==================== julia_pixel_scanner
### Placed cells, one colour a class, julia_pixel_scanner

The bar under the picture is 50 um long.
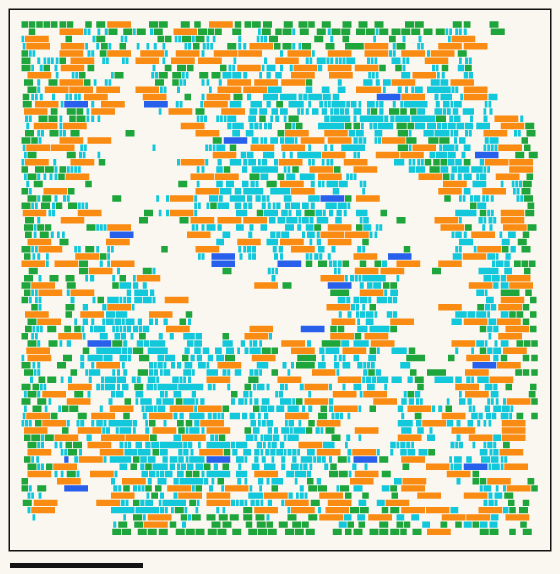

==> src/rtl/julia_pixel_scanner.sv <==
// Raster-order frame scanner: feeds one Q16.16 coordinate at a time to the Julia
// engine over enable/calc_end and forwards each colour to the frame buffer.
module julia_pixel_scanner #(
  parameter int H_RES  = 320,
  parameter int V_RES  = 240,
  parameter int ADDR_W = 17
) (
  input  logic                clk,
  input  logic                rst_n,
  input  logic                start,
  input  logic signed [31:0]  x_start,
  input  logic signed [31:0]  y_start,
  input  logic signed [31:0]  step_x,
  input  logic signed [31:0]  step_y,
  input  logic signed [31:0]  cr_in,
  input  logic signed [31:0]  ci_in,
  output logic                busy,
  output logic                done,
  output logic [15:0]         frame_count,
  output logic                calc_enable,
  output logic signed [31:0]  calc_x,
  output logic signed [31:0]  calc_y,
  output logic signed [31:0]  calc_cr,
  output logic signed [31:0]  calc_ci,
  input  logic                calc_end,
  input  logic [15:0]         calc_color,
  output logic                fb_we,
  output logic [ADDR_W-1:0]   fb_addr,
  output logic [15:0]         fb_data,
  input  logic                fb_ready
);

  localparam int COL_W = (H_RES > 1) ? $clog2(H_RES) : 1;
  localparam int ROW_W = (V_RES > 1) ? $clog2(V_RES) : 1;
  localparam logic [COL_W-1:0] LAST_COL = COL_W'(H_RES - 1);
  localparam logic [ROW_W-1:0] LAST_ROW = ROW_W'(V_RES - 1);

  typedef enum logic [2:0] {
    S_IDLE,
    S_SETUP,
    S_RUN,
    S_WRITE,
    S_DONE
  } state_t;

  state_t             state;
  logic [COL_W-1:0]   col;
  logic [ROW_W-1:0]   row;
  logic signed [31:0] x_base;
  logic signed [31:0] step_x_q;
  logic signed [31:0] step_y_q;

  logic last_col;
  logic last_row;

  always_comb begin
    last_col = (col == LAST_COL);
    last_row = (row == LAST_ROW);
  end

  always_ff @(posedge clk or negedge rst_n) begin
    if (!rst_n) begin
      state       <= S_IDLE;
      col         <= '0;
      row         <= '0;
      x_base      <= '0;
      step_x_q    <= '0;
      step_y_q    <= '0;
      busy        <= 1'b0;
      done        <= 1'b0;
      frame_count <= '0;
      calc_enable <= 1'b0;
      calc_x      <= '0;
      calc_y      <= '0;
      calc_cr     <= '0;
      calc_ci     <= '0;
      fb_we       <= 1'b0;
      fb_addr     <= '0;
      fb_data     <= '0;
    end else begin
      done <= 1'b0;
      case (state)
        S_IDLE: begin
          if (start) begin
            x_base   <= x_start;
            step_x_q <= step_x;
            step_y_q <= step_y;
            calc_x   <= x_start;
            calc_y   <= y_start;
            calc_cr  <= cr_in;
            calc_ci  <= ci_in;
            col      <= '0;
            row      <= '0;
            fb_addr  <= '0;
            busy     <= 1'b1;
            state    <= S_SETUP;
          end
        end

        // Engine is held in reset for this one cycle so it reloads the operands.
        S_SETUP: begin
          calc_enable <= 1'b1;
          state       <= S_RUN;
        end

        S_RUN: begin
          if (calc_end) begin
            fb_data     <= calc_color;
            calc_enable <= 1'b0;
            fb_we       <= 1'b1;
            state       <= S_WRITE;
          end
        end

        S_WRITE: begin
          if (fb_ready) begin
            fb_we <= 1'b0;
            if (last_col && last_row) begin
              // Leave the write port at its idle values before returning to IDLE.
              busy        <= 1'b0;
              done        <= 1'b1;
              frame_count <= frame_count + 16'd1;
              fb_addr     <= '0;
              fb_data     <= '0;
              state       <= S_DONE;
            end else if (last_col) begin
              col     <= '0;
              row     <= row + ROW_W'(1);
              calc_x  <= x_base;
              calc_y  <= calc_y - step_y_q;
              fb_addr <= fb_addr + ADDR_W'(1);
              state   <= S_SETUP;
            end else begin
              col     <= col + COL_W'(1);
              calc_x  <= calc_x + step_x_q;
              fb_addr <= fb_addr + ADDR_W'(1);
              state   <= S_SETUP;
            end
          end
        end

        S_DONE: begin
          state <= S_IDLE;
        end

        default: begin
          state <= S_IDLE;
        end
      endcase
    end
  end

endmodule
==> config.mk <==
export PLATFORM = sky130hd
export DESIGN_NAME = julia_pixel_scanner
export DESIGN_NICKNAME = d
export VERILOG_FILES = /design/src/rtl/julia_pixel_scanner.sv
export SDC_FILE = /design/constraint.sdc
export NUM_CORES = 1
export LEC_CHECK = 0
export CORE_MARGIN = 4
export CORE_UTILIZATION = 40
export CTS_CLUSTER_DIAMETER = 200
export CTS_CLUSTER_SIZE = 20
export DETAILED_ROUTE_END_ITERATION = 6
export PLACE_DENSITY = 0.68
export REMOVE_ABC_BUFFERS = 1
export SETUP_SLACK_MARGIN = 0.5
export SYNTH_ARGS = -nofsm -noshare
export SYNTH_HDL_FRONTEND = slang
export SYNTH_SLANG_ARGS = --single-unit
==> constraint.sdc <==
create_clock -name clk -period 3.2 [get_ports clk]
set_clock_uncertainty 0.15 [all_clocks]
set_input_delay 0.48 -clock clk [delete_from_list [all_inputs] [get_ports clk]]
set_output_delay 0.48 -clock clk [all_outputs]
set_load 0.1 [all_outputs]
==================== load_store_unit
**config.mk**
```make
export PLATFORM = sky130hd
export DESIGN_NAME = load_store_unit
export DESIGN_NICKNAME = d
export VERILOG_FILES = /design/src/rtl/load_store_unit.sv
export SDC_FILE = /design/constraint.sdc
export NUM_CORES = 1
export LEC_CHECK = 0
export CAP_MARGIN = 40
export CORE_AREA = 2 2 115 162
export DETAILED_ROUTE_END_ITERATION = 8
export DIE_AREA = 0 0 117 164
export GPL_TIMING_DRIVEN = 0
export PLACE_DENSITY = 0.71
export SETUP_SLACK_MARGIN = 0.02
export SLEW_MARGIN = 25
export SYNTH_ARGS = -nofsm -noshare
export SYNTH_HDL_FRONTEND = slang
export SYNTH_SLANG_ARGS = --single-unit
```
**constraint.sdc**
```tcl
create_clock -name clk -period 1.8 [get_ports clk]
set_input_delay 0.18 -clock clk [delete_from_list [all_inputs] [get_ports clk]]
set_output_delay 0.18 -clock clk [all_outputs]
set_load 0.01 [all_outputs]
```
**src/rtl/load_store_unit.sv**
```systemverilog
// Load/store unit between the MEM stage and a word-addressed data memory.
// Sub-word loads are extracted and extended; sub-word stores use read-modify-write.
module load_store_unit #(
    parameter int unsigned MEM_WORDS = 32
) (
    input  logic        clk,
    input  logic        rst,
    input  logic        req_valid,
    output logic        req_ready,
    input  logic        req_store,
    input  logic [1:0]  req_size,
    input  logic        req_unsigned,
    input  logic [31:0] req_addr,
    input  logic [31:0] req_wdata,
    output logic        resp_valid,
    output logic [31:0] resp_rdata,
    output logic        resp_err,
    output logic [31:0] mem_addr,
    output logic        mem_read,
    output logic        mem_write,
    output logic [31:0] mem_wdata,
    input  logic [31:0] mem_rdata
);

    typedef enum logic [1:0] {StIdle, StRd, StWr, StResp} state_e;

    state_e      state_q, state_d;
    logic        accept;
    logic        req_err;

    logic        store_q;
    logic [1:0]  size_q;
    logic        unsigned_q;
    logic [31:0] addr_q;
    logic [31:0] wdata_q;
    logic [31:0] wbuf_q;
    logic [31:0] rdata_q;
    logic        err_q;

    // Big-endian lanes: byte offset 0 is [31:24], half offset 0 is [31:16].
    function automatic logic [31:0] load_extend(input logic [31:0] word, input logic [1:0] size,
                                                input logic [1:0] off, input logic uns);
        logic [7:0]  b;
        logic [15:0] h;
        logic [31:0] res;
        unique case (off)
            2'd0: b = word[31:24];
            2'd1: b = word[23:16];
            2'd2: b = word[15:8];
            2'd3: b = word[7:0];
        endcase
        h = off[1] ? word[15:0] : word[31:16];
        case (size)
            2'b00:   res = uns ? {24'b0, b} : {{24{b[7]}}, b};
            2'b01:   res = uns ? {16'b0, h} : {{16{h[15]}}, h};
            default: res = word;
        endcase
        return res;
    endfunction

    function automatic logic [31:0] merge_lane(input logic [31:0] word, input logic [31:0] wdata,
                                               input logic [1:0] size, input logic [1:0] off);
        logic [31:0] res;
        res = word;
        case (size)
            2'b00: begin
                unique case (off)
                    2'd0: res[31:24] = wdata[7:0];
                    2'd1: res[23:16] = wdata[7:0];
                    2'd2: res[15:8]  = wdata[7:0];
                    2'd3: res[7:0]   = wdata[7:0];
                endcase
            end
            2'b01: begin
                if (off[1]) begin
                    res[15:0] = wdata[15:0];
                end else begin
                    res[31:16] = wdata[15:0];
                end
            end
            default: res = wdata;
        endcase
        return res;
    endfunction

    assign accept = req_valid && req_ready;

    always_comb begin
        req_err = 1'b0;
        if (req_size == 2'b11) begin
            req_err = 1'b1;
        end
        if (req_size == 2'b01 && req_addr[0]) begin
            req_err = 1'b1;
        end
        if (req_size == 2'b10 && req_addr[1:0] != 2'b00) begin
            req_err = 1'b1;
        end
        if ({2'b00, req_addr[31:2]} >= 32'(MEM_WORDS)) begin
            req_err = 1'b1;
        end
    end

    // State register
    always_ff @(posedge clk or negedge rst) begin
        if (!rst) begin
            state_q <= StIdle;
        end else begin
            state_q <= state_d;
        end
    end

    // Next-state logic
    always_comb begin
        state_d = state_q;
        unique case (state_q)
            StIdle: begin
                if (accept) begin
                    if (req_err) begin
                        state_d = StResp;
                    end else if (req_store && req_size == 2'b10) begin
                        state_d = StWr;
                    end else begin
                        state_d = StRd;
                    end
                end
            end
            StRd:   state_d = store_q ? StWr : StResp;
            StWr:   state_d = StResp;
            StResp: state_d = StIdle;
        endcase
    end

    // Output logic; memory strobes and address decode purely from state so reset clears them
    always_comb begin
        req_ready  = 1'b0;
        resp_valid = 1'b0;
        mem_read   = 1'b0;
        mem_write  = 1'b0;
        mem_addr   = 32'b0;
        mem_wdata  = 32'b0;
        unique case (state_q)
            StIdle: req_ready = 1'b1;
            StRd: begin
                mem_read = 1'b1;
                mem_addr = {addr_q[31:2], 2'b00};
            end
            StWr: begin
                mem_write = 1'b1;
                mem_addr  = {addr_q[31:2], 2'b00};
                mem_wdata = wbuf_q;
            end
            StResp: resp_valid = 1'b1;
        endcase
    end

    assign resp_rdata = rdata_q;
    assign resp_err   = err_q;

    // Request latch and datapath
    always_ff @(posedge clk or negedge rst) begin
        if (!rst) begin
            store_q    <= 1'b0;
            size_q     <= 2'b00;
            unsigned_q <= 1'b0;
            addr_q     <= 32'b0;
            wdata_q    <= 32'b0;
            wbuf_q     <= 32'b0;
            rdata_q    <= 32'b0;
            err_q      <= 1'b0;
        end else begin
            if (accept) begin
                store_q    <= req_store;
                size_q     <= req_size;
                unsigned_q <= req_unsigned;
                addr_q     <= req_addr;
                wdata_q    <= req_wdata;
                wbuf_q     <= req_wdata;
                rdata_q    <= 32'b0;
                err_q      <= req_err;
            end else if (state_q == StRd) begin
                if (store_q) begin
                    wbuf_q <= merge_lane(mem_rdata, wdata_q, size_q, addr_q[1:0]);
                end else begin
                    rdata_q <= load_extend(mem_rdata, size_q, addr_q[1:0], unsigned_q);
                end
            end
        end
    end

endmodule

```
==================== axis_frame_writer
File: config.mk
export PLATFORM = sky130hd
export DESIGN_NAME = axis_frame_writer
export DESIGN_NICKNAME = d
export VERILOG_FILES = /design/src/rtl/axis_frame_writer.sv
export SDC_FILE = /design/constraint.sdc
export NUM_CORES = 1
export LEC_CHECK = 0
export ABC_AREA = 1
export ABC_CLOCK_PERIOD_IN_PS = 8920
export CAP_MARGIN = 40
export CORE_MARGIN = 1.5
export CORE_UTILIZATION = 45
export DETAILED_ROUTE_END_ITERATION = 10
export GPL_TIMING_DRIVEN = 0
export HOLD_SLACK_MARGIN = 0.02
export PLACE_DENSITY = 0.69
export SYNTH_ARGS = -nofsm -noshare
export SYNTH_HDL_FRONTEND = slang
export SYNTH_SLANG_ARGS = --single-unit
File: constraint.sdc
create_clock -name clk_i -period 8.92 [get_ports clk_i]
set_clock_uncertainty 0.15 [all_clocks]
set_input_delay 1.338 -clock clk_i [delete_from_list [all_inputs] [get_ports clk_i]]
set_output_delay 1.338 -clock clk_i [all_outputs]
set_load 0.05 [all_outputs]
File: src/rtl/axis_frame_writer.sv
// axis_frame_writer: places an AXI4-Stream video frame (TUSER = start of frame,
// TLAST = end of line) into a linear frame buffer at BASE_ADDR + y*H_PIXELS + x.
// It realigns on SOF, checks line length and resynchronises after a bad line,
// pulses frame_done with the last write of a frame, counts completed frames and
// keeps sticky error flags.
//
// state        | meaning
// -------------|------------------------------------------------------------
// ST_WAIT_SOF  | idle between frames; beats without TUSER are dropped
// ST_ACTIVE    | inside a frame; every beat is written at (x,y)
// ST_DROP_LINE | line overran H_PIXELS; drop beats up to and including TLAST
module axis_frame_writer #(
  parameter int          H_PIXELS  = 640,
  parameter int          V_LINES   = 480,
  parameter int          DATA_W    = 24,
  parameter int          ADDR_W    = 20,
  parameter int unsigned BASE_ADDR = 0
) (
  input  logic              clk_i,
  input  logic              rst_n_i,
  input  logic              en_i,
  input  logic              s_axis_tvalid_i,
  output logic              s_axis_tready_o,
  input  logic [DATA_W-1:0] s_axis_tdata_i,
  input  logic              s_axis_tuser_i,
  input  logic              s_axis_tlast_i,
  output logic              wr_en_o,
  output logic [ADDR_W-1:0] wr_addr_o,
  output logic [DATA_W-1:0] wr_data_o,
  output logic              frame_done_o,
  output logic [15:0]       frame_cnt_o,
  input  logic              err_clr_i,
  output logic [2:0]        err_o
);

  localparam int XW = (H_PIXELS > 1) ? $clog2(H_PIXELS) : 1;
  localparam int YW = (V_LINES > 1) ? $clog2(V_LINES) : 1;

  localparam logic [XW-1:0]     X_LAST = XW'(H_PIXELS - 1);
  localparam logic [YW-1:0]     Y_LAST = YW'(V_LINES - 1);
  localparam logic [ADDR_W-1:0] BASE   = ADDR_W'(BASE_ADDR);
  localparam logic [ADDR_W-1:0] H_STEP = ADDR_W'(H_PIXELS);

  localparam longint unsigned LAST_ADDR =
    64'(BASE_ADDR) + 64'(H_PIXELS) * 64'(V_LINES) - 64'd1;

  // The whole frame must fit in the write address range.
  if (ADDR_W < 64 && (LAST_ADDR >> ADDR_W) != 64'd0) begin : g_addr_overflow
    $error("axis_frame_writer: BASE_ADDR + H_PIXELS*V_LINES - 1 does not fit in ADDR_W bits");
  end

  typedef enum logic [1:0] {
    ST_WAIT_SOF  = 2'd0,
    ST_ACTIVE    = 2'd1,
    ST_DROP_LINE = 2'd2
  } state_t;

  state_t              state_q, state_d;
  logic [XW-1:0]       x_q, x_d;
  logic [YW-1:0]       y_q, y_d;
  logic [ADDR_W-1:0]   base_q, base_d;
  logic                tready_q;
  logic                wr_en_q, wr_en_d;
  logic [ADDR_W-1:0]   wr_addr_q, wr_addr_d;
  logic [DATA_W-1:0]   wr_data_q, wr_data_d;
  logic                frame_done_q, frame_done_d;
  logic [15:0]         frame_cnt_q, frame_cnt_d;
  logic [2:0]          err_q, err_d;

  logic                beat;
  logic                restart;
  logic                eol;
  logic [2:0]          err_set;
  logic [XW-1:0]       cur_x;
  logic [YW-1:0]       cur_y;
  logic [ADDR_W-1:0]   cur_base;

  assign beat = s_axis_tvalid_i & tready_q;

  // Next-state, pixel position, write strobe and error logic for one beat.
  always_comb begin
    state_d      = state_q;
    x_d          = x_q;
    y_d          = y_q;
    base_d       = base_q;
    wr_en_d      = 1'b0;
    wr_addr_d    = wr_addr_q;
    wr_data_d    = wr_data_q;
    frame_done_d = 1'b0;
    frame_cnt_d  = frame_cnt_q;
    err_set      = 3'b000;
    restart      = 1'b0;
    eol          = 1'b0;
    cur_x        = x_q;
    cur_y        = y_q;
    cur_base     = base_q;

    if (beat) begin
      // SOF always realigns to pixel (0,0); it is only an error inside a frame.
      if (s_axis_tuser_i) begin
        if (state_q == ST_WAIT_SOF) begin
          restart = 1'b1;
        end else if (state_q == ST_DROP_LINE || x_q != '0 || y_q != '0) begin
          restart    = 1'b1;
          err_set[2] = 1'b1;
        end
      end

      if (restart) begin
        cur_x    = '0;
        cur_y    = '0;
        cur_base = BASE;
      end

      if (restart || state_q == ST_ACTIVE) begin
        wr_en_d   = 1'b1;
        wr_addr_d = cur_base + ADDR_W'(cur_x);
        wr_data_d = s_axis_tdata_i;
        if (s_axis_tlast_i) begin
          eol = 1'b1;
          if (cur_x != X_LAST) err_set[0] = 1'b1;
        end else if (cur_x == X_LAST) begin
          err_set[1] = 1'b1;
          state_d    = ST_DROP_LINE;
          x_d        = cur_x;
          y_d        = cur_y;
          base_d     = cur_base;
        end else begin
          state_d = ST_ACTIVE;
          x_d     = cur_x + 1'b1;
          y_d     = cur_y;
          base_d  = cur_base;
        end
      end else if (state_q == ST_DROP_LINE && s_axis_tlast_i) begin
        eol = 1'b1;
      end

      // A line ends either normally, early, or after dropping an overrun.
      if (eol) begin
        if (cur_y == Y_LAST) begin
          frame_done_d = 1'b1;
          frame_cnt_d  = frame_cnt_q + 16'd1;
          state_d      = ST_WAIT_SOF;
          x_d          = '0;
          y_d          = '0;
          base_d       = BASE;
        end else begin
          state_d = ST_ACTIVE;
          x_d     = '0;
          y_d     = cur_y + 1'b1;
          base_d  = cur_base + H_STEP;
        end
      end
    end

    // New errors survive a simultaneous clear.
    err_d = err_clr_i ? err_set : (err_q | err_set);
  end

  // State and output registers with synchronous active-low reset.
  always_ff @(posedge clk_i) begin
    if (!rst_n_i) begin
      state_q      <= ST_WAIT_SOF;
      x_q          <= '0;
      y_q          <= '0;
      base_q       <= BASE;
      tready_q     <= 1'b0;
      wr_en_q      <= 1'b0;
      wr_addr_q    <= '0;
      wr_data_q    <= '0;
      frame_done_q <= 1'b0;
      frame_cnt_q  <= '0;
      err_q        <= '0;
    end else begin
      state_q      <= state_d;
      x_q          <= x_d;
      y_q          <= y_d;
      base_q       <= base_d;
      tready_q     <= en_i;
      wr_en_q      <= wr_en_d;
      wr_addr_q    <= wr_addr_d;
      wr_data_q    <= wr_data_d;
      frame_done_q <= frame_done_d;
      frame_cnt_q  <= frame_cnt_d;
      err_q        <= err_d;
    end
  end

  assign s_axis_tready_o = tready_q;
  assign wr_en_o         = wr_en_q;
  assign wr_addr_o       = wr_addr_q;
  assign wr_data_o       = wr_data_q;
  assign frame_done_o    = frame_done_q;
  assign frame_cnt_o     = frame_cnt_q;
  assign err_o           = err_q;

endmodule

### Placed cells, one colour a class, load_store_unit

The bar under the picture is 20 um long.
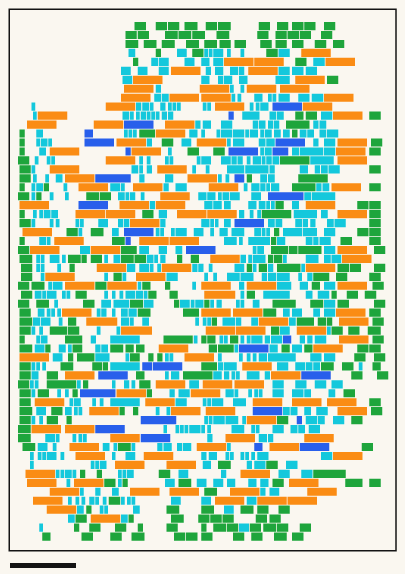
legend:
  blue:
    class: clock drivers and dummy loads
    cells: 31
    share_of_their_area: 6.0%
  orange:
    class: flip-flops
    cells: 135
    share_of_their_area: 33%
  green:
    class: other buffers and delay cells
    cells: 278
    share_of_their_area: 26%
  cyan:
    class: all other logic
    cells: 579
    share_of_their_area: 35%
fin util: 0.6015
sequential share of cell area: 0.3162

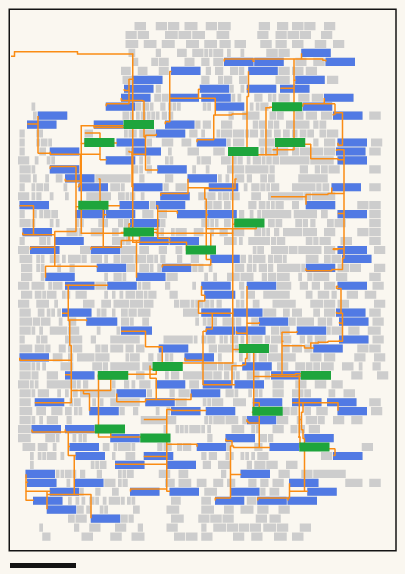
*Clock distribution, load_store_unit*
The bar under the picture is 20 um long.
legend:
  green:
    item: cells driving clock nets
    count: 17
  orange:
    item: clock wires
    length: 1890 um
  blue:
    item: flip-flops
    count: 135
flops lie: spread over the die

==> metrics.csv, load_store_unit <==
metric,value,unit
dominant logic cell type in the layout,nand2_1,
# fillers,1559,
CP endpoint kind,output port,
Setup TNS Final,-2.657,ns
Setup-failing EPs final,51,
status,"complete, but fails checks",
final instance area,0.01070,mm^2
met3 usage,0.06421,
vias in the first global route,6770,
failing checks,setup timing,
row cnt,58,
CP required,1.62,ns
top cells by area,"dfrtp_1 (48%), nand2_1 (11%), and2_1 (5.8%), mux2i_1 (3.2%), a221o_1 (2.9%)",
Layout Nets,1118,
die span in y,164,um
Ant. Diodes,0,
worst setup margin,-0.1215,ns
DR top layer,met4,
WL/cell,19.87,um
NonClk Buf Share,0.2574,
met1 global-route usage,0.3111,
met3 wire length,1.872,mm
Hold Crit Class,input pin to asynchronous set/reset pin,
Critical path destination,mem_wdata[26],
==> load_store_unit: critical path: cells and delay by family (launching register included) <==
family,cells,cell delay [ns]
buf+inv,4,0.54
flops,1,0.44
fa+ha+maj,1,0.19
simple gates,1,0.13
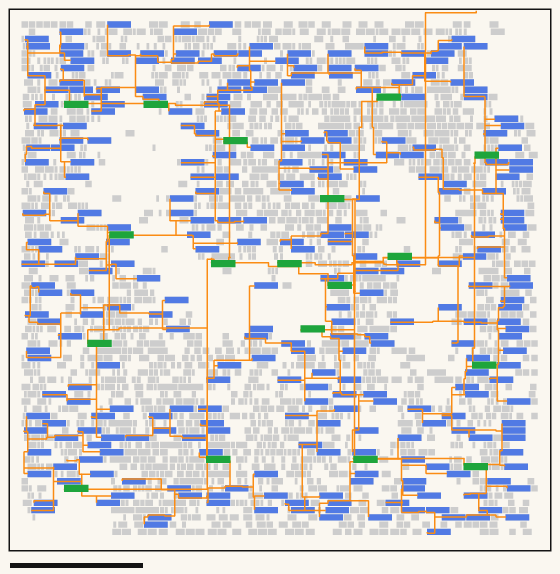
*Clock distribution, julia_pixel_scanner*
The bar under the picture is 50 um long.
legend:
  green:
    item: cells driving clock nets
    count: 18
  orange:
    item: clock wires
    length: 3850 um
  blue:
    item: flip-flops
    count: 297
flops lie: spread over the die
routed clock nets: 19

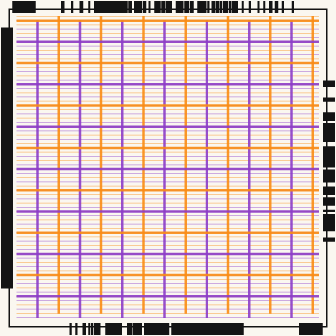
*Floorplan with the power grid, julia_pixel_scanner*
Pins as bars on the die edge.
legend:
  orange:
    net: VDD
  purple:
    net: VSS
met4 straps: 14
signal pins: 394

About 'Placed cells, one colour a class' of julia_pixel_scanner:
legend:
  blue:
    class: clock drivers and dummy loads
    cells: 20
    share_of_their_area: 2.3%
  green:
    class: other buffers and delay cells
    cells: 494
    share_of_their_area: 22%
  cyan:
    class: all other logic
    cells: 1339
    share_of_their_area: 40%
  orange:
    class: flip-flops
    cells: 297
    share_of_their_area: 36%

==> metrics.csv, julia_pixel_scanner <==
metric,value,unit
layout buffer count excluding clock buffers,494,
CP max stage delay,0.39,ns
worst reg2reg path depth,13,
Combinational Gates,1295,
Final ANT Viol Nets,0,
met2 WL,22.72,mm
number of enable flip-flop cells,0,
total wire length,47.37,mm
status,"complete, no violations",
Critical path destination,calc_x[26]$_DFFE_PN0P_,
share of cells above drive strength 1,0.1949,
Setup crit start,calc_x[0]$_DFFE_PN0P_,
max frequency,335.4,MHz
Yosys warnings,0,
Comb area,0.007949,mm^2
area grow syn2layout,39.09,%
Die ar.,0.04108,mm^2
top cells by area,"dfrtp_1 (49%), nand2_1 (14%), ha_1 (5.4%), o21ai_0 (3.2%), a21oi_1 (3.1%)",
Startpoint Class,flop,
"top cells by count, synth","nand2_1 (552), dfrtp_1 (297), o21ai_0 (98)",
die span in y,202.7,um
Ports,394,
crit path kind,flop to flop,
FF-to-FF setup slack,0.22,ns
## julia_pixel_scanner: through the flow
| step | hold WS [ns] | instances | worst slack, ns | area, um^2 |
|---|---|---|---|---|
| CTS | 0.3055 | 2634 | 0.3434 | 20580 |
| finish | 0.3324 | 2661 | 0.2181 | 21090 |
| floorplan | 0.03441 | 1635 | -7.238 | 14870 |
| detailed placement | 0.3115 | 2575 | -0.004142 | 19390 |
| global placement | 0.3067 | 2575 | 0.06783 | 19390 |
| global route | 0.3130 | 2661 | 0.08071 | 21090 |
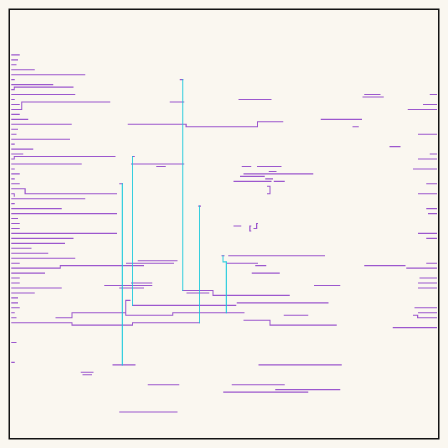
*Metal layers overlaid, axis_frame_writer*
Only two layers are drawn.
legend:
  purple:
    layer: met3
    wire_length: 1210 um
  cyan:
    layer: met4
    wire_length: 197 um

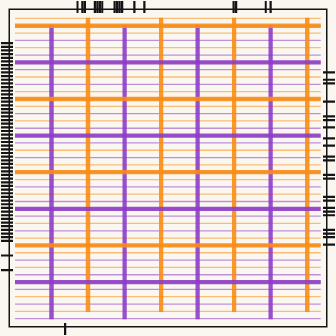
*Floorplan with the power grid, axis_frame_writer*
Pins as bars on the die edge.
legend:
  orange:
    net: VDD
  purple:
    net: VSS
rows: 41
met1 rails: 42
met4 straps: 8

==> metrics.csv, axis_frame_writer <==
metric,value,unit
Comb area,0.003148,mm^2
post-cts resize count,0,
Fin Hold WS,0.2955,ns
total wire length,16.13,mm
final hold vios,0,
RSZ-0062 raised after global routing,false,
aoi share,0.1318,
status,"complete, no violations",
Worst Path Buf+Inv,7,
Slew HR,0.5036,
Setup TNS Final,0,ns
worst setup margin,4.571,ns
synthesized area,0.005886,mm^2
most common cell in the synthesized netlist,nand2_1,
pin count of the biggest net entering global routing,17,
clk_buf instances,9,
Worst-Skew Late Latency,0.35,ns
# clock sinks,107,
==> axis_frame_writer: metrics by stage <==
| step | util |
|---|---|
| after floorplan | - |
| after global placement | 0.5573 |
| after detailed placement | 0.5573 |
| after CTS | 0.5834 |
| after global routing | 0.5834 |
| final | 0.5834 |
==> axis_frame_writer: per-layer routing <==
layer | track usage | routed length (um)
met4 | 0.06250 | 196
met2 | 0.3930 | 7374
met3 | 0.07296 | 1211
met1 | 0.2969 | 7344
met5 | 0 | 0

==================== decode_queue
### Placed cells, one colour a class, decode_queue

The bar under the picture is 50 um long.
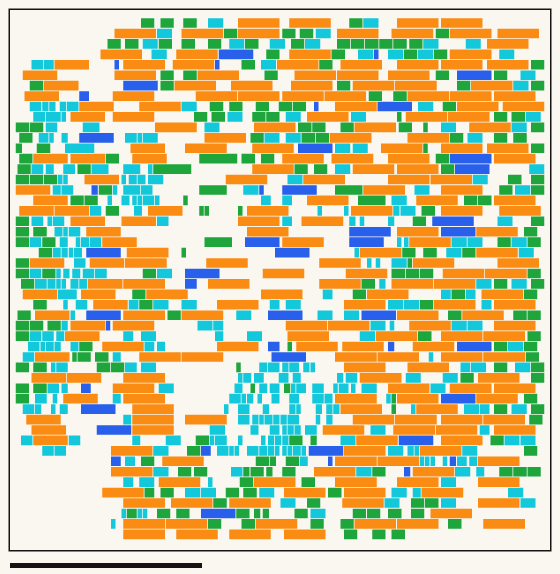

File: src/rtl/decode_pkg.sv
// decode_pkg: RV32I opcode classes, immediate selects and the 24-bit control word
package decode_pkg;
  localparam logic [4:0] OP_R      = 5'b01100;
  localparam logic [4:0] OP_R32    = 5'b01110;
  localparam logic [4:0] OP_IMM    = 5'b00100;
  localparam logic [4:0] OP_IMM32  = 5'b00110;
  localparam logic [4:0] OP_LOAD   = 5'b00000;
  localparam logic [4:0] OP_STORE  = 5'b01000;
  localparam logic [4:0] OP_BRANCH = 5'b11000;
  localparam logic [4:0] OP_LUI    = 5'b01101;
  localparam logic [4:0] OP_AUIPC  = 5'b00101;
  localparam logic [4:0] OP_JAL    = 5'b11011;
  localparam logic [4:0] OP_JALR   = 5'b11001;
  typedef enum logic [2:0] {IMM_NONE, IMM_I, IMM_S, IMM_B, IMM_U, IMM_J} imm_sel_e;
  typedef struct packed {
    logic [3:0] alu_op;
    imm_sel_e   imm_sel;
    logic       alu_src_a;
    logic       alu_src_b;
    logic       reg_we;
    logic       mem_re;
    logic       mem_we;
    logic [2:0] mem_size;
    logic       branch;
    logic       jump;
    logic       jalr;
    logic       is_m;
    logic       illegal;
    logic       use_rs1;
    logic       use_rs2;
    logic [1:0] rsvd;
  } ctrl_t;
endpackage

File: src/rtl/inst_decoder.sv
// inst_decoder: combinational RV32I(+M) decode into a control word and sign-extended immediate
module inst_decoder
  import decode_pkg::*;
#(
  parameter bit EN_M = 1'b0,
  parameter int XLEN = 32
) (
  input  logic [31:0]     inst_i,
  output ctrl_t           ctrl_o,
  output logic [XLEN-1:0] imm_o
);
  logic [4:0] op;
  logic [2:0] f3;
  logic [6:0] f7;
  logic mul, bad;
  ctrl_t c;
  logic signed [31:0] imm;
  assign op  = inst_i[6:2];
  assign f3  = inst_i[14:12];
  assign f7  = inst_i[31:25];
  assign mul = op == OP_R && f7 == 7'b0000001;
  always_comb begin
    c = '0;
    c.use_rs1 = 1'b1;
    bad = inst_i[1:0] != 2'b11;
    case (op)
      OP_R, OP_R32: begin
        c.alu_op = {f7[5] & ~mul, f3};
        c.reg_we = 1'b1;
        c.use_rs2 = 1'b1;
        c.is_m = mul;
        bad = bad | (mul & ~EN_M);
      end
      OP_IMM, OP_IMM32: begin
        c.imm_sel = IMM_I;
        c.alu_op = {(f3 == 3'b101) & f7[5], f3};
        c.alu_src_b = 1'b1;
        c.reg_we = 1'b1;
      end
      OP_LOAD: begin
        c.imm_sel = IMM_I;
        c.alu_src_b = 1'b1;
        c.reg_we = 1'b1;
        c.mem_re = 1'b1;
        c.mem_size = f3;
      end
      OP_STORE: begin
        c.imm_sel = IMM_S;
        c.alu_src_b = 1'b1;
        c.mem_we = 1'b1;
        c.mem_size = f3;
        c.use_rs2 = 1'b1;
      end
      OP_BRANCH: begin
        c.imm_sel = IMM_B;
        c.alu_op = {1'b0, f3};
        c.branch = 1'b1;
        c.use_rs2 = 1'b1;
      end
      OP_LUI, OP_AUIPC: begin
        c.imm_sel = IMM_U;
        c.alu_src_a = op == OP_AUIPC;
        c.alu_src_b = 1'b1;
        c.reg_we = 1'b1;
        c.use_rs1 = 1'b0;
      end
      OP_JAL: begin
        c.imm_sel = IMM_J;
        c.alu_src_a = 1'b1;
        c.jump = 1'b1;
        c.reg_we = 1'b1;
        c.use_rs1 = 1'b0;
      end
      OP_JALR: begin
        c.imm_sel = IMM_I;
        c.alu_src_b = 1'b1;
        c.jump = 1'b1;
        c.jalr = 1'b1;
        c.reg_we = 1'b1;
      end
      default: bad = 1'b1;
    endcase
    if (bad) begin
      c = '0;
      c.illegal = 1'b1;
    end
  end
  // jalr keeps the I-format immediate even though it is grouped with the jumps
  assign imm = c.imm_sel == IMM_I ? {{20{inst_i[31]}}, inst_i[31:20]} :
               c.imm_sel == IMM_S ? {{20{inst_i[31]}}, inst_i[31:25], inst_i[11:7]} :
               c.imm_sel == IMM_B ? {{19{inst_i[31]}}, inst_i[31], inst_i[7], inst_i[30:25], inst_i[11:8], 1'b0} :
               c.imm_sel == IMM_U ? {inst_i[31:12], 12'b0} :
               c.imm_sel == IMM_J ? {{11{inst_i[31]}}, inst_i[31], inst_i[19:12], inst_i[20], inst_i[30:21], 1'b0} :
               '0;
  assign imm_o  = XLEN'(imm);
  assign ctrl_o = c;
endmodule

File: src/rtl/decode_queue.sv
// decode_queue: registered RV32I decode stage feeding an in-order valid/ready queue
module decode_queue
  import decode_pkg::*;
#(
  parameter int DEPTH = 2,
  parameter bit EN_M  = 1'b0,
  parameter int XLEN  = 32
) (
  input  logic            clk,
  input  logic            rstn,
  input  logic            in_valid,
  output logic            in_ready,
  input  logic [31:0]     in_inst,
  input  logic [XLEN-1:0] in_pc,
  input  logic            flush,
  output logic            out_valid,
  input  logic            out_ready,
  output ctrl_t           out_ctrl,
  output logic [XLEN-1:0] out_imm,
  output logic [XLEN-1:0] out_pc,
  output logic [4:0]      out_rs1,
  output logic [4:0]      out_rs2,
  output logic [4:0]      out_rd,
  output logic [31:0]     dec_count
);
  localparam int AW = $clog2(DEPTH);
  localparam int PW = AW + 1;
  ctrl_t dec_ctrl;
  logic [XLEN-1:0] dec_imm;
  ctrl_t ctrl_q [DEPTH];
  logic [XLEN-1:0] imm_q [DEPTH];
  logic [XLEN-1:0] pc_q [DEPTH];
  logic [14:0] regs_q [DEPTH];
  logic [PW-1:0] wr_q, wr_d, rd_q, rd_d, cnt_q, cnt_d;
  logic [31:0] pops_q, pops_d;
  logic push, pop;
  inst_decoder #(.EN_M(EN_M), .XLEN(XLEN)) u_dec (
    .inst_i(in_inst),
    .ctrl_o(dec_ctrl),
    .imm_o (dec_imm)
  );
  function automatic logic [PW-1:0] nxt(input logic [PW-1:0] p);
    return p == PW'(DEPTH - 1) ? '0 : p + 1'b1;
  endfunction
  assign in_ready  = cnt_q != PW'(DEPTH);
  assign out_valid = cnt_q != '0;
  assign push = in_valid & in_ready & ~flush;
  assign pop  = out_valid & out_ready & ~flush;
  always_comb begin
    wr_d   = flush ? '0 : push ? nxt(wr_q) : wr_q;
    rd_d   = flush ? '0 : pop ? nxt(rd_q) : rd_q;
    cnt_d  = flush ? '0 : cnt_q + PW'(push) - PW'(pop);
    pops_d = pops_q + 32'(pop);
  end
  always_ff @(posedge clk or negedge rstn) begin
    if (!rstn) begin
      wr_q   <= '0;
      rd_q   <= '0;
      cnt_q  <= '0;
      pops_q <= '0;
    end else begin
      wr_q   <= wr_d;
      rd_q   <= rd_d;
      cnt_q  <= cnt_d;
      pops_q <= pops_d;
    end
  end
  // storage is deliberately left out of reset; occupancy alone qualifies it
  always_ff @(posedge clk) begin
    if (push) begin
      ctrl_q[wr_q[AW-1:0]] <= dec_ctrl;
      imm_q[wr_q[AW-1:0]]  <= dec_imm;
      pc_q[wr_q[AW-1:0]]   <= in_pc;
      regs_q[wr_q[AW-1:0]] <= {in_inst[19:15], in_inst[24:20], in_inst[11:7]};
    end
  end
  assign out_ctrl  = ctrl_q[rd_q[AW-1:0]];
  assign out_imm   = imm_q[rd_q[AW-1:0]];
  assign out_pc    = pc_q[rd_q[AW-1:0]];
  assign {out_rs1, out_rs2, out_rd} = regs_q[rd_q[AW-1:0]];
  assign dec_count = pops_q;
endmodule

File: config.mk
export PLATFORM = sky130hd
export DESIGN_NAME = decode_queue
export DESIGN_NICKNAME = d
export VERILOG_FILES = /design/src/rtl/decode_pkg.sv /design/src/rtl/inst_decoder.sv /design/src/rtl/decode_queue.sv
export SDC_FILE = /design/constraint.sdc
export NUM_CORES = 1
export LEC_CHECK = 0
export CAP_MARGIN = 20
export CORE_UTILIZATION = 50
export CTS_CLUSTER_SIZE = 30
export DETAILED_ROUTE_END_ITERATION = 10
export GPL_TIMING_DRIVEN = 0
export HOLD_SLACK_MARGIN = 0.03
export PLACE_DENSITY = 0.81
export SETUP_SLACK_MARGIN = 0.3
export SYNTH_ARGS = -nofsm -noshare
export SYNTH_HDL_FRONTEND = slang
export SYNTH_SLANG_ARGS = --single-unit
File: constraint.sdc
create_clock -name clk -period 7.8 [get_ports clk]
set_input_delay 1.17 -clock clk [delete_from_list [all_inputs] [get_ports clk]]
set_output_delay 1.17 -clock clk [all_outputs]
set_load 0.1 [all_outputs]
==================== mem_arbiter
<file path="src/rtl/mem_arbiter.sv">
// Two-requester round-robin arbiter sharing one memory port between fetch and data.
// Each accepted access is answered by a registered response one cycle later.
module mem_arbiter (
    input  logic        clk,
    input  logic        reset,
    input  logic        i_req,
    input  logic [31:0] i_addr,
    output logic        i_ready,
    output logic        i_rvalid,
    output logic [31:0] i_rdata,
    input  logic        d_req,
    input  logic        d_wen,
    input  logic [31:0] d_addr,
    input  logic [31:0] d_wdata,
    input  logic [3:0]  d_wstrb,
    output logic        d_ready,
    output logic        d_rvalid,
    output logic [31:0] d_rdata,
    output logic        mem_wen,
    output logic [31:0] mem_addr,
    output logic [31:0] mem_wdata,
    output logic [3:0]  mem_wstrb,
    input  logic [31:0] mem_rdata
);

    typedef enum logic [1:0] {
        IDLE   = 2'd0,
        RESP_I = 2'd1,
        RESP_D = 2'd2
    } state_t;

    state_t      state;
    state_t      next_state;
    logic        last;          // 0 = I granted last, 1 = D granted last
    logic [31:0] resp_data;
    logic        grant_i;
    logic        grant_d;

    // NOTE: every combinational output gets a default first so no path can infer a latch.
    always_comb begin
        grant_i = 1'b0;
        grant_d = 1'b0;
        if (!reset) begin
            if (i_req && d_req) begin
                grant_i = last;
                grant_d = !last;
            end else begin
                grant_i = i_req;
                grant_d = d_req;
            end
        end
    end

    // NOTE: sequential state uses non-blocking assignments only, so every register sees pre-edge values.
    always_ff @(posedge clk) begin
        if (reset) begin
            state     <= IDLE;
            last      <= 1'b1;
            resp_data <= '0;
        end else begin
            state <= next_state;
            if (grant_i) begin
                last      <= 1'b0;
                resp_data <= mem_rdata;
            end else if (grant_d) begin
                last      <= 1'b1;
                resp_data <= d_wen ? 32'd0 : mem_rdata;
            end
        end
    end

    // Next state depends only on this cycle's grant, giving one access per cycle.
    always_comb begin
        next_state = IDLE;
        if (grant_i) begin
            next_state = RESP_I;
        end else if (grant_d) begin
            next_state = RESP_D;
        end
    end

    always_comb begin
        i_ready   = grant_i;
        d_ready   = grant_d;
        i_rvalid  = (state == RESP_I);
        d_rvalid  = (state == RESP_D);
        i_rdata   = (state == RESP_I) ? resp_data : 32'd0;
        d_rdata   = (state == RESP_D) ? resp_data : 32'd0;
        mem_wen   = 1'b0;
        mem_addr  = 32'd0;
        mem_wdata = 32'd0;
        mem_wstrb = 4'd0;
        if (grant_i) begin
            mem_addr = i_addr;
        end else if (grant_d) begin
            mem_wen   = d_wen;
            mem_addr  = d_addr;
            mem_wdata = d_wdata;
            mem_wstrb = d_wen ? d_wstrb : 4'd0;
        end
    end

endmodule

</file>
<file path="config.mk">
export PLATFORM = sky130hd
export DESIGN_NAME = mem_arbiter
export DESIGN_NICKNAME = d
export VERILOG_FILES = /design/src/rtl/mem_arbiter.sv
export SDC_FILE = /design/constraint.sdc
export NUM_CORES = 1
export LEC_CHECK = 0
export CORE_AREA = 2 2 108 110
export DETAILED_ROUTE_END_ITERATION = 10
export DIE_AREA = 0 0 110 112
export PLACE_DENSITY = 0.72
export SLEW_MARGIN = 15
export SYNTH_ARGS = -nofsm -noshare
export SYNTH_HDL_FRONTEND = slang
export SYNTH_SLANG_ARGS = --single-unit
</file>
<file path="constraint.sdc">
create_clock -name clk -period 1.5 [get_ports clk]
set_clock_uncertainty 0.1 [all_clocks]
set_input_delay 0.3 -clock clk [delete_from_list [all_inputs] [get_ports clk]]
set_output_delay 0.3 -clock clk [all_outputs]
set_load 0.02 [all_outputs]
</file>
==================== lane_state_encoder
File: src/rtl/lane_state_encoder.sv
// lane_state_encoder
// Tracks queue occupancy for four lanes at each of two intersections (A, B)
// with saturating up/down counters. On a sample request it snapshots all
// eight counters, quantises each to a 3-bit congestion level and presents
// the packed state words S_A / S_B with a one-cycle valid strobe.

module lane_state_encoder #(
    parameter int CNT_W = 8,
    parameter int SHIFT = 2
) (
    input  logic        clk,
    input  logic        rst,
    input  logic [3:0]  arr_a,
    input  logic [3:0]  dep_a,
    input  logic [3:0]  arr_b,
    input  logic [3:0]  dep_b,
    input  logic        sample,
    output logic        busy,
    output logic [11:0] S_A,
    output logic [11:0] S_B,
    output logic        s_valid,
    output logic        err
);

    typedef enum logic [1:0] {
        IDLE  = 2'b00,
        QUANT = 2'b01,
        DONE  = 2'b10
    } state_t;

    localparam logic [CNT_W-1:0] CNT_MAX  = {CNT_W{1'b1}};
    localparam logic [CNT_W-1:0] CNT_ZERO = {CNT_W{1'b0}};
    localparam logic [CNT_W-1:0] CNT_ONE  = {{(CNT_W-1){1'b0}}, 1'b1};
    localparam logic [CNT_W-1:0] LVL_CAP  = CNT_W'(3'd7);

    // Level = count >> SHIFT, clamped to the largest 3-bit level.
    function automatic logic [2:0] quantise(input logic [CNT_W-1:0] v);
        logic [CNT_W-1:0] sh;
        sh = v >> SHIFT;
        if (sh > LVL_CAP) begin
            quantise = 3'd7;
        end else begin
            quantise = 3'(sh);
        end
    endfunction

    // Lanes 0..3 are intersection A, lanes 4..7 are intersection B.
    logic [7:0]       arr_s;
    logic [7:0]       dep_s;
    logic [CNT_W-1:0] cnt_r     [8];
    logic [CNT_W-1:0] cnt_nxt_s [8];
    logic [CNT_W-1:0] snap_r    [8];
    logic             err_evt_s;
    logic             err_r;
    logic [11:0]      qa_s;
    logic [11:0]      qb_s;
    logic [11:0]      s_a_r;
    logic [11:0]      s_b_r;
    logic             s_valid_r;
    logic             busy_r;
    state_t           state_r;

    assign arr_s = {arr_b, arr_a};
    assign dep_s = {dep_b, dep_a};

    // Next counter values with saturation; flags any over/underflow attempt.
    always_comb begin
        err_evt_s = 1'b0;
        for (int k = 0; k < 8; k++) begin
            cnt_nxt_s[k] = cnt_r[k];
            case ({arr_s[k], dep_s[k]})
                2'b10: begin
                    if (cnt_r[k] == CNT_MAX) begin
                        err_evt_s = 1'b1;
                    end else begin
                        cnt_nxt_s[k] = cnt_r[k] + CNT_ONE;
                    end
                end
                2'b01: begin
                    if (cnt_r[k] == CNT_ZERO) begin
                        err_evt_s = 1'b1;
                    end else begin
                        cnt_nxt_s[k] = cnt_r[k] - CNT_ONE;
                    end
                end
                default: begin
                    cnt_nxt_s[k] = cnt_r[k];
                end
            endcase
        end
    end

    // Occupancy counters update every cycle regardless of the FSM.
    always_ff @(posedge clk or negedge rst) begin
        if (!rst) begin
            for (int k = 0; k < 8; k++) begin
                cnt_r[k] <= CNT_ZERO;
            end
        end else begin
            for (int k = 0; k < 8; k++) begin
                cnt_r[k] <= cnt_nxt_s[k];
            end
        end
    end

    // Sticky error flag, only cleared by reset.
    always_ff @(posedge clk or negedge rst) begin
        if (!rst) begin
            err_r <= 1'b0;
        end else if (err_evt_s) begin
            err_r <= 1'b1;
        end else begin
            err_r <= err_r;
        end
    end

    // Quantise the snapshot into the packed state words.
    always_comb begin
        qa_s = 12'h000;
        qb_s = 12'h000;
        for (int i = 0; i < 4; i++) begin
            qa_s[3*i +: 3] = quantise(snap_r[i]);
            qb_s[3*i +: 3] = quantise(snap_r[i+4]);
        end
    end

    // Sample FSM: snapshot in IDLE, publish in QUANT, drop strobe in DONE.
    always_ff @(posedge clk or negedge rst) begin
        if (!rst) begin
            state_r   <= IDLE;
            busy_r    <= 1'b0;
            s_valid_r <= 1'b0;
            s_a_r     <= 12'h000;
            s_b_r     <= 12'h000;
            for (int k = 0; k < 8; k++) begin
                snap_r[k] <= CNT_ZERO;
            end
        end else begin
            case (state_r)
                IDLE: begin
                    s_valid_r <= 1'b0;
                    if (sample) begin
                        // Pre-edge counts: same-cycle events land in the next snapshot.
                        for (int k = 0; k < 8; k++) begin
                            snap_r[k] <= cnt_r[k];
                        end
                        state_r <= QUANT;
                        busy_r  <= 1'b1;
                    end else begin
                        state_r <= IDLE;
                        busy_r  <= 1'b0;
                    end
                end
                QUANT: begin
                    s_a_r     <= qa_s;
                    s_b_r     <= qb_s;
                    s_valid_r <= 1'b1;
                    busy_r    <= 1'b1;
                    state_r   <= DONE;
                end
                DONE: begin
                    s_valid_r <= 1'b0;
                    busy_r    <= 1'b0;
                    state_r   <= IDLE;
                end
                default: begin
                    s_valid_r <= 1'b0;
                    busy_r    <= 1'b0;
                    state_r   <= IDLE;
                end
            endcase
        end
    end

    assign busy    = busy_r;
    assign S_A     = s_a_r;
    assign S_B     = s_b_r;
    assign s_valid = s_valid_r;
    assign err     = err_r;

endmodule
File: config.mk
export PLATFORM = sky130hd
export DESIGN_NAME = lane_state_encoder
export DESIGN_NICKNAME = d
export VERILOG_FILES = /design/src/rtl/lane_state_encoder.sv
export SDC_FILE = /design/constraint.sdc
export NUM_CORES = 1
export LEC_CHECK = 0
export ABC_AREA = 1
export CORE_UTILIZATION = 55
export CTS_CLUSTER_DIAMETER = 120
export DETAILED_ROUTE_END_ITERATION = 12
export PLACE_DENSITY = 0.77
export SLEW_MARGIN = 20
export SYNTH_ARGS = -nofsm -noshare
export SYNTH_HDL_FRONTEND = slang
export SYNTH_SLANG_ARGS = --single-unit
File: constraint.sdc
create_clock -name clk -period 1.68 [get_ports clk]
set_input_delay 0.336 -clock clk [delete_from_list [all_inputs] [get_ports clk]]
set_output_delay 0.336 -clock clk [all_outputs]
set_load 0.005 [all_outputs]
==================== gb_mbc_mapper
**config.mk**
```make
export PLATFORM = sky130hd
export DESIGN_NAME = gb_mbc_mapper
export DESIGN_NICKNAME = d
export VERILOG_FILES = /design/src/rtl/gb_mbc_mapper.sv
export SDC_FILE = /design/constraint.sdc
export NUM_CORES = 1
export LEC_CHECK = 0
export ABC_AREA = 0
export CAP_MARGIN = 5
export CORE_MARGIN = 10
export CORE_UTILIZATION = 45
export CTS_CLUSTER_DIAMETER = 40
export DETAILED_ROUTE_END_ITERATION = 10
export GPL_TIMING_DRIVEN = 0
export MAX_ROUTING_LAYER = met4
export PLACE_DENSITY = 0.91
export SETUP_SLACK_MARGIN = 0.4
export SYNTH_ARGS = -nofsm -noshare
export SYNTH_HDL_FRONTEND = slang
export SYNTH_SLANG_ARGS = --single-unit
```
**constraint.sdc**
```tcl
create_clock -name clk -period 2.8 [get_ports clk]
set_input_delay 0.84 -clock clk [delete_from_list [all_inputs] [get_ports clk]]
set_output_delay 0.84 -clock clk [all_outputs]
set_load 0.02 [all_outputs]
```
**src/rtl/gb_mbc_mapper.sv**
```systemverilog
// Game Boy cartridge bank controller (MBC1 or MBC5 by MAPPER) running in the fast clk domain.
// Each synchronised falling edge of wr commits one register write; mapped addresses and strobes are combinational.
module gb_mbc_mapper #(
    parameter int MAPPER      = 0,
    parameter int ROM_AW      = 19,
    parameter int RAM_AW      = 15,
    parameter int SYNC_STAGES = 2,
    parameter int LED_CYCLES  = 1000000
) (
    input  logic              clk,
    input  logic              rst,
    input  logic              wr,
    input  logic              rd,
    input  logic              cs,
    input  logic [15:0]       addr,
    input  logic [7:0]        data_in,
    output logic [ROM_AW-1:0] rom_addr,
    output logic              rom_oe,
    output logic [RAM_AW-1:0] ram_addr,
    output logic              ram_oe,
    output logic              ram_we,
    output logic [7:0]        ram_wdata,
    output logic              data_dir,
    output logic [2:0]        status_led
);

    localparam int ROM_BW = ROM_AW - 14;
    localparam int RAM_BW = RAM_AW - 13;
    localparam int LED_W  = (LED_CYCLES > 1) ? $clog2(LED_CYCLES) : 1;
    localparam logic [LED_W-1:0] LED_RELOAD = LED_W'(LED_CYCLES - 1);

    logic [SYNC_STAGES-1:0] wrSync_q;
    logic                   wrPrev_q;
    logic                   commit;
    logic                   inRamWin;

    logic       ramEn_q,   ramEn_d;
    logic [4:0] bankLo_q,  bankLo_d;
    logic [1:0] bankHi_q,  bankHi_d;
    logic       mode_q,    mode_d;
    logic [8:0] romBank_q, romBank_d;
    logic [3:0] ramBank_q, ramBank_d;
    logic       ramWe_q,   ramWe_d;
    logic [7:0] ramWdata_q, ramWdata_d;
    logic [LED_W-1:0] ledCnt_q, ledCnt_d;

    logic [ROM_BW-1:0] romBankSel;
    logic [RAM_BW-1:0] ramBankSel;

    // Chain resets to the asserted level so a strobe straddling reset release never looks like a new edge.
    always_ff @(posedge clk) begin
        if (!rst) begin
            wrSync_q <= '0;
            wrPrev_q <= 1'b0;
        end else begin
            wrSync_q <= {wrSync_q[SYNC_STAGES-2:0], wr};
            wrPrev_q <= wrSync_q[SYNC_STAGES-1];
        end
    end

    assign commit   = wrPrev_q & ~wrSync_q[SYNC_STAGES-1];
    assign inRamWin = (addr[15:13] == 3'b101);

    always_comb begin
        ramEn_d    = ramEn_q;
        bankLo_d   = bankLo_q;
        bankHi_d   = bankHi_q;
        mode_d     = mode_q;
        romBank_d  = romBank_q;
        ramBank_d  = ramBank_q;
        ramWe_d    = commit && inRamWin && !cs && ramEn_q;
        ramWdata_d = ramWe_d ? data_in : ramWdata_q;
        ledCnt_d   = (ledCnt_q != '0) ? ledCnt_q - 1'b1 : ledCnt_q;
        if (commit) begin
            ledCnt_d = LED_RELOAD;
            if (MAPPER == 0) begin
                case (addr[15:13])
                    3'b000:  ramEn_d  = (data_in[3:0] == 4'hA);
                    3'b001:  bankLo_d = (data_in[4:0] == 5'd0) ? 5'd1 : data_in[4:0];
                    3'b010:  bankHi_d = data_in[1:0];
                    3'b011:  mode_d   = data_in[0];
                    default: ;
                endcase
            end else begin
                case (addr[15:12])
                    4'h0, 4'h1: ramEn_d        = (data_in[3:0] == 4'hA);
                    4'h2:       romBank_d[7:0] = data_in;
                    4'h3:       romBank_d[8]   = data_in[0];
                    4'h4, 4'h5: ramBank_d      = data_in[3:0];
                    default:    ;
                endcase
            end
        end
    end

    always_ff @(posedge clk) begin
        if (!rst) begin
            ramEn_q    <= 1'b0;
            bankLo_q   <= 5'd1;
            bankHi_q   <= 2'd0;
            mode_q     <= 1'b0;
            romBank_q  <= 9'd1;
            ramBank_q  <= 4'd0;
            ramWe_q    <= 1'b0;
            ramWdata_q <= 8'd0;
            ledCnt_q   <= '0;
        end else begin
            ramEn_q    <= ramEn_d;
            bankLo_q   <= bankLo_d;
            bankHi_q   <= bankHi_d;
            mode_q     <= mode_d;
            romBank_q  <= romBank_d;
            ramBank_q  <= ramBank_d;
            ramWe_q    <= ramWe_d;
            ramWdata_q <= ramWdata_d;
            ledCnt_q   <= ledCnt_d;
        end
    end

    // Bank numbers are cast down to the physical memory size, so oversized banks wrap.
    always_comb begin
        if (MAPPER == 0) begin
            if (addr[14]) begin
                romBankSel = ROM_BW'({bankHi_q, bankLo_q});
            end else begin
                romBankSel = mode_q ? ROM_BW'({bankHi_q, 5'b00000}) : '0;
            end
            ramBankSel = mode_q ? RAM_BW'(bankHi_q) : '0;
        end else begin
            romBankSel = addr[14] ? ROM_BW'(romBank_q) : '0;
            ramBankSel = RAM_BW'(ramBank_q);
        end
    end

    assign rom_addr   = {romBankSel, addr[13:0]};
    assign ram_addr   = {ramBankSel, addr[12:0]};
    assign rom_oe     = !rd && !addr[15];
    assign ram_oe     = !rd && !cs && ramEn_q && inRamWin;
    assign data_dir   = rom_oe | ram_oe;
    assign ram_we     = ramWe_q;
    assign ram_wdata  = ramWdata_q;
    assign status_led = {ramEn_q, (ledCnt_q != '0), (MAPPER == 0) ? mode_q : romBank_q[8]};

endmodule

```
### Metal layers overlaid, decode_queue

Only two layers are drawn.
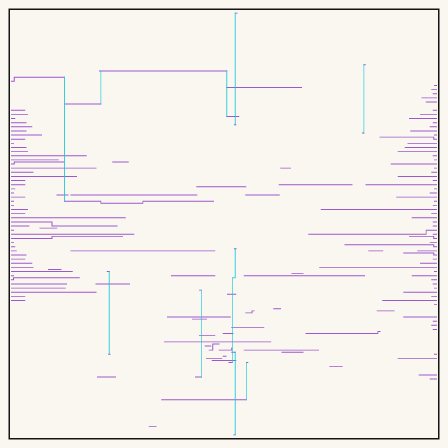
legend:
  purple:
    layer: met3
    wire_length: 1550 um
  cyan:
    layer: met4
    wire_length: 259 um

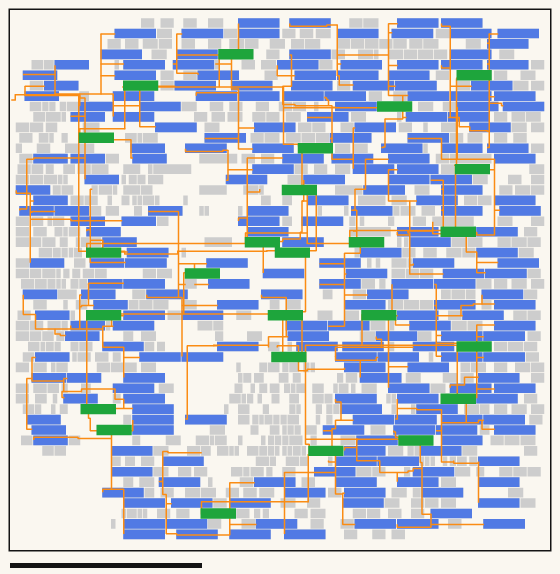
*Clock distribution, decode_queue*
The bar under the picture is 50 um long.
legend:
  orange:
    item: clock wires
    length: 2660 um
  blue:
    item: flip-flops
    count: 238
  green:
    item: cells driving clock nets
    count: 25
routed clock nets: 26
flops lie: spread over the die
Worst-Skew Late Latency: 0.50 ns
Clock Skew: 0.004259 ns
Clk pwr share: 0.298

About 'Placed cells, one colour a class' of decode_queue:
legend:
  blue:
    class: clock drivers and dummy loads
    cells: 45
    share_of_their_area: 6.4%
  cyan:
    class: all other logic
    cells: 330
    share_of_their_area: 20%
  green:
    class: other buffers and delay cells
    cells: 230
    share_of_their_area: 18%
  orange:
    class: flip-flops
    cells: 238
    share_of_their_area: 55%

==> metrics.csv, decode_queue <==
metric,value,unit
most frequent cells in the layout,"edfxtp_1 (202), clkdlybuf4s50_1 (199), mux2_2 (101)",
net switching power figure,1.430,mW
combinational power,1.24,mW
reg-to-reg critical path endpoint,imm_q[1][31]$_DFFE_PP_,
status,"complete, no violations",
Ports,206,
CTS Buf Count,25,
Slew HR,0.3072,
"Slew Viols, Final",0,
# fillers,1274,
initial antenna violation count,0,
Inverters,11,
Die W,140.8,um
crit path DAT,3.42,ns
first-pass GRT wire length,33.71,mm
hold depth,1,
buffer depth of the longest clock path,3,
Layout Nets,898,
Hold Crit Class,flop to flop,
worst setup margin,3.208,ns
Cell Int Power,2.461,mW
Placed Cells incl. Taps,1032,
Reg-to-Reg Start,cnt_q[1]$_DFF_PN0_,
Area after DPL,0.01208,mm^2
CP Max Fanout,10,
clk_buf instances,27,
DRC violations left,0,
CORE AREA,0.01877,mm^2
YS chip area,0.009627,mm^2
decode_queue: critical path, cell delays in order (launching register included):
cell,delay (ns)
dfrtp_1,0.38
clkbuf_1,0.53
clkbuf_1,0.56
mux2_2,0.31
clkdlybuf4s50_1,1.14
decode_queue: per-layer routing:
layer  up-vias  share of wire
li1       2690              -
met1      2876           0.40
met2       209           0.52
met3        21          0.072
met4         0          0.012
met5         -              0
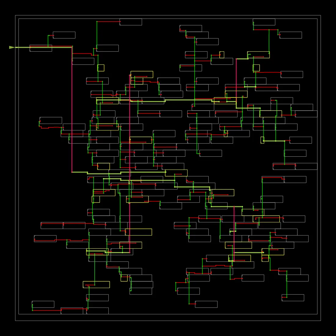
*The clock network, lane_state_encoder*
Seq cells: 140
Worst-Skew Late Latency: 0.42 ns
CTS Buf Count: 17

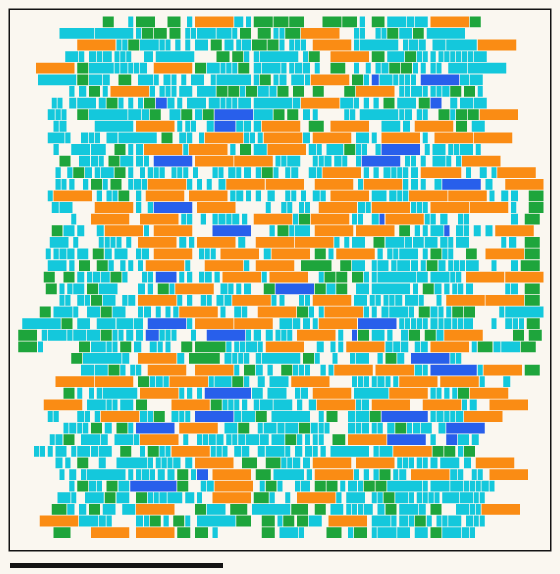
*Placed cells, one colour a class, lane_state_encoder*
The bar under the picture is 50 um long.
legend:
  cyan:
    class: all other logic
    cells: 932
    share_of_their_area: 48%
  blue:
    class: clock drivers and dummy loads
    cells: 32
    share_of_their_area: 5.6%
  orange:
    class: flip-flops
    cells: 140
    share_of_their_area: 31%
  green:
    class: other buffers and delay cells
    cells: 203
    share_of_their_area: 15%
CORE AREA: 0.01515 mm^2
sequential share of cell area: 0.3084

==> metrics.csv, lane_state_encoder <==
metric,value,unit
Seq. pwr,6.43,mW
status,"complete, no violations",
cells along the critical path,clkdlybuf4s50_1,
most frequent cells in the layout,"nand2_1 (370), buf_4 (152), dfrtp_1 (139)",
Pwr top,combinational logic,
Final Non-Filler Cells,1495,
Post-synth seq share,0.4108,
Placed Cells incl. Taps,1439,
Clk pwr share,0.201,
PwrDens,1751,mW/mm^2
number of enable flip-flop cells,0,
Hold Crit Class,input pin to asynchronous set/reset pin,
Clock Skew,0.006207,ns
crit path max-delay cell type,clkdlybuf4s50_1,
Fin Hold WS,0.3603,ns
Final ANT Viol Nets,0,
crit path kind,flop to output port,
"area leader, netlist",dfrtp_1,
Setup TNS Final,0,ns
total wire length,21.48,mm
max frequency,601.0,MHz
CP Max Fanout,2,
most used flip-flop cell after synthesis,dfrtp_1,
-- lane_state_encoder: state kept, by name, summed over array words and instances (netlist names) --
name     flops
snap_r      48
busy         1
state_r      1
S_B         12
s_valid      1
S_A         12
err          1
cnt_r       64
-- lane_state_encoder: final cells by class --
cell class | instances | area, um^2
Inverter | 126 | 475.5
Tap cell | 188 | 235.2
Fill cell | 1040 | 3784
Multi-Input combinational cell | 806 | 4837
Sequential cell | 140 | 3505
Timing Repair Buffer | 203 | 1682
Clock inverter | 10 | 163.9
Clock buffer | 22 | 464.2
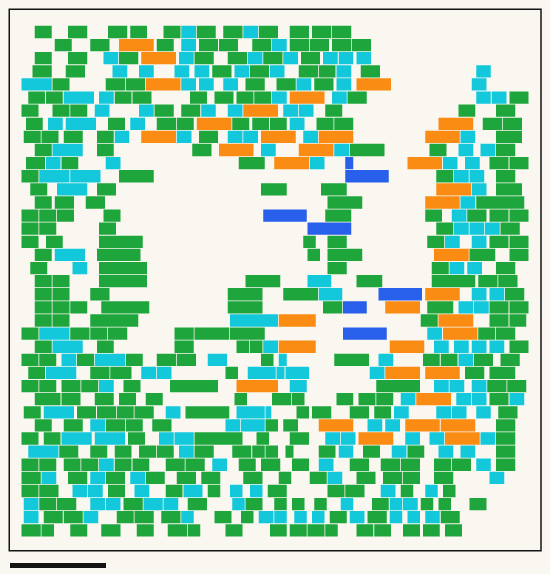
*Placed cells, one colour a class, mem_arbiter*
The bar under the picture is 20 um long.
legend:
  green:
    class: other buffers and delay cells
    cells: 336
    share_of_their_area: 60%
  cyan:
    class: all other logic
    cells: 177
    share_of_their_area: 27%
  blue:
    class: clock drivers and dummy loads
    cells: 7
    share_of_their_area: 2.2%
  orange:
    class: flip-flops
    cells: 35
    share_of_their_area: 11%

==> metrics.csv, mem_arbiter <==
metric,value,unit
status,"complete, but fails checks",
failing checks,setup timing,
Worst Path Buf+Inv,4,
Seq cells,35,
Final Cycle Share,1.285,
Setup-failing EPs final,136,
Seq pwr share,0.286,
crit path kind,flop to output port,
Final Non-Filler Cells,699,
Port Buffers,273,
logic share of the area,0.2615,
Fin Hold WS,0.3644,ns
worst setup margin,-0.4273,ns
YS chip area,0.002093,mm^2
clock network power,1.02,mW
net switching power figure,1.030,mW
"XOR Share, Synth",0,
Ports,274,
CP max stage delay,0.36,ns
Comb area,0.001724,mm^2
cells along the critical path,buf_6 -> a21oi_4 -> buf_12 -> clkbuf_16 -> a22o_1 -> buf_6,
mem_arbiter: repair_timing:
item | in CTS | in global routing
gates cloned | 12 | 5
pin swaps | 26 | 31
setup buffers | 28 | 6
setup endpoints to repair | 169 | 146
gates resized | 840 | 124
mem_arbiter: flip-flops by register name (all words and copies together) (netlist names):
register and flops:
resp_data 32, last 1, state 2
mem_arbiter: metal layers:
layer	track usage	share of wire	vias to the layer above
met5	0	0	-
met4	0.06160	0.028	0
met3	0.04742	0.070	24
met2	0.3885	0.55	167
met1	0.2183	0.35	1487
li1	-	-	1471
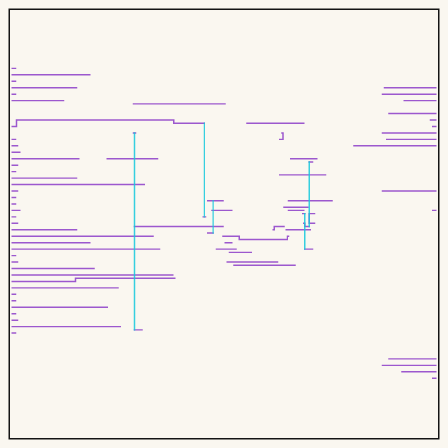
*Metal layers overlaid, gb_mbc_mapper*
Only two layers are drawn.
legend:
  cyan:
    layer: met4
    wire_length: 89.1 um
  purple:
    layer: met3
    wire_length: 691 um

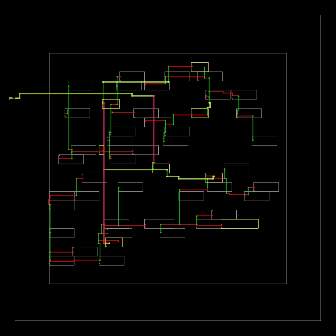
*The clock network, gb_mbc_mapper*
# clock sinks: 41
CTS Buf Count: 5

==> metrics.csv, gb_mbc_mapper <==
metric,value,unit
met3 usage,0.07980,
met3 wire length,691,um
row cnt,25,
status,"complete, no violations",
Slew HR,0.5259,
Final Non-Filler Cells,397,
crit path DAT,1.76,ns
Final ANT Viol Nets,0,
area grow syn2layout,42.99,%
Net Sw Frac,0.4263,
Cell Int Power,1.781,mW
vias in the first global route,2156,
Worst-Skew Late Latency,0.30,ns
die span in y,90.15,um
layout buffer count excluding clock buffers,111,
gb_mbc_mapper: power by group through the flow:
stage,clock network [mW],logic [mW],registers [mW]
after floorplan,0,1.18,0.868
after global placement,0,1.44,0.899
after detailed placement,0,1.49,0.908
after CTS,0.507,1.67,0.898
after global routing,0.534,1.87,0.927
final,0.497,1.70,0.906
gb_mbc_mapper: registers in the layout, summed over array words and instances (netlist names):
name       count
ledCnt_q      20
ram_wdata      8
bankLo_q       5
bankHi_q       2
wrSync_q       2
mode_q         1
ramEn_q        1
ram_we         1
wrPrev_q       1

==================== fetch_buffer
### Metal layers overlaid, fetch_buffer

Only two layers are drawn.
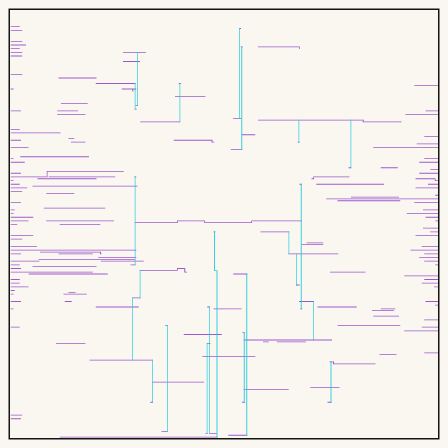

$ cat src/rtl/fetch_buffer_pkg.sv
// rtl/fetch_buffer_pkg.sv - shared fetch-stage constants and payload types
//
// Package: defines
//   DATA_WIDTH      width of PC and instruction word
//   FETCH_BUF_DEPTH default number of fetch buffer entries
//   fetch_entry_t   {pc, instr} pair, used for buffer storage and the IF/ID payload
package defines;

  localparam int DATA_WIDTH      = 32;
  localparam int FETCH_BUF_DEPTH = 4;

  typedef struct packed {
    logic [DATA_WIDTH-1:0] pc;
    logic [DATA_WIDTH-1:0] instr;
  } fetch_entry_t;

endpackage

$ cat src/rtl/fetch_buffer.sv
// rtl/fetch_buffer.sv - fetch-to-decode decoupling FIFO with PC stall and flush
//
// Circular first-word-fall-through FIFO of {pc, instr} pairs between the
// program counter and Decode. A full buffer drops pc_en_o to stall PC advance;
// flush_i empties the buffer in one cycle.
//
// Optional feature macro: FETCH_BUF_PERF_EN
//   defined   : perf_stall_cnt_o counts saturating stall cycles, cleared by rst only
//   undefined : perf_stall_cnt_o tied to 0, no counter flops
//
// Ports:
//   clk               rising-edge clock
//   rst               synchronous active-high reset
//   flush_i           discard all entries (redirect)
//   in_valid_i        fetch presents a pair
//   in_pc_i           fetched PC
//   in_instr_i        fetched instruction
//   pc_en_o           buffer can accept (program counter enable)
//   out_valid_o       head entry valid
//   out_pc_o          head PC
//   out_instr_o       head instruction
//   out_ready_i       Decode accepts head
//   count_o           occupancy
//   perf_stall_cnt_o  stall-cycle counter
module fetch_buffer
  import defines::*;
#(
  parameter int DEPTH = FETCH_BUF_DEPTH
) (
  input  logic                     clk,
  input  logic                     rst,
  input  logic                     flush_i,
  input  logic                     in_valid_i,
  input  logic [DATA_WIDTH-1:0]    in_pc_i,
  input  logic [DATA_WIDTH-1:0]    in_instr_i,
  output logic                     pc_en_o,
  output logic                     out_valid_o,
  output logic [DATA_WIDTH-1:0]    out_pc_o,
  output logic [DATA_WIDTH-1:0]    out_instr_o,
  input  logic                     out_ready_i,
  output logic [$clog2(DEPTH):0]   count_o,
  output logic [31:0]              perf_stall_cnt_o
);

  localparam int PTR_W = $clog2(DEPTH);
  localparam int CNT_W = PTR_W + 1;

  fetch_entry_t     mem_q [DEPTH];
  logic [PTR_W-1:0] rd_ptr_q, rd_ptr_d;
  logic [PTR_W-1:0] wr_ptr_q, wr_ptr_d;
  logic [CNT_W-1:0] count_q, count_d;
  logic             push, pop;

  // pc_en_o looks only at registered occupancy, so a pop while full does not
  // open the door for a push in the same cycle.
  assign pc_en_o     = (count_q != CNT_W'(DEPTH));
  assign out_valid_o = (count_q != '0);
  assign count_o     = count_q;
  assign out_pc_o    = mem_q[rd_ptr_q].pc;
  assign out_instr_o = mem_q[rd_ptr_q].instr;

  assign push = in_valid_i && pc_en_o && !flush_i;
  assign pop  = out_valid_o && out_ready_i && !flush_i;

  always_comb begin
    rd_ptr_d = rd_ptr_q;
    wr_ptr_d = wr_ptr_q;
    count_d  = count_q;
    if (flush_i) begin
      rd_ptr_d = '0;
      wr_ptr_d = '0;
      count_d  = '0;
    end else begin
      // DEPTH is a power of two, so pointer overflow is the modulo wrap.
      if (push) wr_ptr_d = wr_ptr_q + PTR_W'(1);
      if (pop)  rd_ptr_d = rd_ptr_q + PTR_W'(1);
      if (push && !pop)      count_d = count_q + CNT_W'(1);
      else if (pop && !push) count_d = count_q - CNT_W'(1);
    end
  end

  always_ff @(posedge clk) begin
    if (rst) begin
      rd_ptr_q <= '0;
      wr_ptr_q <= '0;
      count_q  <= '0;
      // Clearing storage keeps the stale head defined (zero) after reset.
      for (int i = 0; i < DEPTH; i++) begin
        mem_q[i] <= '0;
      end
    end else begin
      rd_ptr_q <= rd_ptr_d;
      wr_ptr_q <= wr_ptr_d;
      count_q  <= count_d;
      if (push) begin
        mem_q[wr_ptr_q].pc    <= in_pc_i;
        mem_q[wr_ptr_q].instr <= in_instr_i;
      end
    end
  end

`ifdef FETCH_BUF_PERF_EN
  logic [31:0] perf_q, perf_d;

  always_comb begin
    perf_d = perf_q;
    if (in_valid_i && !pc_en_o && !flush_i && (perf_q != 32'hFFFF_FFFF)) begin
      perf_d = perf_q + 32'd1;
    end
  end

  always_ff @(posedge clk) begin
    if (rst) perf_q <= '0;
    else     perf_q <= perf_d;
  end

  assign perf_stall_cnt_o = perf_q;
`else
  assign perf_stall_cnt_o = '0;
`endif

endmodule
$ cat config.mk
export PLATFORM = sky130hd
export DESIGN_NAME = fetch_buffer
export DESIGN_NICKNAME = d
export VERILOG_FILES = /design/src/rtl/fetch_buffer_pkg.sv /design/src/rtl/fetch_buffer.sv
export SDC_FILE = /design/constraint.sdc
export NUM_CORES = 1
export LEC_CHECK = 0
export CORE_MARGIN = 2
export CORE_UTILIZATION = 50
export CTS_BUF_LIST = sky130_fd_sc_hd__clkbuf_4 sky130_fd_sc_hd__clkbuf_8
export CTS_CLUSTER_SIZE = 25
export DETAILED_ROUTE_END_ITERATION = 12
export PLACE_DENSITY = 0.85
export SYNTH_ARGS = -nofsm -noshare
export SYNTH_HDL_FRONTEND = slang
export SYNTH_SLANG_ARGS = --single-unit
$ cat constraint.sdc
create_clock -name clk -period 3 [get_ports clk]
set_input_delay 0.3 -clock clk [delete_from_list [all_inputs] [get_ports clk]]
set_output_delay 0.3 -clock clk [all_outputs]
set_load 0.02 [all_outputs]
==================== pe_mac_sequencer
File: src/rtl/pe_mac_sequencer.sv
// Sequencer for one Eyeriss PE MultAdd datapath: walks the scratchpads per output pixel,
// accumulates FILT_LEN products, adds the vertical psum and hands the result downstream.
module pe_mac_sequencer #(
    parameter int unsigned ADDR_W = 4,
    parameter int unsigned LEN_W  = 4,
    parameter int unsigned DATA_W = 16
) (
    input  logic              clk_i,
    input  logic              rst_i,
    input  logic              start_i,
    input  logic [LEN_W-1:0]  cfg_filt_len_i,
    input  logic [LEN_W-1:0]  cfg_ofmap_len_i,
    input  logic [LEN_W-1:0]  cfg_stride_i,
    output logic              busy_o,
    output logic              done_o,
    output logic [ADDR_W-1:0] filt_raddr_o,
    output logic [ADDR_W-1:0] ifmap_raddr_o,
    output logic              spad_re_o,
    output logic              mac_en_o,
    output logic              mac_clear_o,
    output logic              mac_sel_b_o,
    input  logic [DATA_W-1:0] mac_data_out_i,
    input  logic              psum_in_valid_i,
    output logic              psum_in_ready_o,
    output logic              psum_out_valid_o,
    input  logic              psum_out_ready_i
);

    localparam logic [LEN_W-1:0] LenOne = LEN_W'(1);

    typedef enum logic [2:0] {
        StIdle, StClr, StMac, StDrain, StAddp, StWait, StOut, StDone
    } state_e;

    state_e state_q, state_d;

    logic [LEN_W-1:0]  j_q, j_d;
    logic [LEN_W-1:0]  k_q, k_d;
    logic [LEN_W-1:0]  filt_len_q, filt_len_d;
    logic [LEN_W-1:0]  ofmap_len_q, ofmap_len_d;
    logic [LEN_W-1:0]  stride_q, stride_d;
    // Running j*stride, so the ifmap address needs only an adder.
    logic [ADDR_W-1:0] base_q, base_d;

    logic              busy_q, done_q, spad_re_q, mac_en_q, mac_clear_q, mac_sel_b_q;
    logic              psum_in_ready_q, psum_out_valid_q;
    logic [ADDR_W-1:0] filt_raddr_q, ifmap_raddr_q;

    // The finished psum travels on the datapath bus; the sequencer never inspects it.
    logic unused_mac_data;
    assign unused_mac_data = ^mac_data_out_i;

    always_comb begin
        state_d     = state_q;
        j_d         = j_q;
        k_d         = k_q;
        base_d      = base_q;
        filt_len_d  = filt_len_q;
        ofmap_len_d = ofmap_len_q;
        stride_d    = stride_q;
        unique case (state_q)
            StIdle: begin
                if (start_i) begin
                    filt_len_d  = (cfg_filt_len_i == '0) ? LenOne : cfg_filt_len_i;
                    ofmap_len_d = (cfg_ofmap_len_i == '0) ? LenOne : cfg_ofmap_len_i;
                    stride_d    = cfg_stride_i;
                    j_d         = '0;
                    k_d         = '0;
                    base_d      = '0;
                    state_d     = StClr;
                end
            end
            StClr:   state_d = StMac;
            StMac: begin
                if (k_q == filt_len_q - LenOne) begin
                    state_d = StDrain;
                end else begin
                    k_d = k_q + LenOne;
                end
            end
            StDrain: state_d = StAddp;
            StAddp: begin
                if (psum_in_valid_i) begin
                    state_d = StWait;
                end
            end
            StWait:  state_d = StOut;
            StOut: begin
                if (psum_out_ready_i) begin
                    k_d = '0;
                    j_d = j_q + LenOne;
                    if (j_q < ofmap_len_q - LenOne) begin
                        base_d  = base_q + ADDR_W'(stride_q);
                        state_d = StClr;
                    end else begin
                        state_d = StDone;
                    end
                end
            end
            StDone:  state_d = StIdle;
            default: state_d = StIdle;
        endcase
    end

    // Outputs are registered from the next state so each is valid for the whole state.
    always_ff @(posedge clk_i or posedge rst_i) begin
        if (rst_i) begin
            state_q          <= StIdle;
            j_q              <= '0;
            k_q              <= '0;
            base_q           <= '0;
            filt_len_q       <= '0;
            ofmap_len_q      <= '0;
            stride_q         <= '0;
            busy_q           <= 1'b0;
            done_q           <= 1'b0;
            spad_re_q        <= 1'b0;
            mac_en_q         <= 1'b0;
            mac_clear_q      <= 1'b0;
            mac_sel_b_q      <= 1'b0;
            psum_in_ready_q  <= 1'b0;
            psum_out_valid_q <= 1'b0;
            filt_raddr_q     <= '0;
            ifmap_raddr_q    <= '0;
        end else begin
            state_q          <= state_d;
            j_q              <= j_d;
            k_q              <= k_d;
            base_q           <= base_d;
            filt_len_q       <= filt_len_d;
            ofmap_len_q      <= ofmap_len_d;
            stride_q         <= stride_d;
            busy_q           <= (state_d != StIdle) && (state_d != StDone);
            done_q           <= (state_d == StDone);
            spad_re_q        <= (state_d == StMac);
            // Fire one cycle after each read to cover the scratchpad latency.
            mac_en_q         <= spad_re_q || (state_d == StAddp);
            mac_clear_q      <= (state_d == StClr);
            mac_sel_b_q      <= (state_d == StAddp);
            psum_in_ready_q  <= (state_d == StAddp);
            psum_out_valid_q <= (state_d == StOut);
            if (state_d == StMac) begin
                filt_raddr_q  <= ADDR_W'(k_d);
                ifmap_raddr_q <= base_d + ADDR_W'(k_d);
            end
        end
    end

    assign busy_o           = busy_q;
    assign done_o           = done_q;
    assign filt_raddr_o     = filt_raddr_q;
    assign ifmap_raddr_o    = ifmap_raddr_q;
    assign spad_re_o        = spad_re_q;
    assign mac_en_o         = mac_en_q;
    assign mac_clear_o      = mac_clear_q;
    assign mac_sel_b_o      = mac_sel_b_q;
    assign psum_in_ready_o  = psum_in_ready_q;
    assign psum_out_valid_o = psum_out_valid_q;

endmodule

File: config.mk
export PLATFORM = sky130hd
export DESIGN_NAME = pe_mac_sequencer
export DESIGN_NICKNAME = d
export VERILOG_FILES = /design/src/rtl/pe_mac_sequencer.sv
export SDC_FILE = /design/constraint.sdc
export NUM_CORES = 1
export LEC_CHECK = 0
export CAP_MARGIN = 20
export CORE_ASPECT_RATIO = 1.5
export CORE_MARGIN = 5
export CORE_UTILIZATION = 40
export DETAILED_ROUTE_END_ITERATION = 8
export PLACE_DENSITY = 0.65
export REMOVE_ABC_BUFFERS = 1
export SETUP_SLACK_MARGIN = 0.4
export SYNTH_ARGS = -nofsm -noshare
export SYNTH_HDL_FRONTEND = slang
export SYNTH_SLANG_ARGS = --single-unit
File: constraint.sdc
create_clock -name clk_i -period 3.89 [get_ports clk_i]
set_input_delay 0.778 -clock clk_i [delete_from_list [all_inputs] [get_ports clk_i]]
set_output_delay 0.778 -clock clk_i [all_outputs]
set_load 0.05 [all_outputs]
==================== camera_ctrl
--- src/rtl/camera_pkg.sv ---
// Shared types and constants for the camera pixel-array sequencer.
// State enum, readout step decode, exposure bounds.
package camera_pkg;

  localparam int EXP_W  = 5;
  localparam int STEP_W = 3;

  localparam logic [STEP_W-1:0] STEP_LAST = 3'd7;

  localparam logic [EXP_W-1:0] EXP_MIN_DEF = 5'd2;
  localparam logic [EXP_W-1:0] EXP_MAX_DEF = 5'd30;
  localparam logic [EXP_W-1:0] EXP_RST_DEF = 5'd15;

  typedef enum logic [1:0] {
    IDLE     = 2'd0,
    EXPOSURE = 2'd1,
    READOUT  = 2'd2
  } state_e;

  typedef struct packed {
    logic nre1;
    logic nre2;
    logic adc;
  } rd_t;

  // Steps 0-2 read row 1, 4-6 read row 2, 3 and 7 are gaps.
  // ADC strobes in the middle step of each row.
  function automatic rd_t rd_decode(input logic [STEP_W-1:0] step);
    rd_t  r;
    logic gap;
    gap    = (step[1:0] == 2'd3);
    r.nre1 = step[2] | gap;
    r.nre2 = ~step[2] | gap;
    r.adc  = (step[1:0] == 2'd1);
    return r;
  endfunction

endpackage

--- src/rtl/camera_ctrl_exposure_adjust.sv ---
// Button edge detection and saturating exposure register.
// Ports: Clk, Reset, Enable, Exp_increase, Exp_decrease -> Value[4:0].
module exposure_adjust
  import camera_pkg::*;
#(
  parameter logic [EXP_W-1:0] EXP_MIN = EXP_MIN_DEF,
  parameter logic [EXP_W-1:0] EXP_MAX = EXP_MAX_DEF,
  parameter logic [EXP_W-1:0] EXP_RST = EXP_RST_DEF
) (
  input  logic             Clk,
  input  logic             Reset,
  input  logic             Enable,
  input  logic             Exp_increase,
  input  logic             Exp_decrease,
  output logic [EXP_W-1:0] Value
);

  logic             inc_prev_q;
  logic             dec_prev_q;
  logic             inc_rise;
  logic             dec_rise;
  logic [EXP_W-1:0] value_q;
  logic [EXP_W-1:0] value_d;

  always_comb begin
    inc_rise = Exp_increase & ~inc_prev_q;
    dec_rise = Exp_decrease & ~dec_prev_q;
    value_d  = value_q;
    // Bounds checked first so the register never wraps.
    if (Enable && inc_rise && !dec_rise && value_q < EXP_MAX) begin
      value_d = value_q + EXP_W'(1);
    end else if (Enable && dec_rise && !inc_rise &&
                 value_q > EXP_MIN) begin
      value_d = value_q - EXP_W'(1);
    end
  end

  // Previous-value flops track the buttons even while disabled,
  // so a press held through a capture does not fire afterwards.
  always_ff @(posedge Clk or posedge Reset) begin
    if (Reset) begin
      inc_prev_q <= 1'b0;
      dec_prev_q <= 1'b0;
      value_q    <= EXP_RST;
    end else begin
      inc_prev_q <= Exp_increase;
      dec_prev_q <= Exp_decrease;
      value_q    <= value_d;
    end
  end

  assign Value = value_q;

endmodule

--- src/rtl/camera_ctrl.sv ---
// Capture sequencer: erase release, timed exposure, two-row readout.
// In: Clk, Reset, Init, Exp_increase/decrease, Ovf5. Out: Start,
// Initial[4:0], Erase, Expose, NRE_1, NRE_2, ADC, Busy.
module camera_ctrl
  import camera_pkg::*;
#(
  parameter logic [EXP_W-1:0] EXP_MIN = EXP_MIN_DEF,
  parameter logic [EXP_W-1:0] EXP_MAX = EXP_MAX_DEF,
  parameter logic [EXP_W-1:0] EXP_RST = EXP_RST_DEF
) (
  input  logic             Clk,
  input  logic             Reset,
  input  logic             Init,
  input  logic             Exp_increase,
  input  logic             Exp_decrease,
  input  logic             Ovf5,
  output logic             Start,
  output logic [EXP_W-1:0] Initial,
  output logic             Erase,
  output logic             Expose,
  output logic             NRE_1,
  output logic             NRE_2,
  output logic             ADC,
  output logic             Busy
);

  state_e              state_q;
  logic [STEP_W-1:0]   step_q;
  logic [STEP_W-1:0]   step_nx;
  rd_t                 rd_q;
  rd_t                 rd_nx;
  logic                start_q;
  logic                erase_q;
  logic                expose_q;
  logic                busy_q;
  logic                adj_en;

  // Init wins over a same-cycle button edge.
  assign adj_en = (state_q == IDLE) && !Init;

  exposure_adjust #(
    .EXP_MIN(EXP_MIN),
    .EXP_MAX(EXP_MAX),
    .EXP_RST(EXP_RST)
  ) u_adj (
    .Clk         (Clk),
    .Reset       (Reset),
    .Enable      (adj_en),
    .Exp_increase(Exp_increase),
    .Exp_decrease(Exp_decrease),
    .Value       (Initial)
  );

  // Outputs are registered with the decode of the step being entered.
  always_comb begin
    step_nx = step_q + STEP_W'(1);
    rd_nx   = rd_decode(step_nx);
  end

  always_ff @(posedge Clk or posedge Reset) begin
    if (Reset) begin
      state_q  <= IDLE;
      step_q   <= '0;
      rd_q     <= '{nre1: 1'b1, nre2: 1'b1, adc: 1'b0};
      start_q  <= 1'b0;
      erase_q  <= 1'b1;
      expose_q <= 1'b0;
      busy_q   <= 1'b0;
    end else begin
      unique case (state_q)
        IDLE: begin
          if (Init) begin
            state_q  <= EXPOSURE;
            start_q  <= 1'b1;
            erase_q  <= 1'b0;
            expose_q <= 1'b1;
            busy_q   <= 1'b1;
          end
        end
        EXPOSURE: begin
          start_q <= 1'b0;
          if (Ovf5) begin
            state_q  <= READOUT;
            step_q   <= '0;
            expose_q <= 1'b0;
            rd_q     <= rd_decode('0);
          end
        end
        READOUT: begin
          if (step_q == STEP_LAST) begin
            state_q <= IDLE;
            step_q  <= '0;
            rd_q    <= '{nre1: 1'b1, nre2: 1'b1, adc: 1'b0};
            erase_q <= 1'b1;
            busy_q  <= 1'b0;
          end else begin
            step_q <= step_nx;
            rd_q   <= rd_nx;
          end
        end
        default: begin
          state_q <= IDLE;
        end
      endcase
    end
  end

  assign Start  = start_q;
  assign Erase  = erase_q;
  assign Expose = expose_q;
  assign NRE_1  = rd_q.nre1;
  assign NRE_2  = rd_q.nre2;
  assign ADC    = rd_q.adc;
  assign Busy   = busy_q;

endmodule
--- config.mk ---
export PLATFORM = sky130hd
export DESIGN_NAME = camera_ctrl
export DESIGN_NICKNAME = d
export VERILOG_FILES = /design/src/rtl/camera_pkg.sv /design/src/rtl/camera_ctrl_exposure_adjust.sv /design/src/rtl/camera_ctrl.sv
export SDC_FILE = /design/constraint.sdc
export NUM_CORES = 1
export LEC_CHECK = 0
export CAP_MARGIN = 20
export CELL_PAD_IN_SITES_DETAIL_PLACEMENT = 0
export CELL_PAD_IN_SITES_GLOBAL_PLACEMENT = 1
export CORE_MARGIN = 2
export CORE_UTILIZATION = 30
export DETAILED_ROUTE_END_ITERATION = 10
export PLACE_DENSITY_LB_ADDON = 0.1
export REMOVE_ABC_BUFFERS = 1
export SLEW_MARGIN = 20
export SYNTH_ARGS = -nofsm -noshare
export SYNTH_HDL_FRONTEND = slang
export SYNTH_HIERARCHICAL = 1
export SYNTH_SLANG_ARGS = --single-unit
--- constraint.sdc ---
create_clock -name Clk -period 6 [get_ports Clk]
set_clock_uncertainty 0.1 [all_clocks]
set_input_delay 1.5 -clock Clk [delete_from_list [all_inputs] [get_ports Clk]]
set_output_delay 1.5 -clock Clk [all_outputs]
set_load 0.02 [all_outputs]
==================== riscv_dift_tag_unit
===== config.mk =====
export PLATFORM = sky130hd
export DESIGN_NAME = riscv_dift_tag_unit
export DESIGN_NICKNAME = d
export VERILOG_FILES = /design/src/rtl/riscv_dift_tag_unit.sv
export SDC_FILE = /design/constraint.sdc
export NUM_CORES = 1
export LEC_CHECK = 0
export CORE_ASPECT_RATIO = 0.6
export CORE_MARGIN = 5
export CORE_UTILIZATION = 45
export DETAILED_ROUTE_END_ITERATION = 8
export GPL_TIMING_DRIVEN = 1
export HOLD_SLACK_MARGIN = 0.08
export PLACE_DENSITY = 0.68
export SETUP_SLACK_MARGIN = 0.5
export SYNTH_ARGS = -nofsm -noshare
export SYNTH_HDL_FRONTEND = slang
export SYNTH_SLANG_ARGS = --single-unit

===== constraint.sdc =====
create_clock -name clk -period 5.7 [get_ports clk]
set_clock_uncertainty 0.2 [all_clocks]
set_input_delay 1.71 -clock clk [delete_from_list [all_inputs] [get_ports clk]]
set_output_delay 1.71 -clock clk [all_outputs]
set_load 0.02 [all_outputs]

===== src/rtl/riscv_dift_tag_unit.sv =====
// DIFT tag datapath for the EX stage: programmable per-mode propagation/check
// policy, EX/WB load-tag register, sticky violation exception and counter.
module riscv_dift_tag_unit #(
    parameter int TAG_WIDTH  = 4,
    parameter int MODE_WIDTH = 4,
    parameter int CNT_WIDTH  = 8
) (
    input  logic                  clk,
    input  logic                  rst_n,
    input  logic                  cfg_we_i,
    input  logic [MODE_WIDTH-1:0] cfg_addr_i,
    input  logic [4:0]            cfg_wdata_i,
    output logic [4:0]            cfg_rdata_o,
    input  logic [TAG_WIDTH-1:0]  tag_mask_i,
    input  logic [MODE_WIDTH-1:0] mode_i,
    input  logic [TAG_WIDTH-1:0]  tag_a_i,
    input  logic [TAG_WIDTH-1:0]  tag_b_i,
    input  logic [TAG_WIDTH-1:0]  tag_c_i,
    input  logic                  rf_we_i,
    input  logic                  is_load_i,
    input  logic                  is_store_i,
    input  logic                  branch_i,
    input  logic                  branch_taken_i,
    input  logic                  ex_valid_i,
    input  logic                  wb_ready_i,
    output logic [TAG_WIDTH-1:0]  rf_tag_o,
    output logic                  rf_tag_we_o,
    output logic [TAG_WIDTH-1:0]  mem_tag_o,
    output logic                  mem_tag_we_o,
    output logic [TAG_WIDTH-1:0]  pc_tag_o,
    output logic                  pc_tag_we_o,
    output logic [TAG_WIDTH-1:0]  wb_tag_o,
    output logic                  wb_tag_valid_o,
    output logic                  exc_o,
    output logic [2:0]            exc_cause_o,
    output logic [MODE_WIDTH-1:0] exc_mode_o,
    input  logic                  exc_ack_i,
    input  logic                  cnt_clr_i,
    output logic [CNT_WIDTH-1:0]  viol_count_o
);

    localparam int ENTRIES = 2 ** MODE_WIDTH;
    localparam logic [CNT_WIDTH-1:0] CNT_MAX = '1;

    typedef enum logic [1:0] {
        PROP_OR     = 2'b00,
        PROP_AND    = 2'b01,
        PROP_CLEAR  = 2'b10,
        PROP_PASS_A = 2'b11
    } prop_op_e;

    typedef enum logic {
        ST_IDLE = 1'b0,
        ST_PEND = 1'b1
    } state_e;

    logic [4:0]            table_q [ENTRIES];
    logic [4:0]            entry;
    prop_op_e              prop_op;
    logic                  chk_s1, chk_s2, chk_d;
    logic [TAG_WIDTH-1:0]  res_tag;
    logic                  fire, v_s1, v_s2, v_d, viol;

    state_e                state_q, state_d;
    logic [2:0]            cause_q, cause_d;
    logic [MODE_WIDTH-1:0] mode_q, mode_d;
    logic [CNT_WIDTH-1:0]  cnt_q, cnt_d;
    logic [TAG_WIDTH-1:0]  wb_tag_q, wb_tag_d;
    logic                  wb_valid_q, wb_valid_d;

    // NOTE: the table is built from reset flops rather than a RAM because every
    // entry must come out of reset as a defined OR/no-check policy.
    always_ff @(posedge clk or negedge rst_n) begin
        if (!rst_n) begin
            for (int i = 0; i < ENTRIES; i++) begin
                table_q[i] <= '0;
            end
        end else if (cfg_we_i) begin
            table_q[cfg_addr_i] <= cfg_wdata_i;
        end
    end

    assign cfg_rdata_o = table_q[cfg_addr_i];
    assign entry       = table_q[mode_i];
    assign prop_op     = prop_op_e'(entry[4:3]);
    assign chk_s1      = entry[2];
    assign chk_s2      = entry[1];
    assign chk_d       = entry[0];

    always_comb begin
        res_tag = '0;
        case (prop_op)
            PROP_OR:     res_tag = tag_a_i | tag_b_i;
            PROP_AND:    res_tag = tag_a_i & tag_b_i;
            PROP_CLEAR:  res_tag = '0;
            PROP_PASS_A: res_tag = tag_a_i;
            default:     res_tag = '0;
        endcase
    end

    assign fire = ex_valid_i | branch_i;
    assign v_s1 = chk_s1 & (|(tag_a_i & tag_mask_i));
    assign v_s2 = chk_s2 & (|(tag_b_i & tag_mask_i));
    assign v_d  = chk_d  & (|(res_tag & tag_mask_i));
    assign viol = fire & (v_s1 | v_s2 | v_d);

    assign rf_tag_o     = res_tag;
    assign rf_tag_we_o  = ex_valid_i & rf_we_i & ~is_load_i;
    assign mem_tag_o    = res_tag;
    assign mem_tag_we_o = ex_valid_i & is_store_i;
    // A tagged jump target dominates the data-derived tag.
    assign pc_tag_o     = (tag_c_i != '0) ? tag_c_i : res_tag;
    assign pc_tag_we_o  = branch_i & branch_taken_i;

    always_comb begin
        state_d = state_q;
        cause_d = cause_q;
        mode_d  = mode_q;
        case (state_q)
            ST_IDLE: begin
                if (viol) begin
                    state_d = ST_PEND;
                    cause_d = {v_s1, v_s2, v_d};
                    mode_d  = mode_i;
                end
            end
            ST_PEND: begin
                if (exc_ack_i) begin
                    if (viol) begin
                        cause_d = {v_s1, v_s2, v_d};
                        mode_d  = mode_i;
                    end else begin
                        state_d = ST_IDLE;
                    end
                end
            end
            default: state_d = ST_IDLE;
        endcase
    end

    always_comb begin
        cnt_d = cnt_q;
        if (cnt_clr_i) begin
            cnt_d = '0;
        end else if (viol && (cnt_q != CNT_MAX)) begin
            cnt_d = cnt_q + 1'b1;
        end
    end

    always_comb begin
        wb_tag_d   = wb_tag_q;
        wb_valid_d = wb_valid_q;
        if (ex_valid_i) begin
            wb_valid_d = is_load_i;
            if (is_load_i) begin
                wb_tag_d = tag_a_i;
            end
        end else if (wb_ready_i) begin
            wb_valid_d = 1'b0;
        end
    end

    always_ff @(posedge clk or negedge rst_n) begin
        if (!rst_n) begin
            state_q    <= ST_IDLE;
            cause_q    <= '0;
            mode_q     <= '0;
            cnt_q      <= '0;
            wb_tag_q   <= '0;
            wb_valid_q <= 1'b0;
        end else begin
            state_q    <= state_d;
            cause_q    <= cause_d;
            mode_q     <= mode_d;
            cnt_q      <= cnt_d;
            wb_tag_q   <= wb_tag_d;
            wb_valid_q <= wb_valid_d;
        end
    end

    assign exc_o          = (state_q == ST_PEND);
    assign exc_cause_o    = cause_q;
    assign exc_mode_o     = mode_q;
    assign viol_count_o   = cnt_q;
    assign wb_tag_o       = wb_tag_q;
    assign wb_tag_valid_o = wb_valid_q;

endmodule


### Metal layers overlaid, pe_mac_sequencer

Only two layers are drawn.
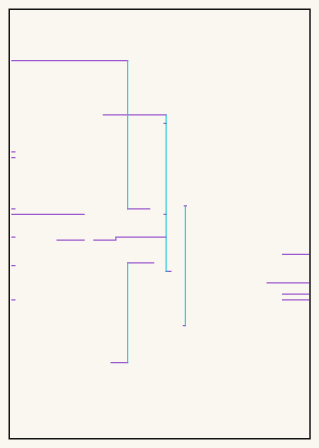
legend:
  cyan:
    layer: met4
    wire_length: 125 um
  purple:
    layer: met3
    wire_length: 134 um

==> metrics.csv, pe_mac_sequencer <==
metric,value,unit
die span in y,102.2,um
Congestion Overflow GR,0,
Worst-Skew Late Latency,0.29,ns
Pwr top,combinational logic,
Cell Int Power,1.327,mW
Layout Nets,323,
Met1 Wirelength,1.966,mm
status,"complete, no violations",
most used flip-flop cell after synthesis,dfrtp_1,
Slew HR,0.6497,
share of cells above drive strength 1,0.1630,
Die W,71.47,um
most frequent cells in the layout,"nand2_1 (45), dfrtp_1 (42), clkdlybuf4s50_1 (32)",
Post-Place Worst Slack,0.0006337,ns
Net Sw Frac,0.4550,
met1 global-route usage,0.1654,
total wire length,4.769,mm
hold depth,1,
"Slew Viols, Final",0,
Worst Path Buf+Inv,1,
Init Core Util,0.4129,
Final ANT Viol Nets,0,
CTS H-tree lvls,2,
layout buffer count excluding clock buffers,46,
max frequency,286.1,MHz
CTS Hold Bufs,0,
combinational share of power,0.575,
Startpoint Class,flop,
==> pe_mac_sequencer: metrics by stage <==
step	instances	total power, mW
3_3_place_gp	334	2.027
5_1_grt	346	2.641
2_1_floorplan	222	1.670
3_5_place_dp	334	2.055
4_1_cts	344	2.377
6_report	346	2.435
==> pe_mac_sequencer: repair_timing <==
item / CTS / global route
setup endpoints to repair: 1 / 1
buffers inserted: 2 / 2
resized: 4 / 9
pin swaps: 1 / 12
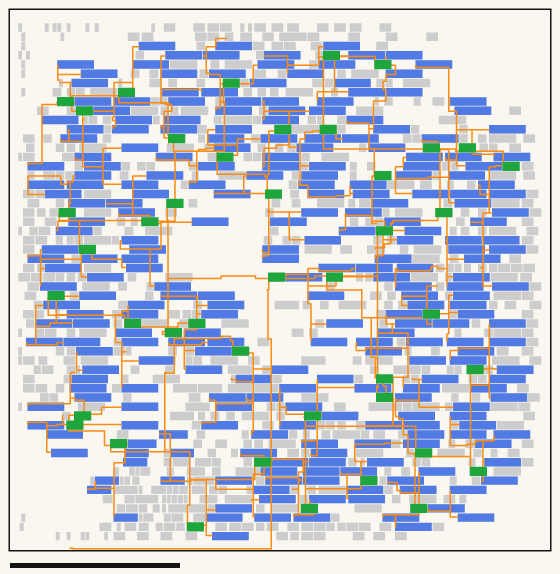
*Clock distribution, fetch_buffer*
The bar under the picture is 50 um long.
legend:
  orange:
    item: clock wires
    length: 3230 um
  blue:
    item: flip-flops
    count: 265
  green:
    item: cells driving clock nets
    count: 43
routed clock nets: 44

About 'Metal layers overlaid' of fetch_buffer:
legend:
  cyan:
    layer: met4
    wire_length: 600 um
  purple:
    layer: met3
    wire_length: 1710 um
total wire length: 24.31 mm
all-layer global routing usage: 0.1936
via count: 6652
WL/cell: 20.10 um

==> metrics.csv, fetch_buffer <==
metric,value,unit
status,"complete, no violations",
pin count of the biggest net entering global routing,91,
Avg Inst Size Synth,16.58,um^2
Die W,158.9,um
vias per cell,5.502,
Die ar.,0.02523,mm^2
hpwl dp,13.69,mm
Setup-failing EPs final,0,
CTS tree,yes,
CP required,2.70,ns
Mapped Cells,723,
Post-synth regs,265,
"XOR Share, Synth",0.002922,
Met1 Wirelength,9.575,mm
Yosys warnings,0,
"Slew Viols, Final",0,
Final ANT Viol Nets,0,
final hold vios,0,
dominant kind of combinational cell,simple AND/OR/NAND/NOR gates,
Slew HR,0.5087,
Critical path destination,out_instr_o[25],
Worst Path Buf+Inv,2,
fetch_buffer: registers in the layout, indices dropped and copies added, names as in the netlist, named ones only:
| name | cells |
|---|---|
| rd_ptr_q | 2 |
| mem_q | 256 |
| count_o | 3 |
| wr_ptr_q | 2 |
fetch_buffer: cell type report:
class	instances	area share
clock buffer	59	0.04962
sequential	265	0.5440
inverter	3	0.0007779
timing repair buffer	157	0.1146
clock inverter	15	0.005100
tap	319	0.02757
multi-input combinational	390	0.2581
antenna	1	0.0001729
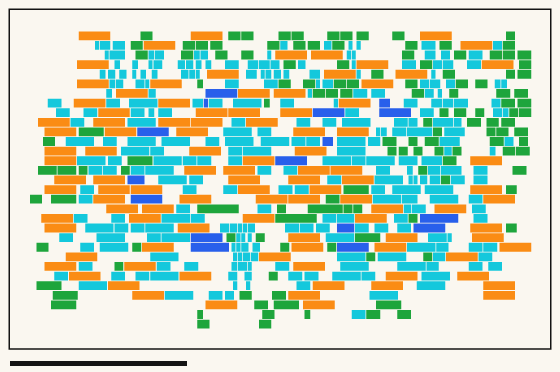
*Placed cells, one colour a class, riscv_dift_tag_unit*
The bar under the picture is 50 um long.
legend:
  green:
    class: other buffers and delay cells
    cells: 131
    share_of_their_area: 19%
  orange:
    class: flip-flops
    cells: 101
    share_of_their_area: 35%
  cyan:
    class: all other logic
    cells: 270
    share_of_their_area: 41%
  blue:
    class: clock drivers and dummy loads
    cells: 16
    share_of_their_area: 4.6%

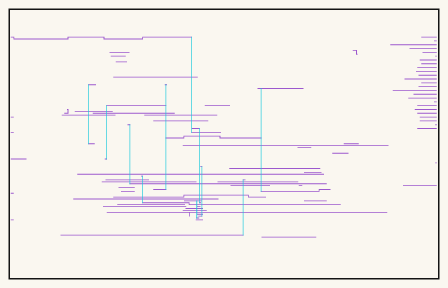
*Metal layers overlaid, riscv_dift_tag_unit*
Only two layers are drawn.
legend:
  purple:
    layer: met3
    wire_length: 1380 um
  cyan:
    layer: met4
    wire_length: 249 um
all-layer global routing usage: 0.2264
total wire length: 15.97 mm
WL/cell: 23.39 um
via count: 3998

==> metrics.csv, riscv_dift_tag_unit <==
metric,value,unit
status,"complete, no violations",
hpwl dp,10.98,mm
net switching power figure,0.7742,mW
Synthesized Nets,440,
Post-synth seq share,0.4588,
area grow syn2layout,35.09,%
Yosys warnings,0,
"Reg clk slew, reported paths",0.07,ns
number of enable flip-flop cells,0,
Placed Cells incl. Taps,640,
Clk pwr share,0.268,
dominant logic cell type in the layout,dfrtp_1,
Starting DRT DRC Count,339,
CP required,3.79,ns
first-pass GRT wire length,24.61,mm
Seq cells,101,
crit path kind,input pin to output port,
Clock buf/inv share,0.04489,
Combinational Gates,267,
initial antenna violation count,0,
combinational share of power,0.336,
DR top layer,met4,
Ports,82,
layout buffer count excluding clock buffers,131,
hold depth,1,
[riscv_dift_tag_unit: logic make-up after synthesis]
group / count (synthesis) / synth area share
AND-OR/OR-AND: 39 / 0.04929
XOR/XNOR: 1 / 0.001590
adder cells (fa/ha/maj): 1 / 0.002271
buffers and inverters: 30 / 0.02748
flip-flops: 101 / 0.4588
multiplexers: 142 / 0.3809
AND/OR/NAND/NOR: 84 / 0.07972
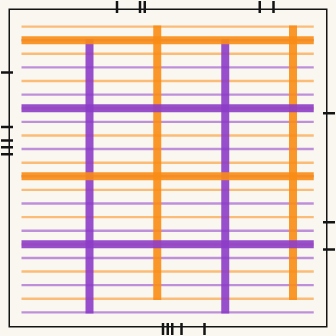
*Floorplan with the power grid, camera_ctrl*
Pins as bars on the die edge.
legend:
  orange:
    net: VDD
  purple:
    net: VSS
met5 straps: 4
met1 rails: 22
rows: 21
met4 straps: 4
signal pins: 18

==> metrics.csv, camera_ctrl <==
metric,value,unit
status,"complete, no violations",
Cell Int Power,0.3978,mW
Clk pwr share,0.099,
area grow syn2layout,22.77,%
hold depth,1,
VDD IR max,0.0002331,V
worst reg2reg path depth,7,
NonClk Buf Share,0.1320,
Die ar.,0.003989,mm^2
CP max stage delay,0.55,ns
net switching power figure,0.2851,mW
Congestion Overflow GR,0,
buffer depth of the longest clock path,2,
Starting DRT DRC Count,25,
clock network power,0.0675,mW
reg-to-reg critical path endpoint,u_adj/Value[4]$_DFFE_PP0P_,
yosys stat cell total,98,
CP required,6.14,ns
all-layer global routing usage,0.1221,
combinational power,0.341,mW
Combinational Gates,69,
layout buffer count excluding clock buffers,17,
YS chip area,0.001050,mm^2
Setup crit start,Init,
CP Max Fanout,6,
CTS Hold Bufs,0,
synthesized area,0.001050,mm^2
Final ANT Viol Nets,0,
leakage,0.5512,nW
[camera_ctrl: routing by layer]
| metal | vias to the layer above | wire, um | part of all wire | global-route usage |
|---|---|---|---|---|
| li1 | 379 | - | - | - |
| met1 | 361 | 977 | 0.47 | 0.1503 |
| met2 | 10 | 1026 | 0.49 | 0.1981 |
| met3 | 2 | 62 | 0.030 | 0.02679 |
| met4 | 0 | 29 | 0.014 | 0.06667 |
| met5 | - | 0 | 0 | 0 |

==> notes/layouts.md <==
Pictures saved along the way, in no particular order.

The clock network.
(a)
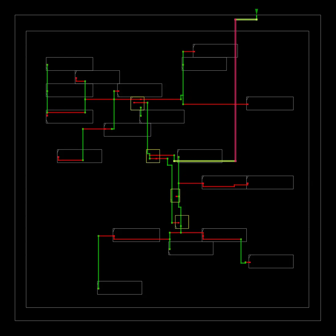
(b)
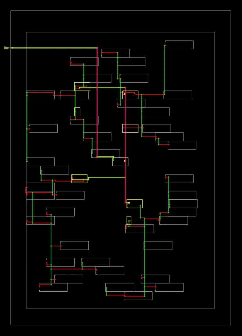
(c)
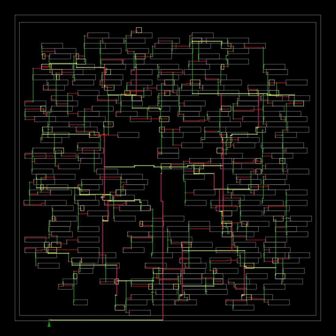
(d)
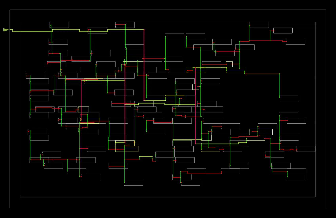
(d) comes from riscv_dift_tag_unit.
(a) comes from camera_ctrl.
(b) comes from pe_mac_sequencer.
(c) comes from fetch_buffer.
The one with the most sequential cells is (c).


==================== ads_sample_capture
### Clock distribution, ads_sample_capture

The bar under the picture is 20 um long.
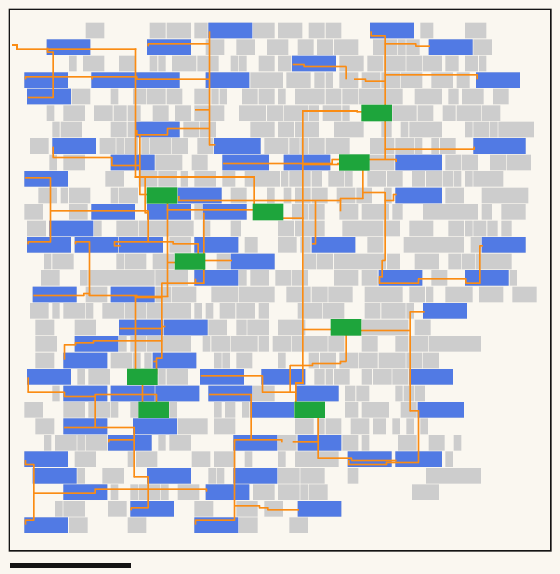

--- src/rtl/ads_sample_capture.sv ---
// Per-channel ADS ADC sampler: each AFE_CLK rise runs settle, convert and a 16-bit serial read,
// then emits the tagged word with a one-cycle strobe. AFE_IRST rise restarts the frame.
module ads_sample_capture #(
  parameter int CH_NUM   = 64,   // at most 64: DATA_CH is 6 bits wide
  parameter int T_SETTLE = 20,
  parameter int T_CONVST = 5,
  parameter int T_CONV   = 30,
  parameter int SCLK_DIV = 1
) (
  input  logic        CLK_100M,
  input  logic        CLK_RST_N,
  input  logic        ADS_INIT_OK,
  input  logic        AFE_CLK,
  input  logic        AFE_IRST,
  output logic        ADS_CONVST,
  output logic        ADS_CS_N,
  output logic        ADS_SCLK,
  input  logic        ADS_SDO,
  output logic [15:0] DATA_OUT,
  output logic [5:0]  DATA_CH,
  output logic        DATA_VALID,
  output logic        FRAME_DONE,
  output logic        OVERRUN,
  output logic [2:0]  dbg_state_o
);

  typedef enum logic [2:0] {
    S_IDLE      = 3'd0,
    S_SETTLE    = 3'd1,
    S_CONVST    = 3'd2,
    S_CONV_WAIT = 3'd3,
    S_SHIFT     = 3'd4,
    S_DONE      = 3'd5
  } state_t;

  state_t      state_q, state_d;
  logic [7:0]  tmr_q, tmr_d;
  logic [7:0]  half_q, half_d;
  logic        sclk_q, sclk_d;
  logic [4:0]  bits_q, bits_d;
  logic [15:0] shift_q, shift_d;
  logic [6:0]  ch_q, ch_d;
  logic [15:0] data_q, data_d;
  logic [5:0]  dch_q, dch_d;
  logic        ovr_q, ovr_d;
  logic        afe_clk_q, afe_irst_q;
  logic        clk_rise, irst_rise;

  assign clk_rise  = AFE_CLK & ~afe_clk_q;
  assign irst_rise = AFE_IRST & ~afe_irst_q;

  always_comb begin
    state_d = state_q;
    tmr_d   = tmr_q;
    half_d  = half_q;
    sclk_d  = sclk_q;
    bits_d  = bits_q;
    shift_d = shift_q;
    ch_d    = ch_q;
    data_d  = data_q;
    dch_d   = dch_q;
    ovr_d   = ovr_q;

    case (state_q)
      S_IDLE: begin
        if (clk_rise && ADS_INIT_OK && (ch_q < 7'(CH_NUM))) begin
          state_d = S_SETTLE;
          tmr_d   = 8'd0;
        end
      end
      S_SETTLE: begin
        if (tmr_q == 8'(T_SETTLE - 1)) begin
          state_d = S_CONVST;
          tmr_d   = 8'd0;
        end else begin
          tmr_d = tmr_q + 8'd1;
        end
      end
      S_CONVST: begin
        if (tmr_q == 8'(T_CONVST - 1)) begin
          state_d = S_CONV_WAIT;
          tmr_d   = 8'd0;
        end else begin
          tmr_d = tmr_q + 8'd1;
        end
      end
      S_CONV_WAIT: begin
        if (tmr_q == 8'(T_CONV - 1)) begin
          state_d = S_SHIFT;
          sclk_d  = 1'b1;
          half_d  = 8'd0;
          bits_d  = 5'd0;
        end else begin
          tmr_d = tmr_q + 8'd1;
        end
      end
      S_SHIFT: begin
        // The first high half after CS_N falls is chip-select setup; each low-to-high
        // toggle afterwards is an SCLK rise and captures one SDO bit.
        if (half_q == 8'(SCLK_DIV - 1)) begin
          half_d = 8'd0;
          if (sclk_q) begin
            if (bits_q == 5'd16) begin
              state_d = S_DONE;
              data_d  = shift_q;
              dch_d   = ch_q[5:0];
            end else begin
              sclk_d = 1'b0;
            end
          end else begin
            sclk_d  = 1'b1;
            shift_d = {shift_q[14:0], ADS_SDO};
            bits_d  = bits_q + 5'd1;
          end
        end else begin
          half_d = half_q + 8'd1;
        end
      end
      S_DONE: begin
        state_d = S_IDLE;
        if (ch_q < 7'(CH_NUM)) ch_d = ch_q + 7'd1;
      end
      default: state_d = S_IDLE;
    endcase

    if (clk_rise && (state_q != S_IDLE)) ovr_d = 1'b1;

    // Frame restart beats everything, including a coincident AFE_CLK edge.
    if (irst_rise) begin
      state_d = S_IDLE;
      ch_d    = 7'd0;
      ovr_d   = 1'b0;
    end
  end

  always_ff @(posedge CLK_100M) begin
    if (!CLK_RST_N) begin
      state_q    <= S_IDLE;
      tmr_q      <= 8'd0;
      half_q     <= 8'd0;
      sclk_q     <= 1'b1;
      bits_q     <= 5'd0;
      shift_q    <= 16'd0;
      ch_q       <= 7'd0;
      data_q     <= 16'd0;
      dch_q      <= 6'd0;
      ovr_q      <= 1'b0;
      afe_clk_q  <= 1'b0;
      afe_irst_q <= 1'b0;
    end else begin
      state_q    <= state_d;
      tmr_q      <= tmr_d;
      half_q     <= half_d;
      sclk_q     <= sclk_d;
      bits_q     <= bits_d;
      shift_q    <= shift_d;
      ch_q       <= ch_d;
      data_q     <= data_d;
      dch_q      <= dch_d;
      ovr_q      <= ovr_d;
      afe_clk_q  <= AFE_CLK;
      afe_irst_q <= AFE_IRST;
    end
  end

  assign ADS_CONVST  = (state_q == S_CONVST);
  assign ADS_CS_N    = (state_q != S_SHIFT);
  assign ADS_SCLK    = (state_q == S_SHIFT) ? sclk_q : 1'b1;
  assign DATA_VALID  = (state_q == S_DONE);
  assign FRAME_DONE  = (state_q == S_DONE) && (ch_q == 7'(CH_NUM - 1));
  assign DATA_OUT    = data_q;
  assign DATA_CH     = dch_q;
  assign OVERRUN     = ovr_q;
  assign dbg_state_o = state_q;

endmodule
--- config.mk ---
export PLATFORM = sky130hd
export DESIGN_NAME = ads_sample_capture
export DESIGN_NICKNAME = d
export VERILOG_FILES = /design/src/rtl/ads_sample_capture.sv
export SDC_FILE = /design/constraint.sdc
export NUM_CORES = 1
export LEC_CHECK = 0
export CORE_MARGIN = 2
export CORE_UTILIZATION = 45
export CTS_CLUSTER_DIAMETER = 150
export DETAILED_ROUTE_END_ITERATION = 8
export PLACE_DENSITY_LB_ADDON = 0.15
export SLEW_MARGIN = 20
export SYNTH_ARGS = -nofsm -noshare
export SYNTH_HDL_FRONTEND = slang
export SYNTH_SLANG_ARGS = --single-unit
--- constraint.sdc ---
create_clock -name CLK_100M -period 1.7 [get_ports CLK_100M]
set_input_delay 0.425 -clock CLK_100M [delete_from_list [all_inputs] [get_ports CLK_100M]]
set_output_delay 0.425 -clock CLK_100M [all_outputs]
set_load 0.02 [all_outputs]
==================== multicycle_control
<file path="config.mk">
export PLATFORM = sky130hd
export DESIGN_NAME = multicycle_control
export DESIGN_NICKNAME = d
export VERILOG_FILES = /design/src/rtl/riscv_pkg.sv /design/src/rtl/alu_decoder.sv /design/src/rtl/multicycle_control.sv
export SDC_FILE = /design/constraint.sdc
export NUM_CORES = 1
export LEC_CHECK = 0
export ABC_AREA = 1
export CAP_MARGIN = 0
export CORE_ASPECT_RATIO = 1.1
export CORE_MARGIN = 8
export CORE_UTILIZATION = 35
export CTS_CLUSTER_DIAMETER = 80
export CTS_CLUSTER_SIZE = 40
export DETAILED_ROUTE_END_ITERATION = 7
export HOLD_SLACK_MARGIN = 0.06
export PLACE_DENSITY = 0.67
export RECOVER_POWER = 25
export SETUP_SLACK_MARGIN = 0.02
export SLEW_MARGIN = 40
export SYNTH_ARGS = -nofsm -noshare
export SYNTH_HDL_FRONTEND = slang
export SYNTH_HIERARCHICAL = 1
export SYNTH_SLANG_ARGS = --single-unit
</file>
<file path="constraint.sdc">
create_clock -name clk -period 1.9 [get_ports clk]
set_input_delay 0.38 -clock clk [delete_from_list [all_inputs] [get_ports clk]]
set_output_delay 0.38 -clock clk [all_outputs]
set_load 0.01 [all_outputs]
</file>
<file path="src/rtl/riscv_pkg.sv">
// Shared definitions for the multicycle RV32 control path and the ALU:
// ALU operation codes, major opcodes and the control FSM state encoding.
package riscv_pkg;

    localparam logic [3:0] ALU_AND = 4'b0000;
    localparam logic [3:0] ALU_OR  = 4'b0001;
    localparam logic [3:0] ALU_ADD = 4'b0010;
    localparam logic [3:0] ALU_XOR = 4'b0011;
    localparam logic [3:0] ALU_SUB = 4'b0110;

    localparam logic [6:0] OP_R      = 7'b0110011;
    localparam logic [6:0] OP_I      = 7'b0010011;
    localparam logic [6:0] OP_LOAD   = 7'b0000011;
    localparam logic [6:0] OP_STORE  = 7'b0100011;
    localparam logic [6:0] OP_BRANCH = 7'b1100011;

    localparam logic [2:0] F3_ADD = 3'b000;
    localparam logic [2:0] F3_XOR = 3'b100;
    localparam logic [2:0] F3_OR  = 3'b110;
    localparam logic [2:0] F3_AND = 3'b111;
    localparam logic [2:0] F3_BEQ = 3'b000;

    typedef enum logic [3:0] {
        FETCH    = 4'd0,
        DECODE   = 4'd1,
        EXEC_R   = 4'd2,
        EXEC_I   = 4'd3,
        MEM_ADDR = 4'd4,
        MEM_RD   = 4'd5,
        MEM_WR   = 4'd6,
        WB_ALU   = 4'd7,
        WB_MEM   = 4'd8,
        BRANCH   = 4'd9,
        TRAP     = 4'd10
    } state_t;

endpackage

</file>
<file path="src/rtl/alu_decoder.sv">
// Combinational funct3/funct7_5 -> ALU operation map.
// Ports: funct3, funct7_5, is_r (R-type, enables sub) in; alu_op, unsupported out.
module alu_decoder
    import riscv_pkg::*;
(
    input  logic [2:0] funct3,
    input  logic       funct7_5,
    input  logic       is_r,
    output logic [3:0] alu_op,
    output logic       unsupported
);

    always_comb begin
        alu_op      = ALU_ADD;
        unsupported = 1'b0;
        unique case (1'b1)
            (funct3 == F3_ADD): alu_op = (is_r && funct7_5) ? ALU_SUB : ALU_ADD;
            (funct3 == F3_XOR): alu_op = ALU_XOR;
            (funct3 == F3_OR):  alu_op = ALU_OR;
            (funct3 == F3_AND): alu_op = ALU_AND;
            default:            unsupported = 1'b1;
        endcase
    end

endmodule

</file>
<file path="src/rtl/multicycle_control.sv">
// Multicycle RV32 control FSM: instruction sequencing, memory handshake
// with wait timeout, and trap on unsupported instructions.
// Ports: clk, rst (async, active-high); opcode/funct3/funct7_5 from IR,
// zero from ALU, mem_ready from memory; datapath selects and strobes out,
// illegal (in TRAP) and state_dbg (current state encoding).
module multicycle_control
    import riscv_pkg::*;
#(
    parameter int MEM_TIMEOUT = 16
) (
    input  logic       clk,
    input  logic       rst,
    input  logic [6:0] opcode,
    input  logic [2:0] funct3,
    input  logic       funct7_5,
    input  logic       zero,
    input  logic       mem_ready,
    output logic [3:0] ALUop,
    output logic [1:0] alu_src_a,
    output logic [1:0] alu_src_b,
    output logic       mem_read,
    output logic       mem_write,
    output logic       ir_write,
    output logic       pc_write,
    output logic       reg_write,
    output logic       mem_to_reg,
    output logic       adr_src,
    output logic       pc_src,
    output logic       illegal,
    output logic [3:0] state_dbg
);

    localparam int WAIT_W = (MEM_TIMEOUT > 1) ? $clog2(MEM_TIMEOUT) : 1;
    localparam logic [WAIT_W-1:0] WAIT_LAST = WAIT_W'(MEM_TIMEOUT - 1);

    state_t            state;
    state_t            state_next;
    logic [WAIT_W-1:0] wait_cnt;
    logic              waiting;
    logic              timeout;
    logic [3:0]        dec_op;
    logic              dec_bad;

    alu_decoder u_alu_decoder (
        .funct3      (funct3),
        .funct7_5    (funct7_5),
        .is_r        (state == EXEC_R),
        .alu_op      (dec_op),
        .unsupported (dec_bad)
    );

    assign waiting   = (state == FETCH) || (state == MEM_RD) || (state == MEM_WR);
    assign timeout   = !mem_ready && (wait_cnt == WAIT_LAST);
    assign state_dbg = state;

    always_ff @(posedge clk or posedge rst) begin
        if (rst) begin
            state    <= FETCH;
            wait_cnt <= '0;
        end else begin
            state <= state_next;
            // Any state change clears the count, which covers every
            // entry into a wait state.
            if (state_next != state) begin
                wait_cnt <= '0;
            end else if (waiting && !mem_ready) begin
                wait_cnt <= wait_cnt + 1'b1;
            end
        end
    end

    always_comb begin
        state_next = state;
        ALUop      = ALU_ADD;
        alu_src_a  = 2'b00;
        alu_src_b  = 2'b00;
        mem_read   = 1'b0;
        mem_write  = 1'b0;
        ir_write   = 1'b0;
        pc_write   = 1'b0;
        reg_write  = 1'b0;
        mem_to_reg = 1'b0;
        adr_src    = 1'b0;
        pc_src     = 1'b0;
        illegal    = 1'b0;

        case (state)
            FETCH: begin
                mem_read  = 1'b1;
                alu_src_b = 2'b01;
                if (mem_ready) begin
                    ir_write   = 1'b1;
                    pc_write   = 1'b1;
                    state_next = DECODE;
                end else if (timeout) begin
                    state_next = TRAP;
                end
            end
            DECODE: begin
                alu_src_a = 2'b01;
                alu_src_b = 2'b10;
                case (opcode)
                    OP_R:     state_next = dec_bad ? TRAP : EXEC_R;
                    OP_I:     state_next = dec_bad ? TRAP : EXEC_I;
                    OP_LOAD,
                    OP_STORE: state_next = MEM_ADDR;
                    OP_BRANCH: state_next = (funct3 == F3_BEQ) ? BRANCH : TRAP;
                    default:  state_next = TRAP;
                endcase
            end
            EXEC_R: begin
                ALUop      = dec_op;
                alu_src_a  = 2'b10;
                state_next = WB_ALU;
            end
            EXEC_I: begin
                ALUop      = dec_op;
                alu_src_a  = 2'b10;
                alu_src_b  = 2'b10;
                state_next = WB_ALU;
            end
            MEM_ADDR: begin
                alu_src_a  = 2'b10;
                alu_src_b  = 2'b10;
                state_next = (opcode == OP_LOAD) ? MEM_RD : MEM_WR;
            end
            MEM_RD: begin
                mem_read = 1'b1;
                adr_src  = 1'b1;
                if (mem_ready) begin
                    state_next = WB_MEM;
                end else if (timeout) begin
                    state_next = TRAP;
                end
            end
            MEM_WR: begin
                mem_write = 1'b1;
                adr_src   = 1'b1;
                if (mem_ready) begin
                    state_next = FETCH;
                end else if (timeout) begin
                    state_next = TRAP;
                end
            end
            WB_ALU: begin
                reg_write  = 1'b1;
                state_next = FETCH;
            end
            WB_MEM: begin
                reg_write  = 1'b1;
                mem_to_reg = 1'b1;
                state_next = FETCH;
            end
            BRANCH: begin
                ALUop      = ALU_SUB;
                alu_src_a  = 2'b10;
                pc_src     = 1'b1;
                pc_write   = zero;
                state_next = FETCH;
            end
            TRAP: begin
                illegal = 1'b1;
            end
            default: begin
                state_next = TRAP;
            end
        endcase

        // Reset silences the FETCH memory request before any clock edge.
        if (rst) begin
            ALUop      = ALU_ADD;
            alu_src_a  = 2'b00;
            alu_src_b  = 2'b00;
            mem_read   = 1'b0;
            mem_write  = 1'b0;
            ir_write   = 1'b0;
            pc_write   = 1'b0;
            reg_write  = 1'b0;
            mem_to_reg = 1'b0;
            adr_src    = 1'b0;
            pc_src     = 1'b0;
            illegal    = 1'b0;
        end
    end

endmodule

</file>
### Metal layers overlaid, ads_sample_capture

Only two layers are drawn.
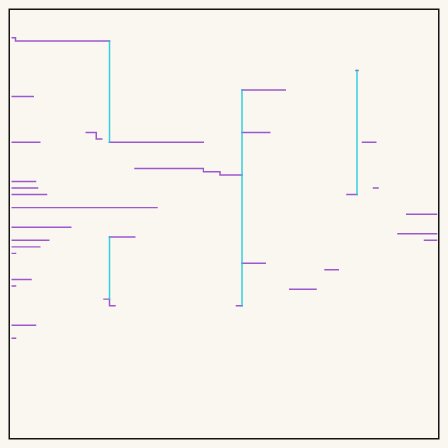
legend:
  purple:
    layer: met3
    wire_length: 223 um
  cyan:
    layer: met4
    wire_length: 105 um
all-layer global routing usage: 0.2009
via count: 2856
WL/cell: 14.61 um

About 'Clock distribution' of ads_sample_capture:
legend:
  blue:
    item: flip-flops
    count: 73
  green:
    item: cells driving clock nets
    count: 9
  orange:
    item: clock wires
    length: 980 um
routed clock nets: 10
flops lie: spread over the die

==> metrics.csv, ads_sample_capture <==
metric,value,unit
status,"complete, but fails checks",
Seq pwr share,0.504,
number of enable flip-flop cells,0,
Distinct lib cells used,49,
Post-synth seq share,0.4487,
top cells by area,"dfxtp_1 (45%), mux2i_1 (12%), nor2_1 (8.6%), ha_1 (3.1%), xor2_1 (2.2%)",
failing checks,setup timing,
synthesized area,0.003257,mm^2
net switching power figure,0.8581,mW
Setup-failing EPs final,45,
CTS Buf Count,9,
worst setup margin,-0.1845,ns
"top cells by count, synth","nor2_1 (75), dfxtp_1 (73), mux2i_1 (40)",
# clock sinks,73,
leakage,2.074,nW
Max-cap violations,0,
ads_sample_capture: cell families (layout without fill, tap and decap cells):
family	Yosys count	count (layout)	share of synthesized area
AND/OR/NAND/NOR	145	146	0.2324
flip-flops	73	73	0.4487
AND-OR/OR-AND	41	41	0.08644
multiplexers	40	40	0.1229
buffers and inverters	28	144	0.04110
XOR/XNOR	14	14	0.03765
adder cells (fa/ha/maj)	8	8	0.03073
ads_sample_capture: cell type report:
class	instances	share of cell area
multi-input combinational	249	0.4039
clock buffer	10	0.02826
tap	99	0.02544
inverter	13	0.01002
timing repair buffer	115	0.2145
sequential	73	0.3027
clock inverter	6	0.01516
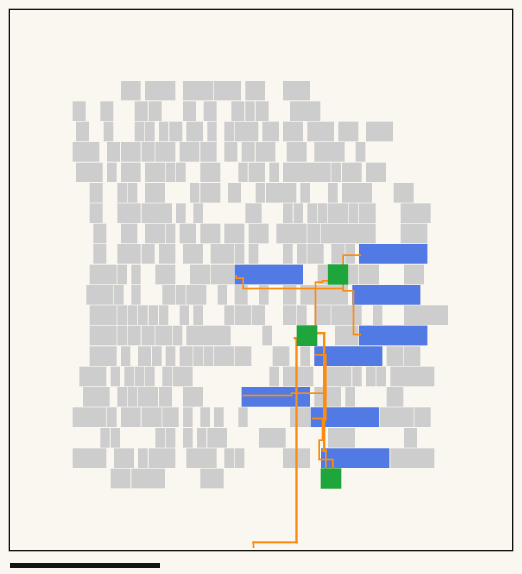
*Clock distribution, multicycle_control*
The bar under the picture is 20 um long.
legend:
  blue:
    item: flip-flops
    count: 8
  green:
    item: cells driving clock nets
    count: 3
  orange:
    item: clock wires
    length: 130 um
routed clock nets: 4

==> metrics.csv, multicycle_control <==
metric,value,unit
Setup-failing EPs final,4,
Max-cap violations,0,
"area leader, netlist",dfrtp_1,
crit path DAT,1.58,ns
"XOR Share, Synth",0.03392,
pin count of the biggest net entering global routing,10,
Net Sw Frac,0.4952,
Cell Int Power,1.155,mW
Setup crit start,state_dbg[3]$_DFF_PP0_,
reg-to-reg critical path endpoint,wait_cnt[2]$_DFFE_PP0P_,
Critical Path Most Common Cell,buf_4,
worst setup margin,-0.05505,ns
dominant kind of combinational cell,simple AND/OR/NAND/NOR gates,
Congestion Overflow GR,0,
status,"complete, but fails checks",
failing checks,setup timing,
synthesized area,996.0,um^2
multicycle_control: stage by stage:
step           std cells  setup WS, ns  TNS (ns)    util
2_1_floorplan        165        0.2308         0       -
3_3_place_gp         263       -0.2696    -3.758  0.5904
3_5_place_dp         263       -0.3458    -3.969  0.5904
4_1_cts              269      -0.06203   -0.2009  0.6032
5_1_grt              272       -0.1495   -0.9876  0.6353
6_report             272      -0.05505   -0.1403  0.6353
multicycle_control: per-layer routing:
metal	global-route usage	vias to the layer above	share of wire
met1	0.1471	591	0.40
met4	0.06512	0	0.018
met5	0	-	0
li1	-	663	-
met3	0.02465	6	0.033
met2	0.2574	29	0.55


==> screenshots <==
Placed cells, one colour a class.
Plate I
The bar under the picture is 20 um long.
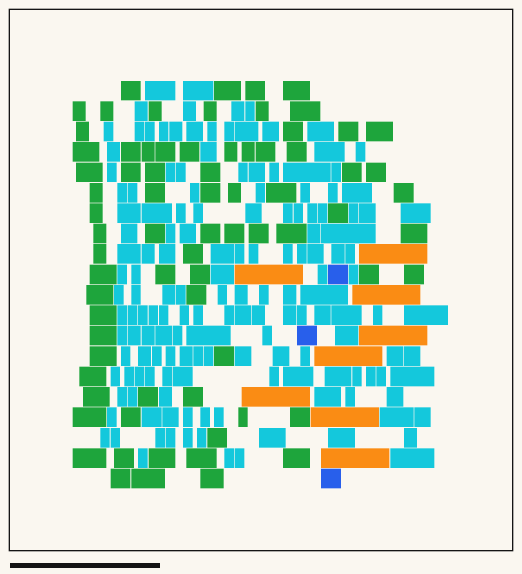
Plate II
The bar under the picture is 20 um long.
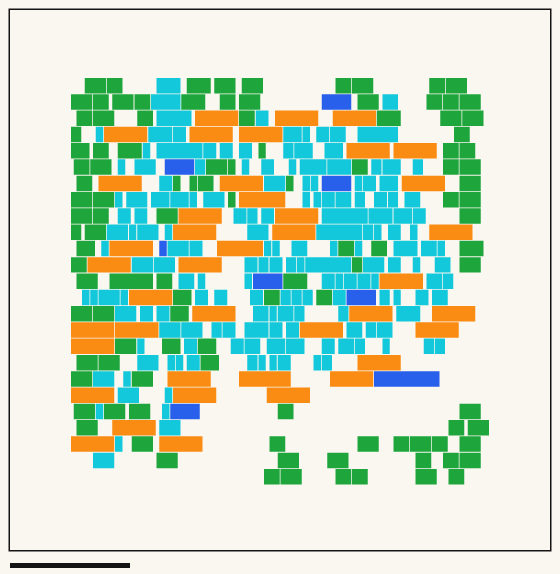
Plate III
The bar under the picture is 50 um long.
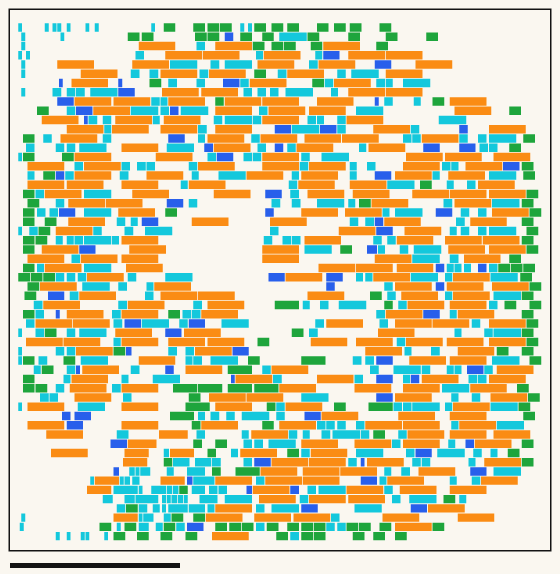
Plate IV
The bar under the picture is 20 um long.
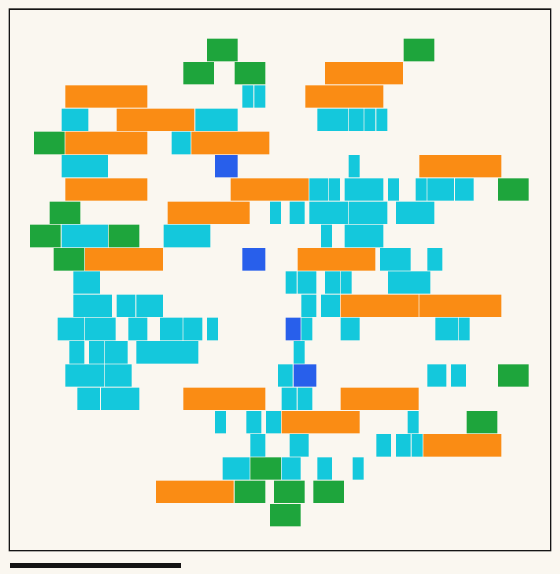
Plate V
The bar under the picture is 20 um long.
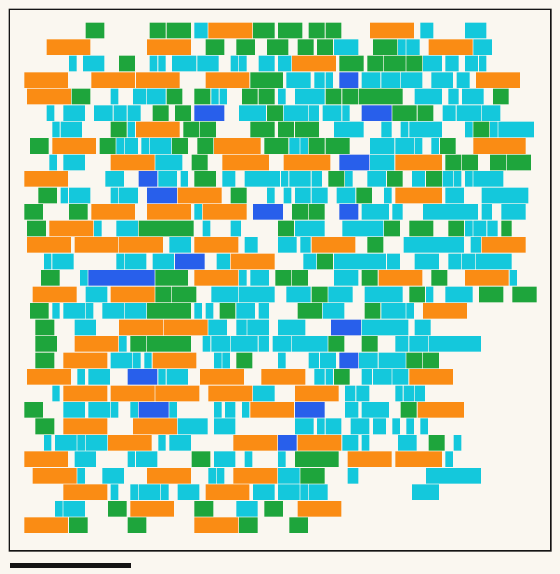
Plate VI
The bar under the picture is 20 um long.
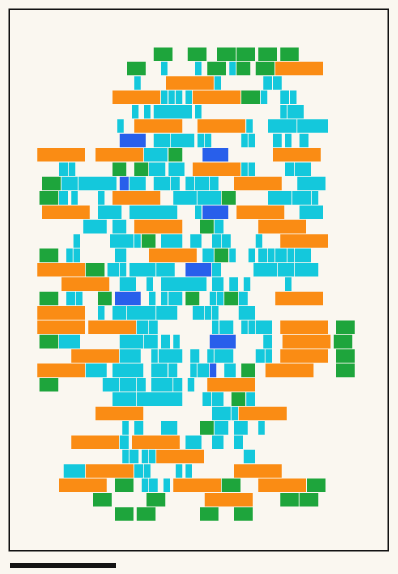
Of these, lowest utilization: Plate IV
Plate IV -> camera_ctrl
Plate II -> gb_mbc_mapper
Plate VI -> pe_mac_sequencer
Plate V -> ads_sample_capture
Plate III -> fetch_buffer
Plate I -> multicycle_control

Key to Plate VI:
legend:
  blue:
    class: clock drivers and dummy loads
    cells: 8
    share_of_their_area: 3.3%
  green:
    class: other buffers and delay cells
    cells: 46
    share_of_their_area: 15%
  orange:
    class: flip-flops
    cells: 42
    share_of_their_area: 38%
  cyan:
    class: all other logic
    cells: 180
    share_of_their_area: 44%


==> screenshots <==
Clock distribution.
panel A
The bar under the picture is 50 um long.
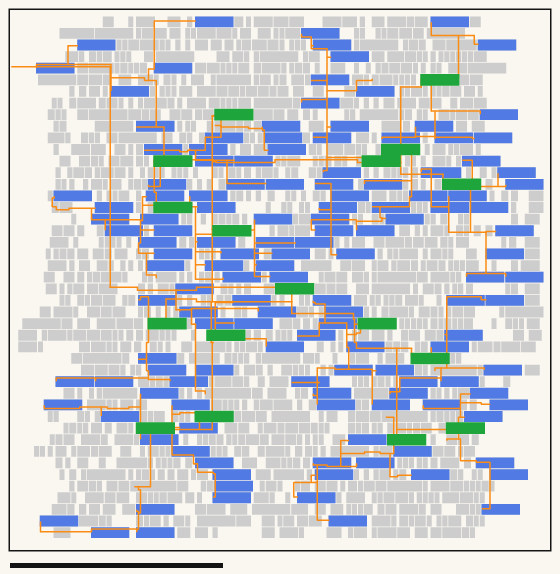
panel B
The bar under the picture is 20 um long.
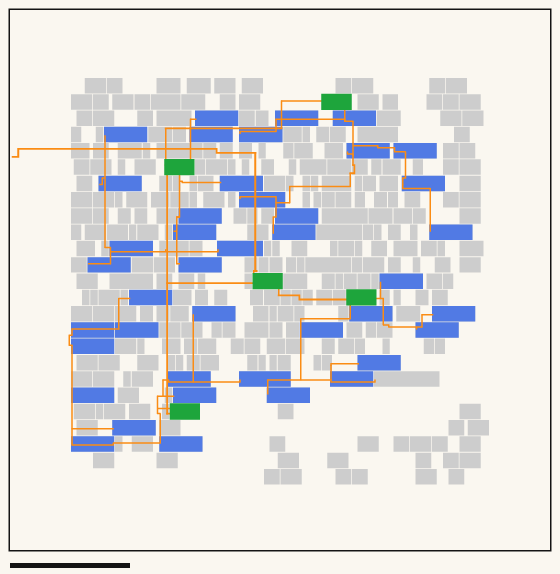
panel C
The bar under the picture is 20 um long.
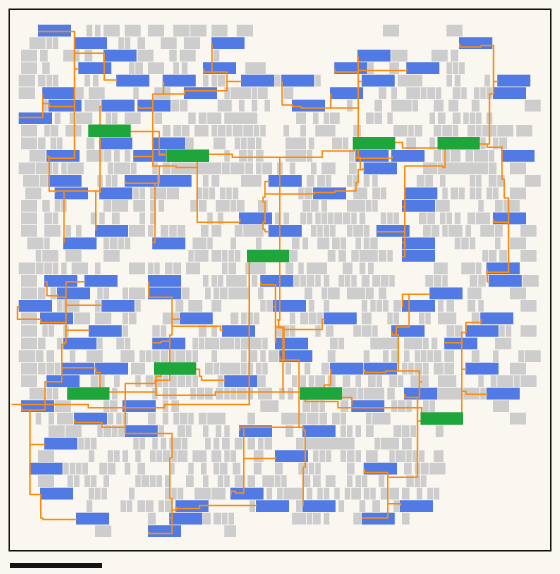
panel D
The bar under the picture is 20 um long.
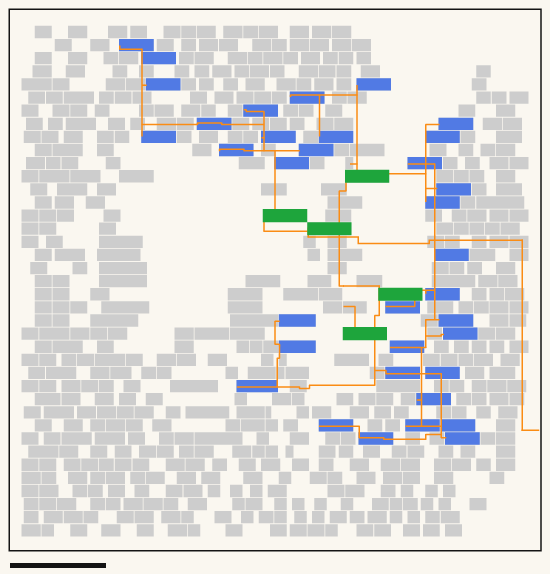
panel E
The bar under the picture is 20 um long.
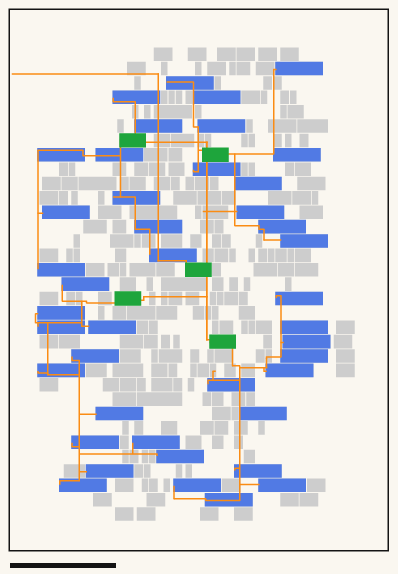
panel A: lane_state_encoder
panel D: mem_arbiter
panel B: gb_mbc_mapper
panel E: pe_mac_sequencer
panel C: axis_frame_writer

Key to panel A:
legend:
  blue:
    item: flip-flops
    count: 140
  green:
    item: cells driving clock nets
    count: 17
  orange:
    item: clock wires
    length: 1710 um
routed clock nets: 18

Power and IR drop assume default switching activity.
